# ---- block 1 ----
block_1/layer_met3.png
Cells faint in the background.
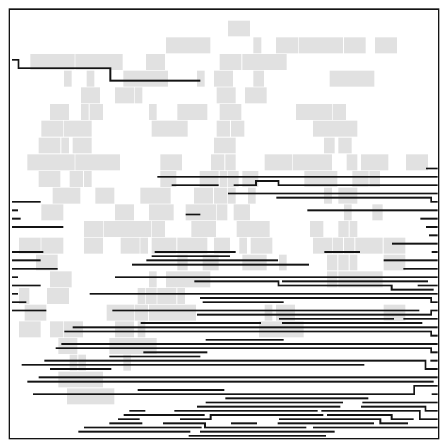

--- src/rtl/fifo_ctrl_if.sv ---
// ----------------------------------------------------------------------------
// fifo_ctrl_if
// Handshake bundle for fifo_ctrl: the producer-side stream (in_*) and the
// consumer-side stream (out_*).
//   slave  : the FIFO controller (accepts in_*, presents out_*)
//   master : the environment (producer + consumer) driving the FIFO
// Parameters:
//   DWIDTH : data word width
// ----------------------------------------------------------------------------
interface fifo_ctrl_if #(
    parameter int DWIDTH = 25
);
    logic              in_valid;
    logic              in_ready;
    logic [DWIDTH-1:0] in_data;
    logic              out_valid;
    logic              out_ready;
    logic [DWIDTH-1:0] out_data;

    modport slave (
        input  in_valid, in_data, out_ready,
        output in_ready, out_valid, out_data
    );

    modport master (
        output in_valid, in_data, out_ready,
        input  in_ready, out_valid, out_data
    );
endinterface

--- src/rtl/fifo_ctrl.sv ---
// ----------------------------------------------------------------------------
// fifo_ctrl
// Single-clock FIFO controller for an external dual-port array with
// combinational read. Holds the write/read pointers, occupancy, flags and
// flush logic, and presents valid/ready streams on both sides.
//
// Ports:
//   clk          : clock, rising edge
//   rst_n        : synchronous active-low reset
//   flush        : synchronous clear of all contents
//   bus          : fifo_ctrl_if.slave (in_valid/in_ready/in_data,
//                  out_valid/out_ready/out_data)
//   mem_wen      : array write enable (combinational from push)
//   mem_waddr    : array write address
//   mem_wdata    : array write data (= in_data)
//   mem_raddr    : array read address
//   mem_rdata    : array combinational read data
//   count        : occupancy, 0..capacity
//   almost_full  : count >= AF_LEVEL (registered)
//   almost_empty : count <= AE_LEVEL (registered)
//
// Build option:
//   FIFO_CTRL_OREG_EN : adds a one-entry output register between the array
//                       and out_data (capacity DEPTH+1, 2-cycle latency).
//                       Undefined: first-word fall-through from the array.
// ----------------------------------------------------------------------------
module fifo_ctrl #(
    parameter int DWIDTH   = 25,
    parameter int AWIDTH   = 4,
    parameter int AF_LEVEL = 12,
    parameter int AE_LEVEL = 2
) (
    input  logic              clk,
    input  logic              rst_n,
    input  logic              flush,
    fifo_ctrl_if.slave        bus,
    output logic              mem_wen,
    output logic [AWIDTH-1:0] mem_waddr,
    output logic [DWIDTH-1:0] mem_wdata,
    output logic [AWIDTH-1:0] mem_raddr,
    input  logic [DWIDTH-1:0] mem_rdata,
    output logic [AWIDTH:0]   count,
    output logic              almost_full,
    output logic              almost_empty
);

    localparam logic [AWIDTH:0] L_AF  = (AWIDTH+1)'(AF_LEVEL);
    localparam logic [AWIDTH:0] L_AE  = (AWIDTH+1)'(AE_LEVEL);
    localparam logic [AWIDTH:0] L_ONE = (AWIDTH+1)'(1);

    logic [AWIDTH:0] r_wptr;
    logic [AWIDTH:0] r_rptr;
    logic [AWIDTH:0] r_count;
    logic            r_af;
    logic            r_ae;

    logic            w_run;       // neither reset nor flush this cycle
    logic            w_empty;     // array holds no words
    logic            w_full;      // array holds DEPTH words
    logic            w_push;
    logic            w_pop;
    logic            w_radv;      // read pointer advances
    logic [AWIDTH:0] w_count_nxt;

    assign w_run   = rst_n & ~flush;
    assign w_empty = (r_wptr == r_rptr);
    // Same slot, opposite lap: the writer is a full lap ahead.
    assign w_full  = (r_wptr[AWIDTH] != r_rptr[AWIDTH]) &&
                     (r_wptr[AWIDTH-1:0] == r_rptr[AWIDTH-1:0]);

    assign bus.in_ready = ~w_full & w_run;
    assign w_push       = bus.in_valid & bus.in_ready;
    // A handshake seen during reset or flush is discarded, not counted.
    assign w_pop        = bus.out_valid & bus.out_ready & w_run;

    assign mem_wen   = w_push;
    assign mem_waddr = r_wptr[AWIDTH-1:0];
    assign mem_wdata = bus.in_data;
    assign mem_raddr = r_rptr[AWIDTH-1:0];

`ifdef FIFO_CTRL_OREG_EN
    logic              r_oreg_valid;
    logic [DWIDTH-1:0] r_oreg_data;
    logic              w_load;

    // Refill the output register whenever it is, or is about to become, free.
    assign w_load        = ~w_empty & (~r_oreg_valid | w_pop) & w_run;
    assign w_radv        = w_load;
    assign bus.out_valid = r_oreg_valid;
    assign bus.out_data  = r_oreg_data;

    always_ff @(posedge clk) begin
        if (!rst_n || flush) begin
            r_oreg_valid <= 1'b0;
        end else if (w_load) begin
            r_oreg_valid <= 1'b1;
        end else if (w_pop) begin
            r_oreg_valid <= 1'b0;
        end
    end

    // NOTE: the data register carries no reset; r_oreg_valid qualifies it,
    // so clearing it would only cost reset fan-out.
    always_ff @(posedge clk) begin
        if (w_load) begin
            r_oreg_data <= mem_rdata;
        end
    end
`else
    assign w_radv        = w_pop;
    assign bus.out_valid = ~w_empty;
    assign bus.out_data  = mem_rdata;
`endif

    // NOTE: every signal assigned in always_comb gets a default first, so no
    // path leaves it unassigned and no latch is inferred.
    always_comb begin
        w_count_nxt = r_count;
        if (w_push && !w_pop) begin
            w_count_nxt = r_count + L_ONE;
        end else if (!w_push && w_pop) begin
            w_count_nxt = r_count - L_ONE;
        end
    end

    // NOTE: state registers use non-blocking assignments so every flop samples
    // the pre-edge values regardless of statement order.
    always_ff @(posedge clk) begin
        if (!rst_n || flush) begin
            r_wptr  <= '0;
            r_rptr  <= '0;
            r_count <= '0;
            r_af    <= 1'b0;
            r_ae    <= 1'b1;
        end else begin
            if (w_push) begin
                r_wptr <= r_wptr + L_ONE;
            end
            if (w_radv) begin
                r_rptr <= r_rptr + L_ONE;
            end
            r_count <= w_count_nxt;
            // Flags follow the next count so they line up with count.
            r_af    <= (w_count_nxt >= L_AF);
            r_ae    <= (w_count_nxt <= L_AE);
        end
    end

    assign count        = r_count;
    assign almost_full  = r_af;
    assign almost_empty = r_ae;

endmodule

--- src/flat_wrapper.sv ---
// flat-port wrapper written by rule: the top's interface ports become plain ports
module fifo_ctrl_flat 
#(
    parameter int DWIDTH   = 25,
    parameter int AWIDTH   = 4,
    parameter int AF_LEVEL = 12,
    parameter int AE_LEVEL = 2
)
  (clk, rst_n, flush, mem_wen, mem_waddr, mem_wdata, mem_raddr, mem_rdata, count, almost_full, almost_empty, bus_in_valid, bus_in_data, bus_out_ready, bus_in_ready, bus_out_valid, bus_out_data);
  fifo_ctrl_if #(.DWIDTH(DWIDTH)) bus_i ();
  input  logic clk;
  input  logic rst_n;
  input  logic flush;
  output logic mem_wen;
  output logic [AWIDTH-1:0] mem_waddr;
  output logic [DWIDTH-1:0] mem_wdata;
  output logic [AWIDTH-1:0] mem_raddr;
  input  logic [DWIDTH-1:0] mem_rdata;
  output logic [AWIDTH:0] count;
  output logic almost_full;
  output logic almost_empty;
  input wire logic [$bits(bus_i.in_valid)-1:0] bus_in_valid;
  input wire logic [$bits(bus_i.in_data)-1:0] bus_in_data;
  input wire logic [$bits(bus_i.out_ready)-1:0] bus_out_ready;
  output wire logic [$bits(bus_i.in_ready)-1:0] bus_in_ready;
  output wire logic [$bits(bus_i.out_valid)-1:0] bus_out_valid;
  output wire logic [$bits(bus_i.out_data)-1:0] bus_out_data;
  assign bus_i.in_valid = bus_in_valid;
  assign bus_i.in_data = bus_in_data;
  assign bus_i.out_ready = bus_out_ready;
  assign bus_in_ready = bus_i.in_ready;
  assign bus_out_valid = bus_i.out_valid;
  assign bus_out_data = bus_i.out_data;
  fifo_ctrl #(.DWIDTH(DWIDTH), .AWIDTH(AWIDTH), .AF_LEVEL(AF_LEVEL), .AE_LEVEL(AE_LEVEL)) u_core (.clk(clk), .rst_n(rst_n), .flush(flush), .bus(bus_i), .mem_wen(mem_wen), .mem_waddr(mem_waddr), .mem_wdata(mem_wdata), .mem_raddr(mem_raddr), .mem_rdata(mem_rdata), .count(count), .almost_full(almost_full), .almost_empty(almost_empty));
endmodule
--- config.mk ---
export PLATFORM = sky130hd
export DESIGN_NAME = fifo_ctrl_flat
export DESIGN_NICKNAME = d
export VERILOG_FILES = /design/src/rtl/fifo_ctrl_if.sv /design/src/rtl/fifo_ctrl.sv /design/src/flat_wrapper.sv
export SDC_FILE = /design/constraint.sdc
export NUM_CORES = 1
export LEC_CHECK = 0
export CORE_UTILIZATION = 33
export DETAILED_ROUTE_END_ITERATION = 8
export GPL_TIMING_DRIVEN = 0
export PLACE_DENSITY_LB_ADDON = 0.12
export REMOVE_ABC_BUFFERS = 1
export SETUP_SLACK_MARGIN = 0.1
export SLEW_MARGIN = 25
export SYNTH_ARGS = -nofsm -noshare
export SYNTH_HDL_FRONTEND = slang
export SYNTH_SLANG_ARGS = --single-unit
--- constraint.sdc ---
create_clock -name clk -period 2.6 [get_ports clk]
set_input_delay 0.52 -clock clk [delete_from_list [all_inputs] [get_ports clk]]
set_output_delay 0.52 -clock clk [all_outputs]
set_load 0.03 [all_outputs]
# ---- block 2 ----
$ cat config.mk
export PLATFORM = sky130hd
export DESIGN_NAME = apb_regfile_slave
export DESIGN_NICKNAME = d
export VERILOG_FILES = /design/src/rtl/apb_regfile_slave.sv
export SDC_FILE = /design/constraint.sdc
export NUM_CORES = 1
export LEC_CHECK = 0
export CAP_MARGIN = 10
export CORE_UTILIZATION = 58
export DETAILED_ROUTE_END_ITERATION = 7
export PLACE_DENSITY = 0.77
export REMOVE_ABC_BUFFERS = 1
export SKIP_CTS_REPAIR_TIMING = 1
export SLEW_MARGIN = 20
export SYNTH_ARGS = -nofsm -noshare
export SYNTH_HDL_FRONTEND = slang
export SYNTH_SLANG_ARGS = --single-unit
$ cat constraint.sdc
create_clock -name PCLK -period 3.83 [get_ports PCLK]
set_clock_uncertainty 0.15 [all_clocks]
set_input_delay 0.766 -clock PCLK [delete_from_list [all_inputs] [get_ports PCLK]]
set_output_delay 0.766 -clock PCLK [all_outputs]
set_load 0.02 [all_outputs]
$ cat src/rtl/apb_regfile_slave.sv
// APB register bank with a read-only {wr_cnt, rd_cnt} status register in the top slot.
// PREADY rises WAIT_CYCLES cycles after the first ACCESS cycle; the bridge is stalled until then.
module apb_regfile_slave #(
    parameter int NUM_REGS    = 16,
    parameter int WAIT_CYCLES = 1
) (
    input  logic        PCLK,
    input  logic        PRST,
    input  logic        PSELx,
    input  logic        PENABLE,
    input  logic        PWRITE,
    input  logic [31:0] PADDR,
    input  logic [31:0] PWDATA,
    output logic [31:0] PRDATA,
    output logic        PREADY,
    output logic        PSLVERR
);

    typedef enum logic [1:0] {
        ST_IDLE,
        ST_ACCESS,
        ST_DONE
    } state_t;

    state_t      r_state;
    state_t      w_next;

    logic [5:0]  r_idx;
    logic        r_write;
    logic        r_err;
    logic [31:0] r_wdata;
    logic [3:0]  r_wait;
    logic        r_pready;
    logic [15:0] r_wr_cnt;
    logic [15:0] r_rd_cnt;
    logic [31:0] r_regs [NUM_REGS-1];

    logic        w_setup;
    logic        w_count;
    logic        w_commit;
    logic [5:0]  w_idx;
    logic        w_err_in;
    logic [31:0] w_rdata;
    logic        w_unused_addr;

    assign w_idx         = PADDR[7:2];
    assign w_unused_addr = ^PADDR[31:8];

    // Status slot is read-only, so a write to it is flagged like a bad address.
    assign w_err_in = (PADDR[1:0] != 2'b00)
                   || ({1'b0, w_idx} >= 7'(NUM_REGS))
                   || (PWRITE && ({1'b0, w_idx} == 7'(NUM_REGS - 1)));

    always_comb begin
        w_next   = r_state;
        w_setup  = 1'b0;
        w_count  = 1'b0;
        w_commit = 1'b0;
        case (r_state)
            ST_IDLE: begin
                if (PSELx && !PENABLE) begin
                    w_setup = 1'b1;
                    w_next  = ST_ACCESS;
                end
            end
            ST_ACCESS: begin
                if (!PSELx) begin
                    w_next = ST_IDLE;
                end else if (PENABLE) begin
                    if (r_pready) begin
                        w_commit = 1'b1;
                        w_next   = ST_DONE;
                    end else begin
                        w_count = 1'b1;
                    end
                end
            end
            ST_DONE: begin
                if (PSELx && !PENABLE) begin
                    w_setup = 1'b1;
                    w_next  = ST_ACCESS;
                end else begin
                    w_next = ST_IDLE;
                end
            end
            default: w_next = ST_IDLE;
        endcase
    end

    always_ff @(posedge PCLK) begin
        if (PRST) begin
            r_state  <= ST_IDLE;
            r_idx    <= '0;
            r_write  <= 1'b0;
            r_err    <= 1'b0;
            r_wdata  <= '0;
            r_wait   <= '0;
            r_pready <= 1'b0;
            r_wr_cnt <= '0;
            r_rd_cnt <= '0;
            for (int i = 0; i < NUM_REGS - 1; i++) begin
                r_regs[i] <= '0;
            end
        end else begin
            r_state <= w_next;

            // PREADY is registered, so with no wait states it must be set at the setup edge.
            if (w_setup) begin
                r_idx    <= w_idx;
                r_write  <= PWRITE;
                r_err    <= w_err_in;
                r_wdata  <= PWDATA;
                r_wait   <= 4'(WAIT_CYCLES);
                r_pready <= (WAIT_CYCLES == 0);
            end else if (w_count) begin
                r_wait   <= r_wait - 4'd1;
                r_pready <= (r_wait == 4'd1);
            end else if (w_next != ST_ACCESS) begin
                r_pready <= 1'b0;
            end

            if (w_commit && !r_err) begin
                if (r_write) begin
                    r_wr_cnt <= r_wr_cnt + 16'd1;
                    for (int i = 0; i < NUM_REGS - 1; i++) begin
                        if (r_idx == 6'(i)) begin
                            r_regs[i] <= r_wdata;
                        end
                    end
                end else begin
                    r_rd_cnt <= r_rd_cnt + 16'd1;
                end
            end
        end
    end

    always_comb begin
        w_rdata = '0;
        if (r_idx == 6'(NUM_REGS - 1)) begin
            w_rdata = {r_wr_cnt, r_rd_cnt};
        end else begin
            for (int i = 0; i < NUM_REGS - 1; i++) begin
                if (r_idx == 6'(i)) begin
                    w_rdata = r_regs[i];
                end
            end
        end
    end

    // Status read returns the pre-increment count; rd_cnt only bumps at the closing edge.
    assign PREADY  = r_pready;
    assign PSLVERR = r_pready & r_err;
    assign PRDATA  = (r_pready && !r_err && !r_write) ? w_rdata : 32'd0;

endmodule

# ---- block 3 ----
## src/rtl/core_pkg.sv

```systemverilog
// core_pkg: definitions shared by the MIPS32 front-end blocks.
//   - fetch_state_t : instruction-fetch FSM states
//   - RESET_PC_DEF / NOP_WORD_DEF : default reset PC and bubble instruction
//   - OP_* : primary opcode values, shared with the main decoder
//   - branch_offset() : sign-extended, word-scaled branch displacement
package core_pkg;

    typedef enum logic [1:0] {
        FETCH = 2'd0,
        SKID  = 2'd1,
        DROP  = 2'd2
    } fetch_state_t;

    localparam logic [31:0] RESET_PC_DEF = 32'h0000_0000;
    localparam logic [31:0] NOP_WORD_DEF = 32'h0000_0000;

    localparam logic [5:0] OP_RTYPE = 6'd0;
    localparam logic [5:0] OP_J     = 6'd2;
    localparam logic [5:0] OP_BEQ   = 6'd4;
    localparam logic [5:0] OP_BNE   = 6'd5;

    function automatic logic signed [31:0] branch_offset(input logic [15:0] imm);
        return {{14{imm[15]}}, imm, 2'b00};
    endfunction

endpackage

```

## src/rtl/ifetch_unit_npc_calc.sv

```systemverilog
// npc_calc: combinational next-PC arithmetic for the fetch stage.
//   pc          in  : current fetch PC
//   instr_pc    in  : PC of the IF/ID instruction
//   instr       in  : IF/ID instruction word
//   j           in  : select jump target over branch target
//   pc_next_seq out : pc + 4 (sequential fetch)
//   pc_plus4    out : instr_pc + 4
//   target      out : redirect target (jump or branch), 32-bit wrapping
module npc_calc
    import core_pkg::*;
(
    input  logic [31:0] pc,
    input  logic [31:0] instr_pc,
    input  logic [31:0] instr,
    input  logic        j,
    output logic [31:0] pc_next_seq,
    output logic [31:0] pc_plus4,
    output logic [31:0] target
);

    logic [31:0]        jump_tgt;
    logic [31:0]        br_tgt;
    logic signed [31:0] br_off;

    always_comb begin
        pc_next_seq = pc + 32'd4;
        pc_plus4    = instr_pc + 32'd4;
        // Jump keeps the 256 MB region of the delay-slot-free successor.
        jump_tgt    = {pc_plus4[31:28], instr[25:0], 2'b00};
        br_off      = branch_offset(instr[15:0]);
        br_tgt      = pc_plus4 + 32'(br_off);
        target      = j ? jump_tgt : br_tgt;
    end

endmodule

```

## src/rtl/ifetch_unit.sv

```systemverilog
// ifetch_unit: MIPS32 instruction-fetch stage with IF/ID register.
//   clk, rst          : core clock, synchronous active-high reset
//   imem_req/addr     : fetch request, held stable until imem_rdy
//   imem_rdy/rdata    : memory response (may come in the request cycle)
//   stall             : decode cannot accept, IF/ID holds
//   j, br_taken       : redirect requests decoded from the IF/ID instruction
//   instr, opcode     : IF/ID instruction and its primary opcode
//   instr_pc, pc_plus4: PC of instr and that PC + 4
//   instr_valid       : IF/ID holds a real instruction
// A one-entry skid buffer absorbs a word accepted in a stalled cycle; the
// DROP state waits out an outstanding fetch made stale by a redirect.
module ifetch_unit
    import core_pkg::*;
#(
    parameter logic [31:0] RESET_PC = RESET_PC_DEF,
    parameter logic [31:0] NOP_WORD = NOP_WORD_DEF
)(
    input  logic        clk,
    input  logic        rst,
    output logic        imem_req,
    output logic [31:0] imem_addr,
    input  logic        imem_rdy,
    input  logic [31:0] imem_rdata,
    input  logic        stall,
    input  logic        j,
    input  logic        br_taken,
    output logic [31:0] instr,
    output logic [5:0]  opcode,
    output logic [31:0] instr_pc,
    output logic [31:0] pc_plus4,
    output logic        instr_valid
);

    fetch_state_t state;
    logic [31:0]  pc;
    logic         pending;
    logic [31:0]  target_q;
    logic [31:0]  skid_instr;
    logic [31:0]  skid_pc;

    logic [31:0]  instr_p1;
    logic [31:0]  instr_pc_p1;
    logic         vld_p1;

    logic         accept;
    logic         redirect;
    logic [31:0]  pc_next_seq;
    logic [31:0]  target;

    npc_calc u_npc (
        .pc          (pc),
        .instr_pc    (instr_pc_p1),
        .instr       (instr_p1),
        .j           (j),
        .pc_next_seq (pc_next_seq),
        .pc_plus4    (pc_plus4),
        .target      (target)
    );

    // A raised request stays up while pending, even if stall arrives later.
    assign imem_req  = !rst && (pending || state == DROP || (state == FETCH && !stall));
    assign imem_addr = pc;
    assign accept    = imem_req && imem_rdy;
    assign redirect  = vld_p1 && !stall && (j || br_taken);

    assign instr       = instr_p1;
    assign instr_pc    = instr_pc_p1;
    assign instr_valid = vld_p1;
    assign opcode      = vld_p1 ? instr_p1[31:26] : 6'd0;

    // Fetch request (p0) -> IF/ID register (p1)
    always_ff @(posedge clk) begin
        if (rst) begin
            state       <= FETCH;
            pc          <= RESET_PC;
            pending     <= 1'b0;
            vld_p1      <= 1'b0;
            instr_p1    <= NOP_WORD;
            instr_pc_p1 <= 32'd0;
        end else begin
            pending <= imem_req && !imem_rdy;
            unique case (state)
                FETCH: begin
                    if (accept && redirect) begin
                        pc       <= target;
                        vld_p1   <= 1'b0;
                        instr_p1 <= NOP_WORD;
                    end else if (redirect) begin
                        // Request is up but unanswered: it must complete at
                        // the old address before the target can be fetched.
                        target_q <= target;
                        vld_p1   <= 1'b0;
                        instr_p1 <= NOP_WORD;
                        state    <= DROP;
                    end else if (accept && stall) begin
                        skid_instr <= imem_rdata;
                        skid_pc    <= pc;
                        pc         <= pc_next_seq;
                        state      <= SKID;
                    end else if (accept) begin
                        instr_p1    <= imem_rdata;
                        instr_pc_p1 <= pc;
                        vld_p1      <= 1'b1;
                        pc          <= pc_next_seq;
                    end else if (!stall) begin
                        vld_p1   <= 1'b0;
                        instr_p1 <= NOP_WORD;
                    end
                end
                SKID: begin
                    if (!stall) begin
                        if (redirect) begin
                            pc       <= target;
                            vld_p1   <= 1'b0;
                            instr_p1 <= NOP_WORD;
                        end else begin
                            instr_p1    <= skid_instr;
                            instr_pc_p1 <= skid_pc;
                            vld_p1      <= 1'b1;
                        end
                        state <= FETCH;
                    end
                end
                DROP: begin
                    if (imem_rdy) begin
                        pc    <= target_q;
                        state <= FETCH;
                    end
                end
                default: state <= FETCH;
            endcase
        end
    end

endmodule

```

## config.mk

```make
export PLATFORM = sky130hd
export DESIGN_NAME = ifetch_unit
export DESIGN_NICKNAME = d
export VERILOG_FILES = /design/src/rtl/core_pkg.sv /design/src/rtl/ifetch_unit_npc_calc.sv /design/src/rtl/ifetch_unit.sv
export SDC_FILE = /design/constraint.sdc
export NUM_CORES = 1
export LEC_CHECK = 0
export CAP_MARGIN = 5
export CORE_ASPECT_RATIO = 0.8
export CORE_MARGIN = 3
export CORE_UTILIZATION = 57
export DETAILED_ROUTE_END_ITERATION = 8
export GPL_TIMING_DRIVEN = 0
export PLACE_DENSITY = 0.84
export SYNTH_ARGS = -nofsm -noshare
export SYNTH_HDL_FRONTEND = slang
export SYNTH_SLANG_ARGS = --single-unit
```

## constraint.sdc

```tcl
create_clock -name clk -period 9.2 [get_ports clk]
set_input_delay 1.38 -clock clk [delete_from_list [all_inputs] [get_ports clk]]
set_output_delay 1.38 -clock clk [all_outputs]
set_load 0.03 [all_outputs]
```

block_2/clocks.png
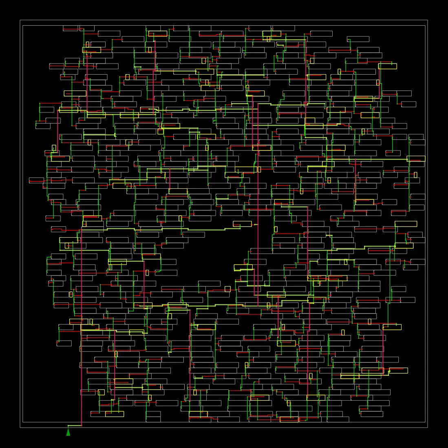
TritonCTS Sinks: 559
TritonCTS Buffers: 56
clk latency of the worst-skew pair: 630 ps

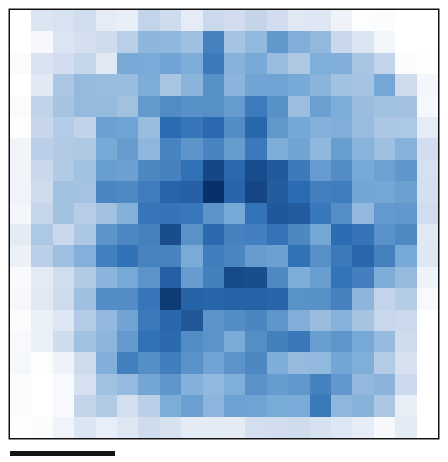
block_2/metal_density.png
Bar = 50 um. 20 x 20 tiles, from white (low) to dark blue (high), scaled to the fullest tile. Values are wire area over tile area, all layers added.
tiles over half the peak: 42%
nearly empty tiles: 6.0%
mean over tiles: 0.31
fullest tile: 0.72
drt total wl: 73,000 um
via count: 18,086

==> job_summary.md, block 2 <==
### Metrics collected by this job

| Metric | Value |
|---|---|
| Biggest area cells | `edfxtp_1, dfxtp_1, nor2_1` |
| Leakage | `10.1 nW` |
| Synth top area share | `60.9%` |
| Sw Share | `22.8%` |
| Seq pwr | `6.90 mW` |
| Worst hold slack | `303 ps` |
| Failing checks | `negative setup slack` |
| Final WS setup | `-205 ps` |
| Post-route cell area | `28,600 um^2` |
| Setup CP Type | `reg -> out` |
| Pwr top | `sequential cells` |
| DR WL/cell | `26.5 um` |
| RSZ-0062 raised after global routing | `yes` |
| Status | `finished with violations` |
| P_clk | `5.34 mW` |
| Largest net degree at the start of global routing | `41` |
| Share of the yosys chip area belonging to registers | `67.6%` |
| ClkCell Share | `6.17%` |
| CTS tree | `done` |
| Slowest CP cell | `or4b_4` |
| Count leader, synth | `edfxtp_1` |
| Max-slew violation count | `0` |
| Cell Area, Synth | `23,700 um^2` |
| Final-layout clock buffer total | `70` |
| Setup violators final | `26` |
| Sequential share of power | `52.6%` |
| Reg-to-reg endpoint | `r_regs[1][143]` |
block 2: cells by family (layout without fill, tap and decap cells):
group	Yosys count	count (layout)	synth area share, %
buf+inv	207	435	3.57
mux	29	29	1.53
fa+ha+maj	4	4	0.211
xor+xnor	31	31	1.15
simple gates	743	743	13.8
flops	559	559	67.6
compound gates	428	428	12.2
block 2: critical path, delay by kind of cell (launching register included):
kind,cells,cell delay [ps]
compound gates,4,890
simple gates,2,740
buf+inv,3,500
flops,1,370
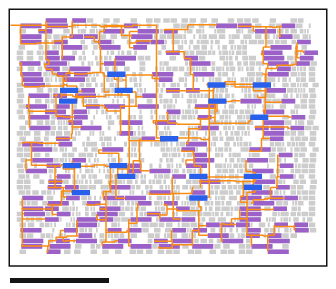
block_3/clk_routes.png
Bar = 50 um.
legend:
  orange:
    item: clock wires
    length: 2,370 um
  blue:
    item: clock drivers
    count: 17
  purple:
    item: flip-flops
    count: 196
routed clock nets: 18
flops lie: widely spread

==> job_summary.md, block 3 <==
### Metrics collected by this job

| Metric | Value |
|---|---|
| Worst vdd ir | `0.000108 V` |
| Setup violators final | `0` |
| Non-clock buffer share | `15.1%` |
| Post-route antenna net violation count | `0` |
| XORs/XNORs by Area | `5.27%` |
| First-pass GRT wire length | `55,600 um` |
| Critical path depth in cells | `8` |
| Reg-to-reg slack, setup | `4470 ps` |
| Data required time of the critical path | `7820 ps` |
| Hold endpoint | `skid_pc[0]` |
| Top layer in use | `met4` |
| Tmin final | `5150 ps` |
| Cell Area, Synth | `10,800 um^2` |
| Antenna cell count | `0` |
| Area after DPL | `12,900 um^2` |
| Status | `finished clean` |
| Drt total wl | `36,400 um` |
| DR WL/cell | `22.7 um` |
| HP Start | `imem_addr[0]` |
| Wl on met1 | `15,600 um` |
[block 3: registers in the layout (all words and copies together), names as in the netlist]
name	flops
state	2
skid_pc	32
target_q	32
imem_addr	32
instr_pc	32
instr_valid	1
instr	32
pending	1
skid_instr	32
[block 3: power by group through the flow]
stage | clock (mW) | combinational, mW | sequential, mW
6_report | 0.753 | 0.415 | 1.01
5_1_grt | 0.788 | 0.441 | 1.01
4_1_cts | 0.749 | 0.407 | 1.00
3_5_place_dp | 0 | 0.405 | 1.02
3_3_place_gp | 0 | 0.395 | 1.02
2_1_floorplan | 0 | 0.199 | 1.05
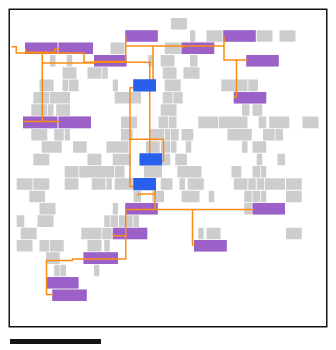
block_1/clk_routes.png
Bar = 20 um.
legend:
  orange:
    item: clock wires
    length: 287 um
  blue:
    item: clock drivers
    count: 3
  purple:
    item: flip-flops
    count: 17
routed clock nets: 4
flops lie: widely spread

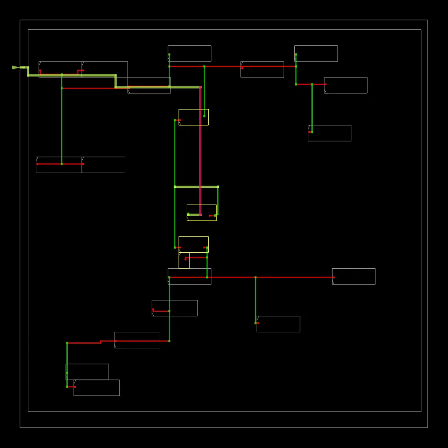
block_1/clocks.png
TritonCTS Sinks: 17
Worst Skew: 3.26 ps
final-layout clock buffer total: 3
clk latency of the worst-skew pair: 250 ps

About block_1/layer_met3.png:
wire length on this layer: 1,720 um
nets with wire on the layer: 58
longest straight run: 65.8 um
via count: 1,102
drt total wl: 5360 um

==> job_summary.md, block 1 <==
### Metrics collected by this job

| Metric | Value |
|---|---|
| Worst vdd ir | `0.000145 V` |
| Status | `finished clean` |
| Clock power share | `38.2%` |
| Hold Violations, Final | `0` |
| CP Cell Sequence | `clkdlybuf4s50_1, nand2b_2, nor2_1, clkdlybuf4s15_1` |
| Vias per Instance | `5.59` |
| Total track usage | `22.7%` |
| Post-CTS sizing | `6` |
| Delay-heaviest family, CP | `buffers and inverters` |
| Setup CP Type | `in -> out` |
| Adder Area Share | `3.31%` |
| Simple-Gate Area Share | `18.2%` |
| FP Rows | `24` |
| Final period utilization | `92.9%` |
| HP Start | `u_core.r_wptr[1]` |
| CP bufs+invs | `2` |
| Seq pwr | `0.265 mW` |
| Tap cells | `52` |
| F_max | `414 MHz` |
| Mean Syn Cell Area | `8.39 um^2` |
| Wl on met1 | `1630 um` |
-- block 1: through the flow --
| step | std cells | hold WS, ps | setup WS, ps | utilization (%) |
|---|---|---|---|---|
| floorplan | 117 | 532 | -192 | - |
| global placement | 191 | 548 | -524 | 30.4 |
| detailed placement | 191 | 553 | -338 | 30.6 |
| CTS | 196 | 556 | 65.8 | 31.9 |
| global route | 197 | 537 | 88.5 | 32.6 |
| finish | 197 | 511 | 185 | 32.6 |

==> screenshots <==
Zoomed window.
picture 1
Window x 82 to 122, y 82 to 122 um. Cells in gray, sequential cells in the stronger gray; small squares are vias.
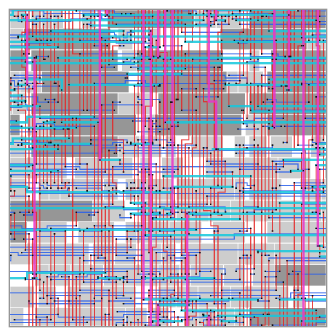
picture 2
Window x 15 to 55, y 15 to 55 um. Cells in gray, sequential cells in the stronger gray; small squares are vias.
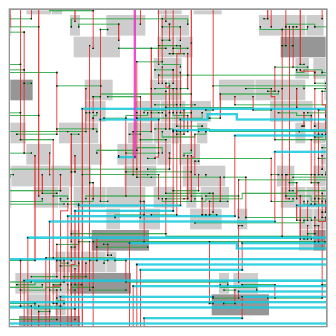
picture 3
Window x 60 to 100, y 45 to 85 um. Cells in gray, sequential cells in the stronger gray; small squares are vias.
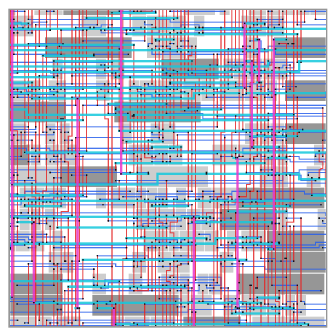
- picture 3 = block 3
- picture 1 = block 2
- picture 2 = block 1

Key to picture 3:
legend:
  blue:
    layer: metal 1
  red:
    layer: metal 2
  magenta:
    layer: metal 4
  cyan:
    layer: metal 3
sequential cells in the window: 15
most frequent: nand2_1 (21), o21ai_0 (14), nor2_1 (10)
netlist names of flops here include: target_q (8), imem_addr (7)
cells with their middle in the window: 119


# ---- block 4 ----
block_4/clk_routes.png
Bar = 10 um.
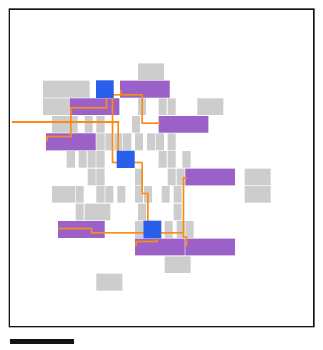

**config.mk**
```make
export PLATFORM = sky130hd
export DESIGN_NAME = shift_register_8bit
export DESIGN_NICKNAME = d
export VERILOG_FILES = /design/src/rtl/shift_register_8bit_pkg.sv /design/src/rtl/shift_register_8bit_shift_dir_mux.sv /design/src/rtl/shift_register_8bit.sv
export SDC_FILE = /design/constraint.sdc
export NUM_CORES = 1
export LEC_CHECK = 0
export ABC_AREA = 1
export CAP_MARGIN = 20
export CORE_AREA = 5 5 42 44
export DETAILED_ROUTE_END_ITERATION = 16
export DIE_AREA = 0 0 47 49
export GPL_TIMING_DRIVEN = 0
export HOLD_SLACK_MARGIN = 0.06
export SKIP_CTS_REPAIR_TIMING = 1
export SYNTH_ARGS = -nofsm -noshare
export SYNTH_HDL_FRONTEND = slang
export SYNTH_HIERARCHICAL = 1
export SYNTH_SLANG_ARGS = --single-unit
```
**constraint.sdc**
```tcl
create_clock -name clk -period 1.11 [get_ports clk]
set_input_delay 0.222 -clock clk [delete_from_list [all_inputs] [get_ports clk]]
set_output_delay 0.222 -clock clk [all_outputs]
set_load 0.1 [all_outputs]
```
**src/rtl/shift_register_8bit_pkg.sv**
```systemverilog
// shift_register_8bit_pkg: shared direction encoding and default width
package shift_register_8bit_pkg;
  localparam logic DIR_LEFT = 1'b0;
  localparam logic DIR_RIGHT = 1'b1;
  localparam int DEFAULT_WIDTH = 8;
endpackage

```
**src/rtl/shift_register_8bit_shift_dir_mux.sv**
```systemverilog
// shift_dir_mux: next-state select for a bidirectional serial-in shift
module shift_dir_mux
  import shift_register_8bit_pkg::*;
#(
  parameter int WIDTH = DEFAULT_WIDTH
) (
  input  logic [WIDTH-1:0] cur,
  input  logic             mov,
  input  logic             data_in,
  output logic [WIDTH-1:0] nxt
);
  always_comb begin
    nxt = (mov == DIR_RIGHT) ? {data_in, cur[WIDTH-1:1]} : {cur[WIDTH-2:0], data_in};
  end
endmodule

```
**src/rtl/shift_register_8bit.sv**
```systemverilog
// shift_register_8bit: serial-in/parallel-out bidirectional shift register
module shift_register_8bit
  import shift_register_8bit_pkg::*;
#(
  parameter int WIDTH = DEFAULT_WIDTH
) (
  input  logic             clk,
  input  logic             reset,
  input  logic             mov,
  input  logic             data_in,
  output logic [WIDTH-1:0] data_out
);
  logic [WIDTH-1:0] nxt;
  shift_dir_mux #(.WIDTH(WIDTH)) u_mux (
    .cur(data_out),
    .mov(mov),
    .data_in(data_in),
    .nxt(nxt)
  );
  always_ff @(posedge clk) begin
    if (reset) data_out <= '0;
    else data_out <= nxt;
  end
endmodule

```
# ---- block 5 ----
`src/rtl/mbus_bridge.sv`:
```
// CPU memory-bus to req/ack bridge with ack timeout and sticky error flag.
// Optional one-entry read buffer enabled by defining MBUS_BRIDGE_RBUF_EN.
module mbus_bridge #(
    parameter int unsigned WIDTH     = 32,
    parameter int unsigned ADDR_SIZE = 32,
    parameter int unsigned TIMEOUT   = 255
) (
    input  logic                 clk,
    input  logic                 reset,
    input  logic [ADDR_SIZE-1:0] cpu_aout,
    input  logic [WIDTH-1:0]     cpu_dout,
    input  logic                 cpu_wen,
    input  logic                 cpu_req,
    output logic [WIDTH-1:0]     cpu_din,
    output logic                 cpu_wait,
    output logic [ADDR_SIZE-1:0] mem_addr,
    output logic [WIDTH-1:0]     mem_wdata,
    output logic                 mem_we,
    output logic                 mem_req,
    input  logic                 mem_ack,
    input  logic [WIDTH-1:0]     mem_rdata,
    output logic                 err,
    output logic [1:0]           stat
);

    typedef enum logic [1:0] {
        S_IDLE = 2'd0,
        S_REQ  = 2'd1,
        S_DONE = 2'd2
    } state_t;

    localparam logic [15:0] CNT_LAST = 16'(TIMEOUT - 1);

    state_t               state, state_n;
    logic [15:0]          cnt, cnt_n;
    logic [WIDTH-1:0]     din_n, wdata_n;
    logic [ADDR_SIZE-1:0] addr_n;
    logic                 we_n, req_n, err_n;

`ifdef MBUS_BRIDGE_RBUF_EN
    logic                 rb_valid, rb_valid_n;
    logic [ADDR_SIZE-1:0] rb_addr, rb_addr_n;
    logic [WIDTH-1:0]     rb_data, rb_data_n;
    logic                 rb_hit;

    assign rb_hit = rb_valid && !cpu_wen && (cpu_aout == rb_addr);
`endif

    assign cpu_wait = reset & cpu_req & (state != S_DONE);
    assign stat     = state;

    always_comb begin
        state_n = state;
        cnt_n   = cnt;
        din_n   = cpu_din;
        addr_n  = mem_addr;
        wdata_n = mem_wdata;
        we_n    = mem_we;
        req_n   = mem_req;
        err_n   = err;
`ifdef MBUS_BRIDGE_RBUF_EN
        rb_valid_n = rb_valid;
        rb_addr_n  = rb_addr;
        rb_data_n  = rb_data;
`endif
        unique case (state)
            S_IDLE: begin
                if (cpu_req) begin
`ifdef MBUS_BRIDGE_RBUF_EN
                    if (rb_hit) begin
                        din_n   = rb_data;
                        state_n = S_DONE;
                    end else
`endif
                    begin
                        addr_n  = cpu_aout;
                        wdata_n = cpu_dout;
                        we_n    = cpu_wen;
                        req_n   = 1'b1;
                        cnt_n   = '0;
                        state_n = S_REQ;
                    end
                end
            end
            S_REQ: begin
                // ack takes priority over the timeout limit in the same cycle
                if (mem_ack) begin
                    req_n   = 1'b0;
                    state_n = S_DONE;
                    if (!mem_we) begin
                        din_n = mem_rdata;
                    end
`ifdef MBUS_BRIDGE_RBUF_EN
                    if (!mem_we) begin
                        rb_valid_n = 1'b1;
                        rb_addr_n  = mem_addr;
                        rb_data_n  = mem_rdata;
                    end else if (mem_addr == rb_addr) begin
                        rb_data_n  = mem_wdata;
                    end
`endif
                end else if (cnt == CNT_LAST) begin
                    req_n   = 1'b0;
                    err_n   = 1'b1;
                    state_n = S_DONE;
                    if (!mem_we) begin
                        din_n = '1;
                    end
                end else begin
                    cnt_n = cnt + 16'd1;
                end
            end
            S_DONE:  state_n = S_IDLE;
            default: state_n = S_IDLE;
        endcase
    end

    always_ff @(posedge clk) begin
        if (!reset) begin
            state     <= S_IDLE;
            cnt       <= '0;
            cpu_din   <= '0;
            mem_addr  <= '0;
            mem_wdata <= '0;
            mem_we    <= 1'b0;
            mem_req   <= 1'b0;
            err       <= 1'b0;
`ifdef MBUS_BRIDGE_RBUF_EN
            rb_valid  <= 1'b0;
            rb_addr   <= '0;
            rb_data   <= '0;
`endif
        end else begin
            state     <= state_n;
            cnt       <= cnt_n;
            cpu_din   <= din_n;
            mem_addr  <= addr_n;
            mem_wdata <= wdata_n;
            mem_we    <= we_n;
            mem_req   <= req_n;
            err       <= err_n;
`ifdef MBUS_BRIDGE_RBUF_EN
            rb_valid  <= rb_valid_n;
            rb_addr   <= rb_addr_n;
            rb_data   <= rb_data_n;
`endif
        end
    end

endmodule
```
`config.mk`:
```
export PLATFORM = sky130hd
export DESIGN_NAME = mbus_bridge
export DESIGN_NICKNAME = d
export VERILOG_FILES = /design/src/rtl/mbus_bridge.sv
export SDC_FILE = /design/constraint.sdc
export NUM_CORES = 1
export LEC_CHECK = 0
export CORE_MARGIN = 3
export CORE_UTILIZATION = 42
export CTS_BUF_LIST = sky130_fd_sc_hd__clkbuf_8
export DETAILED_ROUTE_END_ITERATION = 10
export PLACE_DENSITY = 0.82
export REMOVE_ABC_BUFFERS = 1
export SYNTH_ARGS = -nofsm -noshare
export SYNTH_HDL_FRONTEND = slang
export SYNTH_SLANG_ARGS = --single-unit
```
`constraint.sdc`:
```
create_clock -name clk -period 1.97 [get_ports clk]
set_input_delay 0.394 -clock clk [delete_from_list [all_inputs] [get_ports clk]]
set_output_delay 0.394 -clock clk [all_outputs]
set_load 0.01 [all_outputs]
```
# ---- block 6 ----
===== src/rtl/ex_md_stage_pkg.sv =====
// Shared encodings for the EX stage: opcode/func constants, aluOP and
// forward-select codes, the multiply/divide state enum and the ALU op decode.
package ex_md_stage_pkg;

   localparam logic [1:0] ALUOP_LDST = 2'b00, ALUOP_BR = 2'b01, ALUOP_R = 2'b10, ALUOP_I = 2'b11;
   localparam logic [1:0] FW_REG = 2'b00, FW_ZERO = 2'b01, FW_MEMWB = 2'b10, FW_EXMEM = 2'b11;

   localparam logic [5:0] OP_JAL   = 6'b000011, OP_ADDI = 6'b001000, OP_ADDIU = 6'b001001,
                          OP_SLTI  = 6'b001010, OP_SLTIU = 6'b001011, OP_ANDI = 6'b001100,
                          OP_ORI   = 6'b001101, OP_XORI = 6'b001110, OP_LUI   = 6'b001111;

   localparam logic [5:0] F_SLL  = 6'b000000, F_SRL  = 6'b000010, F_SRA  = 6'b000011,
                          F_SLLV = 6'b000100, F_SRLV = 6'b000110, F_SRAV = 6'b000111,
                          F_JALR = 6'b001001,
                          F_MFHI = 6'b010000, F_MTHI = 6'b010001, F_MFLO = 6'b010010, F_MTLO = 6'b010011,
                          F_MULT = 6'b011000, F_MULTU = 6'b011001, F_DIV = 6'b011010, F_DIVU = 6'b011011,
                          F_ADD  = 6'b100000, F_ADDU = 6'b100001, F_SUB  = 6'b100010, F_SUBU = 6'b100011,
                          F_AND  = 6'b100100, F_OR   = 6'b100101, F_XOR  = 6'b100110, F_NOR  = 6'b100111,
                          F_SLT  = 6'b101010, F_SLTU = 6'b101011;
   // Internal-only code for LUI; no R-type instruction uses this func value.
   localparam logic [5:0] F_LUI  = 6'b111111;

   typedef enum logic [1:0] {MD_IDLE, MD_BUSY, MD_DONE} md_state_e;

   function automatic logic [5:0] alu_fn(input logic [1:0] aluop, input logic [5:0] opcode,
                                         input logic [5:0] func);
      logic [5:0] fn;
      fn = F_ADD;
      if (opcode == OP_JAL) fn = F_JALR;
      else begin
         case (aluop)
            ALUOP_LDST: fn = F_ADDU;
            ALUOP_BR:   fn = F_SUBU;
            ALUOP_R:    fn = func;
            default: begin
               case (opcode)
                  OP_SLTI:  fn = F_SLT;
                  OP_SLTIU: fn = F_SLTU;
                  OP_ANDI:  fn = F_AND;
                  OP_ORI:   fn = F_OR;
                  OP_XORI:  fn = F_XOR;
                  OP_LUI:   fn = F_LUI;
                  default:  fn = F_ADD;
               endcase
            end
         endcase
      end
      return fn;
   endfunction

endpackage


===== src/rtl/ex_md_stage_md_unit.sv =====
// Iterative multiply/divide unit: one bit per cycle shift-add multiplier and
// restoring divider sharing one accumulator, plus the HI/LO registers.
module md_unit
   import ex_md_stage_pkg::*;
#(
   parameter int NB_DATA = 32
) (
   input  logic               clk,
   input  logic               i_reset,
   input  logic               i_halt,
   input  logic               i_start,
   input  logic [1:0]         i_op,
   input  logic [NB_DATA-1:0] i_a,
   input  logic [NB_DATA-1:0] i_b,
   input  logic               i_mthi,
   input  logic               i_mtlo,
   output logic               o_stall,
   output logic [NB_DATA-1:0] o_hi,
   output logic [NB_DATA-1:0] o_lo
);
   localparam int NC = $clog2(NB_DATA + 1);

   md_state_e              state_q;
   logic [NC-1:0]          count_q;
   logic [NB_DATA-1:0]     opnd_q, hi_q, lo_q;
   logic [2*NB_DATA-1:0]   acc_q, acc_d, prod;
   logic                   is_div_q, neg_q, neg_rem_q, dz_q;
   logic                   a_neg, b_neg;
   logic [NB_DATA-1:0]     a_mag, b_mag, quo, rem;
   logic [NB_DATA:0]       sum, shifted, diff;

   // i_op[0] set means the unsigned variant; signed ops work on magnitudes.
   assign a_neg = ~i_op[0] & i_a[NB_DATA-1];
   assign b_neg = ~i_op[0] & i_b[NB_DATA-1];
   assign a_mag = a_neg ? -i_a : i_a;
   assign b_mag = b_neg ? -i_b : i_b;

   assign o_stall = (state_q == MD_IDLE && i_start && !i_halt) || state_q == MD_BUSY;
   assign o_hi = hi_q;
   assign o_lo = lo_q;

   // acc holds {upper product, multiplier} for MULT and {remainder, quotient} for DIV.
   always_comb begin
      sum     = {1'b0, acc_q[2*NB_DATA-1:NB_DATA]} + (acc_q[0] ? {1'b0, opnd_q} : '0);
      shifted = acc_q[2*NB_DATA-1:NB_DATA-1];
      diff    = shifted - {1'b0, opnd_q};
      if (!is_div_q)     acc_d = {sum, acc_q[NB_DATA-1:1]};
      else if (diff[NB_DATA]) acc_d = {shifted[NB_DATA-1:0], acc_q[NB_DATA-2:0], 1'b0};
      else               acc_d = {diff[NB_DATA-1:0], acc_q[NB_DATA-2:0], 1'b1};
      prod = neg_q ? -acc_d : acc_d;
      quo  = dz_q ? '1 : (neg_q ? -acc_d[NB_DATA-1:0] : acc_d[NB_DATA-1:0]);
      rem  = neg_rem_q ? -acc_d[2*NB_DATA-1:NB_DATA] : acc_d[2*NB_DATA-1:NB_DATA];
   end

   always_ff @(posedge clk) begin
      if (i_reset) begin
         state_q   <= MD_IDLE;
         count_q   <= '0;
         hi_q      <= '0;
         lo_q      <= '0;
         acc_q     <= '0;
         opnd_q    <= '0;
         is_div_q  <= 1'b0;
         neg_q     <= 1'b0;
         neg_rem_q <= 1'b0;
         dz_q      <= 1'b0;
      end else if (!i_halt) begin
         case (state_q)
            MD_IDLE: begin
               if (i_start) begin
                  state_q   <= MD_BUSY;
                  count_q   <= NC'(NB_DATA);
                  is_div_q  <= i_op[1];
                  neg_q     <= a_neg ^ b_neg;
                  neg_rem_q <= a_neg;
                  dz_q      <= i_op[1] && (i_b == '0);
                  opnd_q    <= i_op[1] ? b_mag : a_mag;
                  acc_q     <= {{NB_DATA{1'b0}}, (i_op[1] ? a_mag : b_mag)};
               end else begin
                  if (i_mthi) hi_q <= i_a;
                  if (i_mtlo) lo_q <= i_a;
               end
            end
            MD_BUSY: begin
               acc_q   <= acc_d;
               count_q <= count_q - NC'(1);
               if (count_q == NC'(1)) begin
                  state_q <= MD_DONE;
                  hi_q    <= is_div_q ? rem : prod[2*NB_DATA-1:NB_DATA];
                  lo_q    <= is_div_q ? quo : prod[NB_DATA-1:0];
               end
            end
            default: state_q <= MD_IDLE;
         endcase
      end
   end

endmodule


===== src/rtl/ex_md_stage.sv =====
// EX pipeline stage: operand forwarding, single-cycle ALU, iterative
// multiply/divide with HI/LO, and the EX/MEM pipeline register.
module ex_md_stage
   import ex_md_stage_pkg::*;
#(
   parameter int NB_DATA = 32,
   parameter int NB_REG  = 5
) (
   input  logic               clk,
   input  logic               i_reset,
   input  logic               i_halt,
   input  logic               i_valid,
   input  logic [5:0]         i_opcode,
   input  logic [5:0]         i_func,
   input  logic [4:0]         i_shamt,
   input  logic [1:0]         i_aluOP,
   input  logic               i_immediate_flag,
   input  logic [NB_DATA-1:0] i_immediate,
   input  logic [NB_DATA-1:0] i_reg_DA,
   input  logic [NB_DATA-1:0] i_reg_DB,
   input  logic [1:0]         i_fw_a,
   input  logic [1:0]         i_fw_b,
   input  logic [NB_DATA-1:0] i_output_EXMEM,
   input  logic [NB_DATA-1:0] i_output_MEMWB,
   input  logic [NB_REG-1:0]  i_rt,
   input  logic [NB_REG-1:0]  i_rd,
   input  logic               i_regDst,
   input  logic               i_regWrite,
   input  logic               i_memWrite,
   input  logic               i_mem2reg,
   output logic               o_stall,
   output logic [NB_DATA-1:0] o_result,
   output logic [NB_DATA-1:0] o_data4Mem,
   output logic [NB_REG-1:0]  o_write_reg,
   output logic               o_regWrite,
   output logic               o_memWrite,
   output logic               o_mem2reg
);
   logic               is_r, is_link, md_start, stall;
   logic [5:0]         fn;
   logic [NB_DATA-1:0] fw_a, fw_b, op_a, op_b, alu_res, hi, lo;
   logic [NB_DATA-1:0] result_q, data4mem_q;
   logic [NB_REG-1:0]  write_reg_q;
   logic               regwrite_q, memwrite_q, mem2reg_q;

   assign is_r     = (i_aluOP == ALUOP_R);
   assign is_link  = (i_opcode == OP_JAL) || (is_r && i_func == F_JALR);
   assign md_start = i_valid && is_r && (i_func[5:2] == 4'b0110);
   assign fn       = alu_fn(i_aluOP, i_opcode, i_func);

   // Links carry the return address on DA, so forwarding must not replace it.
   always_comb begin
      case (i_fw_a)
         FW_MEMWB: fw_a = i_output_MEMWB;
         FW_EXMEM: fw_a = i_output_EXMEM;
         FW_ZERO:  fw_a = '0;
         default:  fw_a = i_reg_DA;
      endcase
      case (i_fw_b)
         FW_MEMWB: fw_b = i_output_MEMWB;
         FW_EXMEM: fw_b = i_output_EXMEM;
         FW_ZERO:  fw_b = '0;
         default:  fw_b = i_reg_DB;
      endcase
      if (is_link) begin
         fw_a = i_reg_DA;
         fw_b = i_reg_DB;
      end
      op_a = fw_a;
      op_b = i_immediate_flag ? i_immediate : fw_b;
   end

   always_comb begin
      alu_res = '0;
      case (fn)
         F_ADD, F_ADDU: alu_res = op_a + op_b;
         F_SUB, F_SUBU: alu_res = op_a - op_b;
         F_AND:  alu_res = op_a & op_b;
         F_OR:   alu_res = op_a | op_b;
         F_XOR:  alu_res = op_a ^ op_b;
         F_NOR:  alu_res = ~(op_a | op_b);
         F_SLT:  alu_res = NB_DATA'($signed(op_a) < $signed(op_b));
         F_SLTU: alu_res = NB_DATA'(op_a < op_b);
         F_SLL:  alu_res = op_b << i_shamt;
         F_SRL:  alu_res = op_b >> i_shamt;
         F_SRA:  alu_res = $signed(op_b) >>> i_shamt;
         F_SLLV: alu_res = op_b << op_a[4:0];
         F_SRLV: alu_res = op_b >> op_a[4:0];
         F_SRAV: alu_res = $signed(op_b) >>> op_a[4:0];
         F_LUI:  alu_res = op_b << (NB_DATA / 2);
         F_JALR: alu_res = op_a;
         F_MFHI: alu_res = hi;
         F_MFLO: alu_res = lo;
         default: alu_res = '0;
      endcase
   end

   md_unit #(.NB_DATA(NB_DATA)) u_md (
      .clk     (clk),
      .i_reset (i_reset),
      .i_halt  (i_halt),
      .i_start (md_start),
      .i_op    (i_func[1:0]),
      .i_a     (op_a),
      .i_b     (op_b),
      .i_mthi  (i_valid && is_r && i_func == F_MTHI),
      .i_mtlo  (i_valid && is_r && i_func == F_MTLO),
      .o_stall (stall),
      .o_hi    (hi),
      .o_lo    (lo)
   );

   always_ff @(posedge clk) begin
      if (i_reset || (!i_halt && stall)) begin
         result_q    <= '0;
         data4mem_q  <= '0;
         write_reg_q <= '0;
         regwrite_q  <= 1'b0;
         memwrite_q  <= 1'b0;
         mem2reg_q   <= 1'b0;
      end else if (!i_halt) begin
         result_q    <= alu_res;
         data4mem_q  <= fw_b;
         write_reg_q <= i_regDst ? i_rd : i_rt;
         regwrite_q  <= i_regWrite;
         memwrite_q  <= i_memWrite;
         mem2reg_q   <= i_mem2reg;
      end
   end

   assign o_stall     = stall;
   assign o_result    = result_q;
   assign o_data4Mem  = data4mem_q;
   assign o_write_reg = write_reg_q;
   assign o_regWrite  = regwrite_q;
   assign o_memWrite  = memwrite_q;
   assign o_mem2reg   = mem2reg_q;

endmodule


===== config.mk =====
export PLATFORM = sky130hd
export DESIGN_NAME = ex_md_stage
export DESIGN_NICKNAME = d
export VERILOG_FILES = /design/src/rtl/ex_md_stage_pkg.sv /design/src/rtl/ex_md_stage_md_unit.sv /design/src/rtl/ex_md_stage.sv
export SDC_FILE = /design/constraint.sdc
export NUM_CORES = 2
export LEC_CHECK = 0
export ABC_AREA = 1
export CORE_MARGIN = 1.5
export CORE_UTILIZATION = 53
export CTS_CLUSTER_SIZE = 30
export DETAILED_ROUTE_END_ITERATION = 8
export MAX_ROUTING_LAYER = met4
export PLACE_DENSITY = 0.84
export SLEW_MARGIN = 20
export SYNTH_ARGS = -nofsm -noshare
export SYNTH_HDL_FRONTEND = slang
export SYNTH_SLANG_ARGS = --single-unit

===== constraint.sdc =====
create_clock -name clk -period 5.8 [get_ports clk]
set_clock_uncertainty 0.2 [all_clocks]
set_input_delay 0.58 -clock clk [delete_from_list [all_inputs] [get_ports clk]]
set_output_delay 0.58 -clock clk [all_outputs]
set_load 0.05 [all_outputs]

# ---- block 7 ----
<file path="config.mk">
export PLATFORM = sky130hd
export DESIGN_NAME = logicnet_input_quantizer
export DESIGN_NICKNAME = d
export VERILOG_FILES = /design/src/rtl/logicnet_input_quantizer.sv
export SDC_FILE = /design/constraint.sdc
export NUM_CORES = 1
export LEC_CHECK = 0
export ABC_AREA = 0
export CAP_MARGIN = 5
export CORE_MARGIN = 3
export CORE_UTILIZATION = 40
export DETAILED_ROUTE_END_ITERATION = 8
export PLACE_DENSITY_LB_ADDON = 0.1
export SLEW_MARGIN = 15
export SYNTH_ARGS = -nofsm -noshare
export SYNTH_HDL_FRONTEND = slang
export SYNTH_SLANG_ARGS = --single-unit
</file>
<file path="constraint.sdc">
create_clock -name clk -period 8.25 [get_ports clk]
set_input_delay 1.2375 -clock clk [delete_from_list [all_inputs] [get_ports clk]]
set_output_delay 1.2375 -clock clk [all_outputs]
set_load 0.02 [all_outputs]
</file>
<file path="src/rtl/logicnet_input_quantizer.sv">
// Streaming 2-bit feature quantizer that packs N_FEAT codes into one vector for layer0.
// Define QUANT_STATS_EN to add vec_count/err_count statistics outputs.
module logicnet_input_quantizer #(
  parameter int unsigned N_FEAT = 16,
  parameter int unsigned IN_W   = 16
) (
  input  logic                        clk,
  input  logic                        rst_n,
  input  logic                        s_valid,
  output logic                        s_ready,
  input  logic [IN_W-1:0]             s_data,
  input  logic                        s_last,
  input  logic                        cfg_we,
  input  logic [$clog2(N_FEAT)-1:0]   cfg_feat,
  input  logic [1:0]                  cfg_sel,
  input  logic [IN_W-1:0]             cfg_data,
  output logic                        m_valid,
  input  logic                        m_ready,
  output logic [2*N_FEAT-1:0]         m_data,
  output logic                        err_len
`ifdef QUANT_STATS_EN
  ,
  output logic [15:0]                 vec_count,
  output logic [15:0]                 err_count
`endif
);

  localparam int unsigned OUT_W = 2 * N_FEAT;
  localparam int unsigned IDX_W = $clog2(N_FEAT);
  localparam logic [IN_W-1:0] T0_RST = {2'b11, (IN_W-2)'(0)};
  localparam logic [IN_W-1:0] T1_RST = '0;
  localparam logic [IN_W-1:0] T2_RST = {2'b01, (IN_W-2)'(0)};

  typedef enum logic {COLLECT = 1'b0, HOLD = 1'b1} state_t;

  state_t               state_q, state_d;
  logic [IDX_W-1:0]     idx_q, idx_d;
  logic [OUT_W-1:0]     stage_q, stage_d;
  logic [OUT_W-1:0]     m_data_q, m_data_d;
  logic                 s_ready_q, s_ready_d;
  logic                 m_valid_q, m_valid_d;
  logic                 err_len_q, err_len_d;

  logic signed [IN_W-1:0] t0_q [N_FEAT];
  logic signed [IN_W-1:0] t1_q [N_FEAT];
  logic signed [IN_W-1:0] t2_q [N_FEAT];

  logic signed [IN_W-1:0] x_c;
  logic                   ge0_c, ge1_c, ge2_c;
  logic [1:0]             code_c;
  logic                   idx_last_c;
  logic                   cfg_ok_c;

  // Code is the number of thresholds passed; thresholds need not be ordered.
  assign x_c        = $signed(s_data);
  assign ge0_c      = x_c >= t0_q[idx_q];
  assign ge1_c      = x_c >= t1_q[idx_q];
  assign ge2_c      = x_c >= t2_q[idx_q];
  assign code_c     = 2'(ge0_c) + 2'(ge1_c) + 2'(ge2_c);
  assign idx_last_c = (idx_q == IDX_W'(N_FEAT - 1));
  assign cfg_ok_c   = cfg_we && (32'(cfg_feat) < N_FEAT);

  // Threshold table; a same-cycle write is seen only by later beats.
  always_ff @(posedge clk or negedge rst_n) begin
    if (!rst_n) begin
      for (int i = 0; i < N_FEAT; i++) begin
        t0_q[i] <= T0_RST;
        t1_q[i] <= T1_RST;
        t2_q[i] <= T2_RST;
      end
    end else if (cfg_ok_c) begin
      case (cfg_sel)
        2'd0:    t0_q[cfg_feat] <= cfg_data;
        2'd1:    t1_q[cfg_feat] <= cfg_data;
        2'd2:    t2_q[cfg_feat] <= cfg_data;
        default: ;
      endcase
    end
  end

  always_ff @(posedge clk or negedge rst_n) begin
    if (!rst_n) begin
      state_q   <= COLLECT;
      idx_q     <= '0;
      stage_q   <= '0;
      m_data_q  <= '0;
      s_ready_q <= 1'b0;
      m_valid_q <= 1'b0;
      err_len_q <= 1'b0;
    end else begin
      state_q   <= state_d;
      idx_q     <= idx_d;
      stage_q   <= stage_d;
      m_data_q  <= m_data_d;
      s_ready_q <= s_ready_d;
      m_valid_q <= m_valid_d;
      err_len_q <= err_len_d;
    end
  end

  // Staging is cleared on completion so a short vector leaves zeros in unused slices.
  always_comb begin
    state_d   = state_q;
    idx_d     = idx_q;
    stage_d   = stage_q;
    m_data_d  = m_data_q;
    err_len_d = 1'b0;
    case (state_q)
      COLLECT: begin
        if (s_valid && s_ready_q) begin
          stage_d[{idx_q, 1'b0} +: 2] = code_c;
          if (s_last || idx_last_c) begin
            m_data_d  = stage_d;
            stage_d   = '0;
            idx_d     = '0;
            state_d   = HOLD;
            err_len_d = (s_last != idx_last_c);
          end else begin
            idx_d = idx_q + 1'b1;
          end
        end
      end
      HOLD: begin
        if (m_ready) state_d = COLLECT;
      end
      default: state_d = COLLECT;
    endcase
    s_ready_d = (state_d == COLLECT);
    m_valid_d = (state_d == HOLD);
  end

  assign s_ready = s_ready_q;
  assign m_valid = m_valid_q;
  assign m_data  = m_data_q;
  assign err_len = err_len_q;

`ifdef QUANT_STATS_EN
  logic [15:0] vec_count_q, err_count_q;

  always_ff @(posedge clk or negedge rst_n) begin
    if (!rst_n) begin
      vec_count_q <= '0;
      err_count_q <= '0;
    end else begin
      if (m_valid_q && m_ready) vec_count_q <= vec_count_q + 16'd1;
      if (err_len_q)            err_count_q <= err_count_q + 16'd1;
    end
  end

  assign vec_count = vec_count_q;
  assign err_count = err_count_q;
`endif

endmodule

</file>
block_6/metal_density.png
Bar = 100 um. 26 x 26 tiles, from white (low) to dark blue (high), scaled to the fullest tile. Values are wire area over tile area, all layers added.
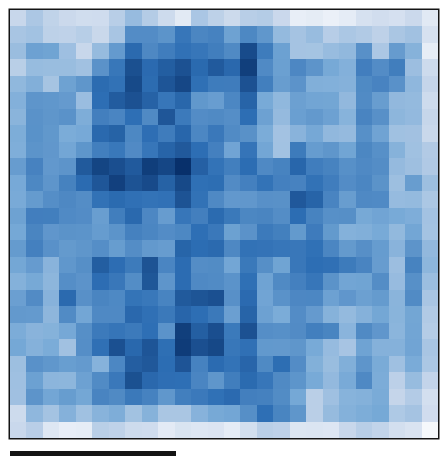
mean over tiles: 0.54
tiles over half the peak: 67%
fullest tile: 0.96
total track usage: 56.5%
DR WL/cell: 25.4 um

==> job_summary.md, block 6 <==
### Metrics collected by this job

| Metric | Value |
|---|---|
| Status | `finished clean` |
| Post-CTS setup buffers | `0` |
| Drt total wl | `189,000 um` |
| Clk latency of the worst-skew pair | `660 ps` |
| Die area | `66,200 um^2` |
| Filler cells | `6,388` |
| Warnings, synthesis | `0` |
| P_clk | `2.13 mW` |
| CP max stage delay | `850 ps` |
| Sequential share of power | `25.0%` |
| First-pass DRT Iterations | `8` |
| Largest class | `multi-input combinational cells` |
| Util after Layout | `62.5%` |
| Drt drc | `0` |
| Synth top area share | `20.9%` |
| Combinational share of cell area | `62.7%` |
| H-tree depth | `1` |
| Pwr Total | `7.10 mW` |
| Flops & latches, synth | `244` |
| CP Cell Sequence | `clkdlybuf4s50_1, inv_6, nand2_2, nor2_2, nand2_2, o21ai_2, nor2_2, o22ai_1, inv_1, ha_1, inv_1, nor2_1, inv_1, nor4_1, nand4_1, nand3_1, o21ai_0, a21oi_1, a31oi_1, nand4_1, nand2_1, a21oi_1` |
| HP Start | `i_reset` |
| Tool warnings | `106` |
| Net Switching | `3.20 mW` |
| First-pass GRT wire length | `274,000 um` |
| TritonCTS Sinks | `244` |
| Comb. pwr | `3.20 mW` |
| Clock Path Buffers | `3` |
| Slowest CP cell | `o22ai_1` |
-- block 6: timing repair --
action | in CTS | in global routing
gates resized | 0 | 2
endpoints found under the hold margin | 0 | 0
endpoints found under the setup margin | 0 | 2
-- block 6: metal layers --
metal | part of all wire [%] | up-vias | track usage (%)
met1 | 34 | 21022 | 63.1
met4 | 11 | 0 | 48.5
met2 | 40 | 3772 | 80.6
met5 | 0 | - | -
li1 | - | 21130 | -
met3 | 15 | 1098 | 18.9
-- block 6: worst max-delay path, delay by kind of cell --
family | cells | cell delay, ps
compound gates | 6 | 1690
buf+inv | 5 | 1100
simple gates | 10 | 2030
fa+ha+maj | 1 | 500
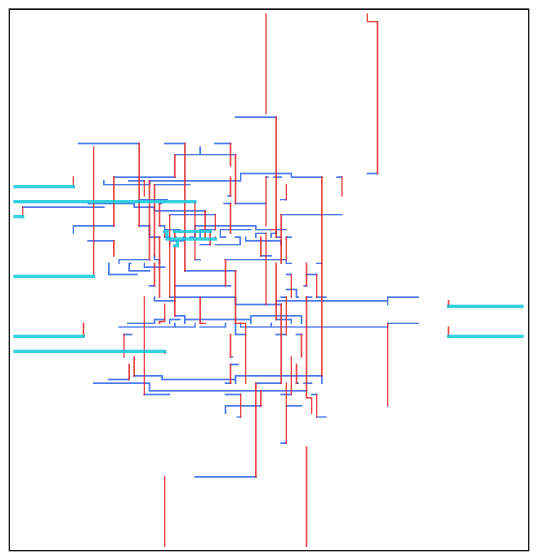
block_4/wires.png
legend:
  cyan:
    layer: metal 3
    wire_length: 71.9 um
  blue:
    layer: metal 1
    wire_length: 306 um
  red:
    layer: metal 2
    wire_length: 298 um

About block_4/clk_routes.png:
legend:
  blue:
    item: clock drivers
    count: 3
  orange:
    item: clock wires
    length: 118 um
  purple:
    item: flip-flops
    count: 8
routed clock nets: 4

==> job_summary.md, block 4 <==
### Metrics collected by this job

| Metric | Value |
|---|---|
| RSZ-0062 raised after global routing | `no` |
| Die Wd | `47 um` |
| Total track usage | `7.05%` |
| Reg-to-reg endpoint | `data_out[2]` |
| Cell Area, Synth | `337 um^2` |
| First-pass GRT wire length | `1110 um` |
| Slew HR | `86.5%` |
| Antenna violations before repair | `0` |
| Worst hold slack | `155 ps` |
| Biggest area cells | `dfxtp_1, nand2_1, inv_1` |
| Most frequent cells in the layout | `nand2_1, buf_6, inv_1, nor2_1, dfxtp_2` |
| Flops | `8` |
| CP max stage delay | `340 ps` |
| Status | `finished clean` |
| Hold endpoint | `data_out[6]` |
| Fin cells | `79` |
| Worst Skew | `1.94 ps` |
| Drt drc | `0` |
| Syn nets | `55` |
| Post-route cell area | `497 um^2` |
## block 4: Yosys cell counts
cell type	count
buf_6	2
dfxtp_1	8
inv_1	8
inv_2	1
nand2_1	24
nor2_1	8
## block 4: metal layers
metal / vias up / share of wire [%] / wire [um]
met2: 13 / 44 / 297
met3: 0 / 11 / 71
li1: 167 / - / -
met1: 138 / 45 / 305
met4: 0 / 0 / 0
met5: - / 0 / 0
## block 4: report_power, final
part           total, mW  internal (mW)  switching (mW)
Combinational     0.0906         0.0282          0.0624
Clock              0.219          0.124          0.0956
Sequential         0.298          0.294         0.00454
Total              0.608          0.445           0.163
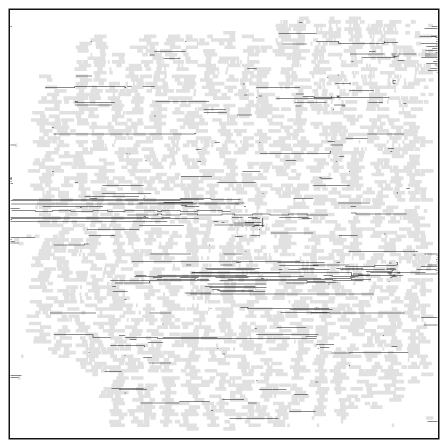
block_7/layer_met3.png
Cells faint in the background.
longest straight run: 143 um
main direction: horizontal
wire length on this layer: 6,050 um
share of all routed wire: 5.6%
nets with wire on the layer: 173

==> job_summary.md, block 7 <==
### Metrics collected by this job

| Metric | Value |
|---|---|
| Leakage | `19.9 nW` |
| Top Registers | `t0_q x256, t1_q x256, t2_q x256` |
| Slew HR | `19.5%` |
| Vias per Instance | `5.72` |
| Post-synth EDFFs | `0` |
| Cell Pwr Density | `289 nW/um^2` |
| Status | `finished clean` |
| Antenna violations before repair | `12` |
| Hold Buf Count CTS | `0` |
| Largest class | `flip-flops and latches` |
| Top cells by count, synth | `dfrtp_1, mux2_2, mux4_2` |
| Most frequent cells in the layout | `dfrtp_1, mux2_2, mux4_2, nand2_1, a21oi_1` |
| Delay-heaviest family, CP | `multiplexers` |
| Non-clock buffer count | `112` |
| Sequential share of power | `41.0%` |
| Clock power share | `33.4%` |
| Max-slew violation count | `0` |
[block 7: metrics by stage]
stage	instance area, um^2	power [mW]	setup slack [ps]	hold WS, ps	utilization (%)
global route	44300	13.4	1670	504	45.5
global placement	41100	8.53	2120	462	42.3
CTS	44300	13.0	2000	486	45.5
detailed placement	41200	8.64	2060	472	42.3
finish	44300	12.8	2100	485	45.6
floorplan	39500	7.48	3960	450	-
[block 7: layer usage]
layer / track usage [%] / share of wire [%]
met1: 29.3 / 44
met2: 35.3 / 48
met3: 4.16 / 5.5
met4: 5.74 / 2.3
met5: 0 / 0.053
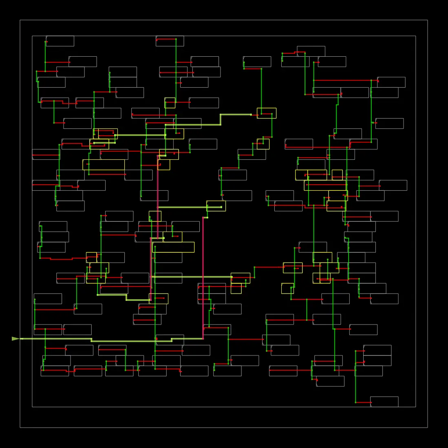
block_5/clocks.png
P_clk: 2.27 mW
Worst Skew: 12.3 ps
TritonCTS Sinks: 117
Flops: 117
TritonCTS Buffers: 17

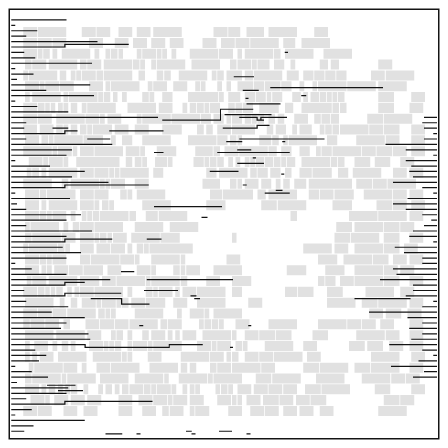
block_5/layer_met3.png
Cells faint in the background.
share of all routed wire: 11%
longest straight run: 36.6 um
main direction: horizontal
wire length on this layer: 1,540 um
nets with wire on the layer: 155

==> job_summary.md, block 5 <==
### Metrics collected by this job

| Metric | Value |
|---|---|
| Met2 usage in global routing | `40.1%` |
| WL met3 | `1540 um` |
| Status | `finished clean` |
| GR met1 Demand/Resource | `26.2%` |
| HP Start | `mem_addr[16]` |
| Seq pwr | `2.57 mW` |
| Post-DP HPWL | `9700 um` |
| Largest net degree at the start of global routing | `65` |
| DR WL/cell | `16.1 um` |
| Worst slew pin tran | `405 ps` |
| Synth Instances | `486` |
| Mux cell area share after synthesis | `0%` |
| Setup CP Type | `reg -> reg` |
| Final period utilization | `95.7%` |
| Util after Layout | `71.2%` |
| Share of cells above drive strength 1 | `10.4%` |
| Cells in synth_stat.txt | `486` |
| Clock power share | `39.5%` |
| H-tree depth | `4` |
| Drt total wl | `13,600 um` |
| CTS tree | `done` |
| CP bufs+invs | `2` |
| Most frequent logic cell in the layout | `clkdlybuf4s50_1` |
| Total negative slack | `0 ps` |
| Slowest CP cell | `dfxtp_1` |
block 5: flip-flops by register name (all words and copies together) (netlist names):
| name | flops |
|---|---|
| cnt | 16 |
| cpu_din | 32 |
| err | 1 |
| mem_addr | 32 |
| mem_req | 1 |
| mem_wdata | 32 |
| mem_we | 1 |
| stat | 2 |
block 5: area by class of cell:
type	count	area (um^2)
Fill cell	750	2850
Sequential cell	117	2340
Timing Repair Buffer	226	2280
Multi-Input combinational cell	333	1840
Clock buffer	17	234
Clock inverter	15	180
Tap cell	133	166
Inverter	4	15.0

## Gallery

Clock wires, drivers and flops.
shot_01.png
Bar = 20 um.
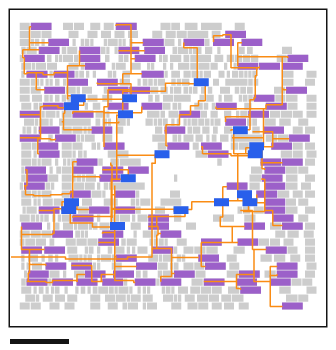
shot_02.png
Bar = 100 um.
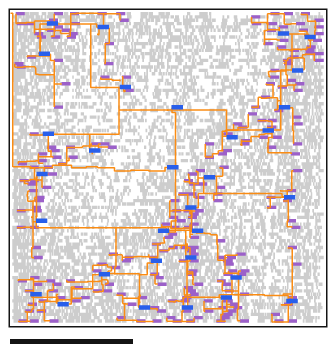
shot_03.png
Bar = 100 um.
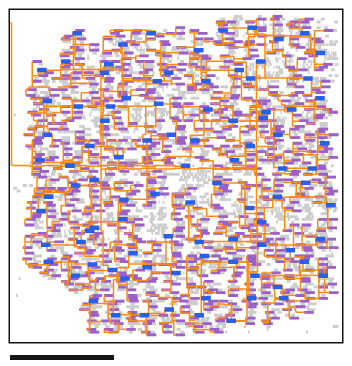
| picture | from |
|---|---|
| shot_03.png | block 7 |
| shot_01.png | block 5 |
| shot_02.png | block 6 |
The one with the fewest sequential cells is shot_01.png.
The one with the largest die is shot_03.png.



==> notes/layouts.md <==
Pictures saved along the way, in no particular order.

Signal metal coverage by tile.
Plate I
Bar = 20 um. 22 x 22 tiles, from white (low) to dark blue (high), scaled to the fullest tile. Values are wire area over tile area, all layers added.
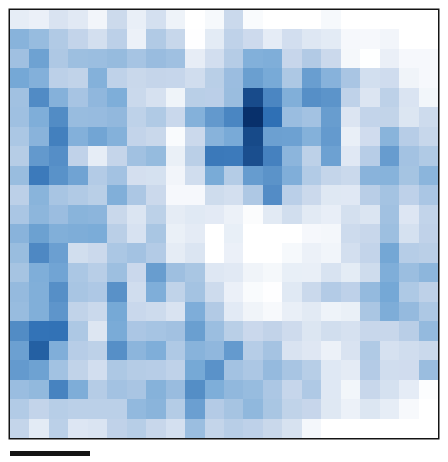
Plate II
Bar = 10 um. 9 x 10 tiles, from white (low) to dark blue (high), scaled to the fullest tile. Values are wire area over tile area, all layers added.
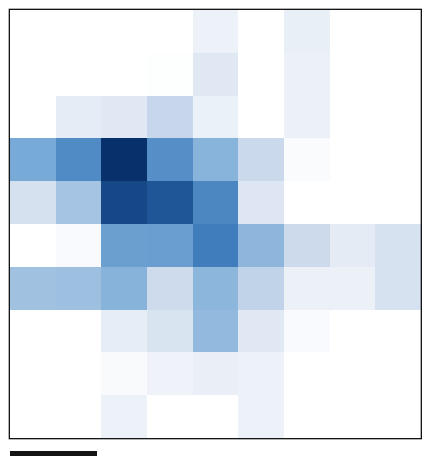
Plate III
Bar = 50 um. 32 x 26 tiles, from white (low) to dark blue (high), scaled to the fullest tile. Values are wire area over tile area, all layers added.
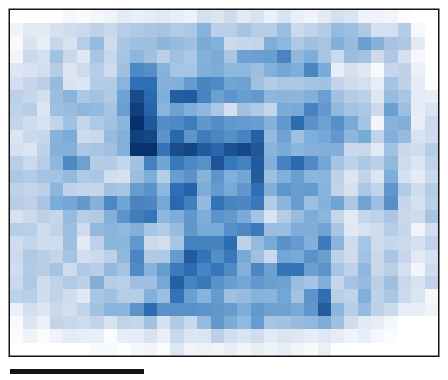
Plate IV
Bar = 20 um. 14 x 14 tiles, from white (low) to dark blue (high), scaled to the fullest tile. Values are wire area over tile area, all layers added.
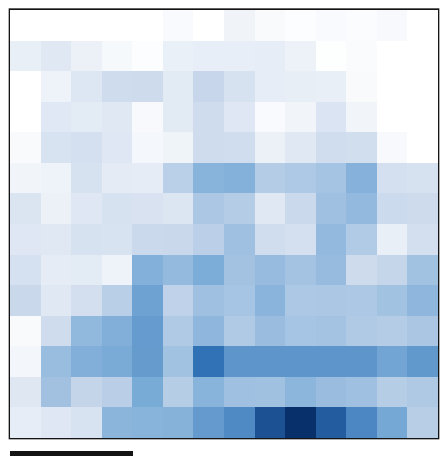
Plate V
Bar = 100 um. 32 x 32 tiles, from white (low) to dark blue (high), scaled to the fullest tile. Values are wire area over tile area, all layers added.
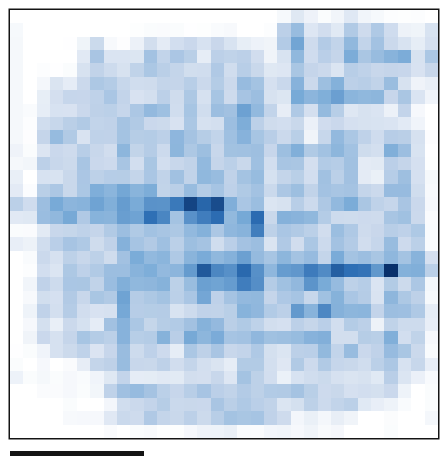
- largest die: Plate V
- smallest die: Plate II
| from | picture |
|---|---|
| block 5 | Plate I |
| block 4 | Plate II |
| block 1 | Plate IV |
| block 3 | Plate III |
| block 7 | Plate V |

Key to Plate II:
nearly empty tiles: 44%
tiles over half the peak: 11%
densest ninth of the die: center
fullest tile: 0.31


==> notes/layouts.md <==
Pictures saved along the way, in no particular order.

Clock nets.
(a)
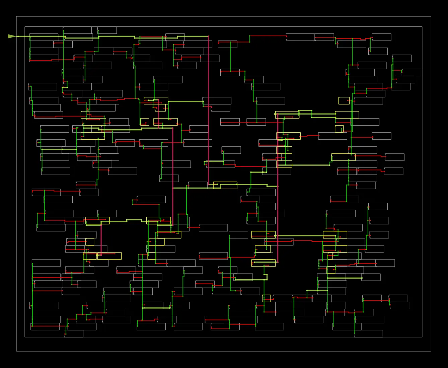
(b)
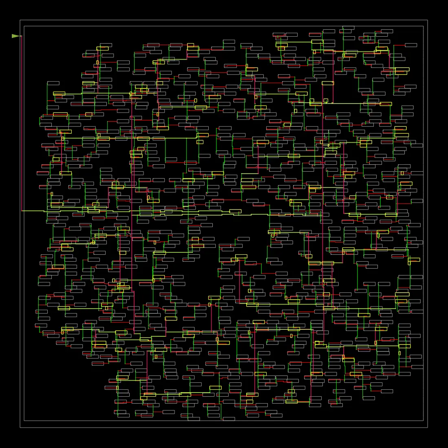
(c)
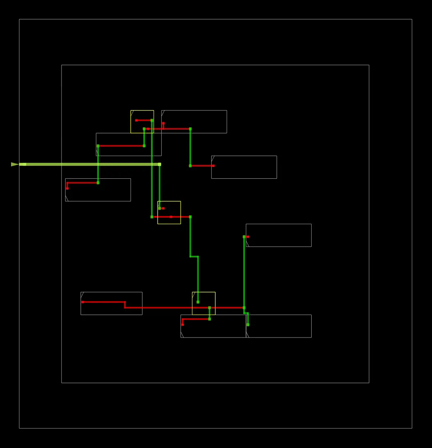
(d)
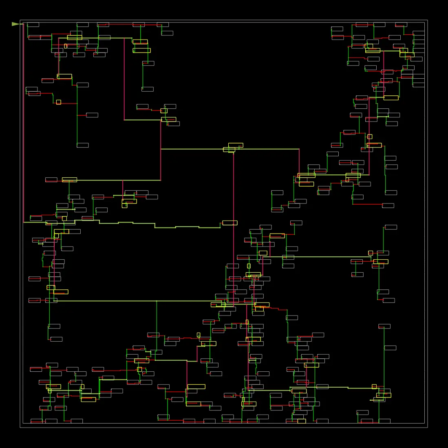
- fewest sequential cells: (c)
- fewest clock buffers: (c)
block 7 -> (b)
block 6 -> (d)
block 3 -> (a)
block 4 -> (c)

Power and IR drop assume default switching activity.
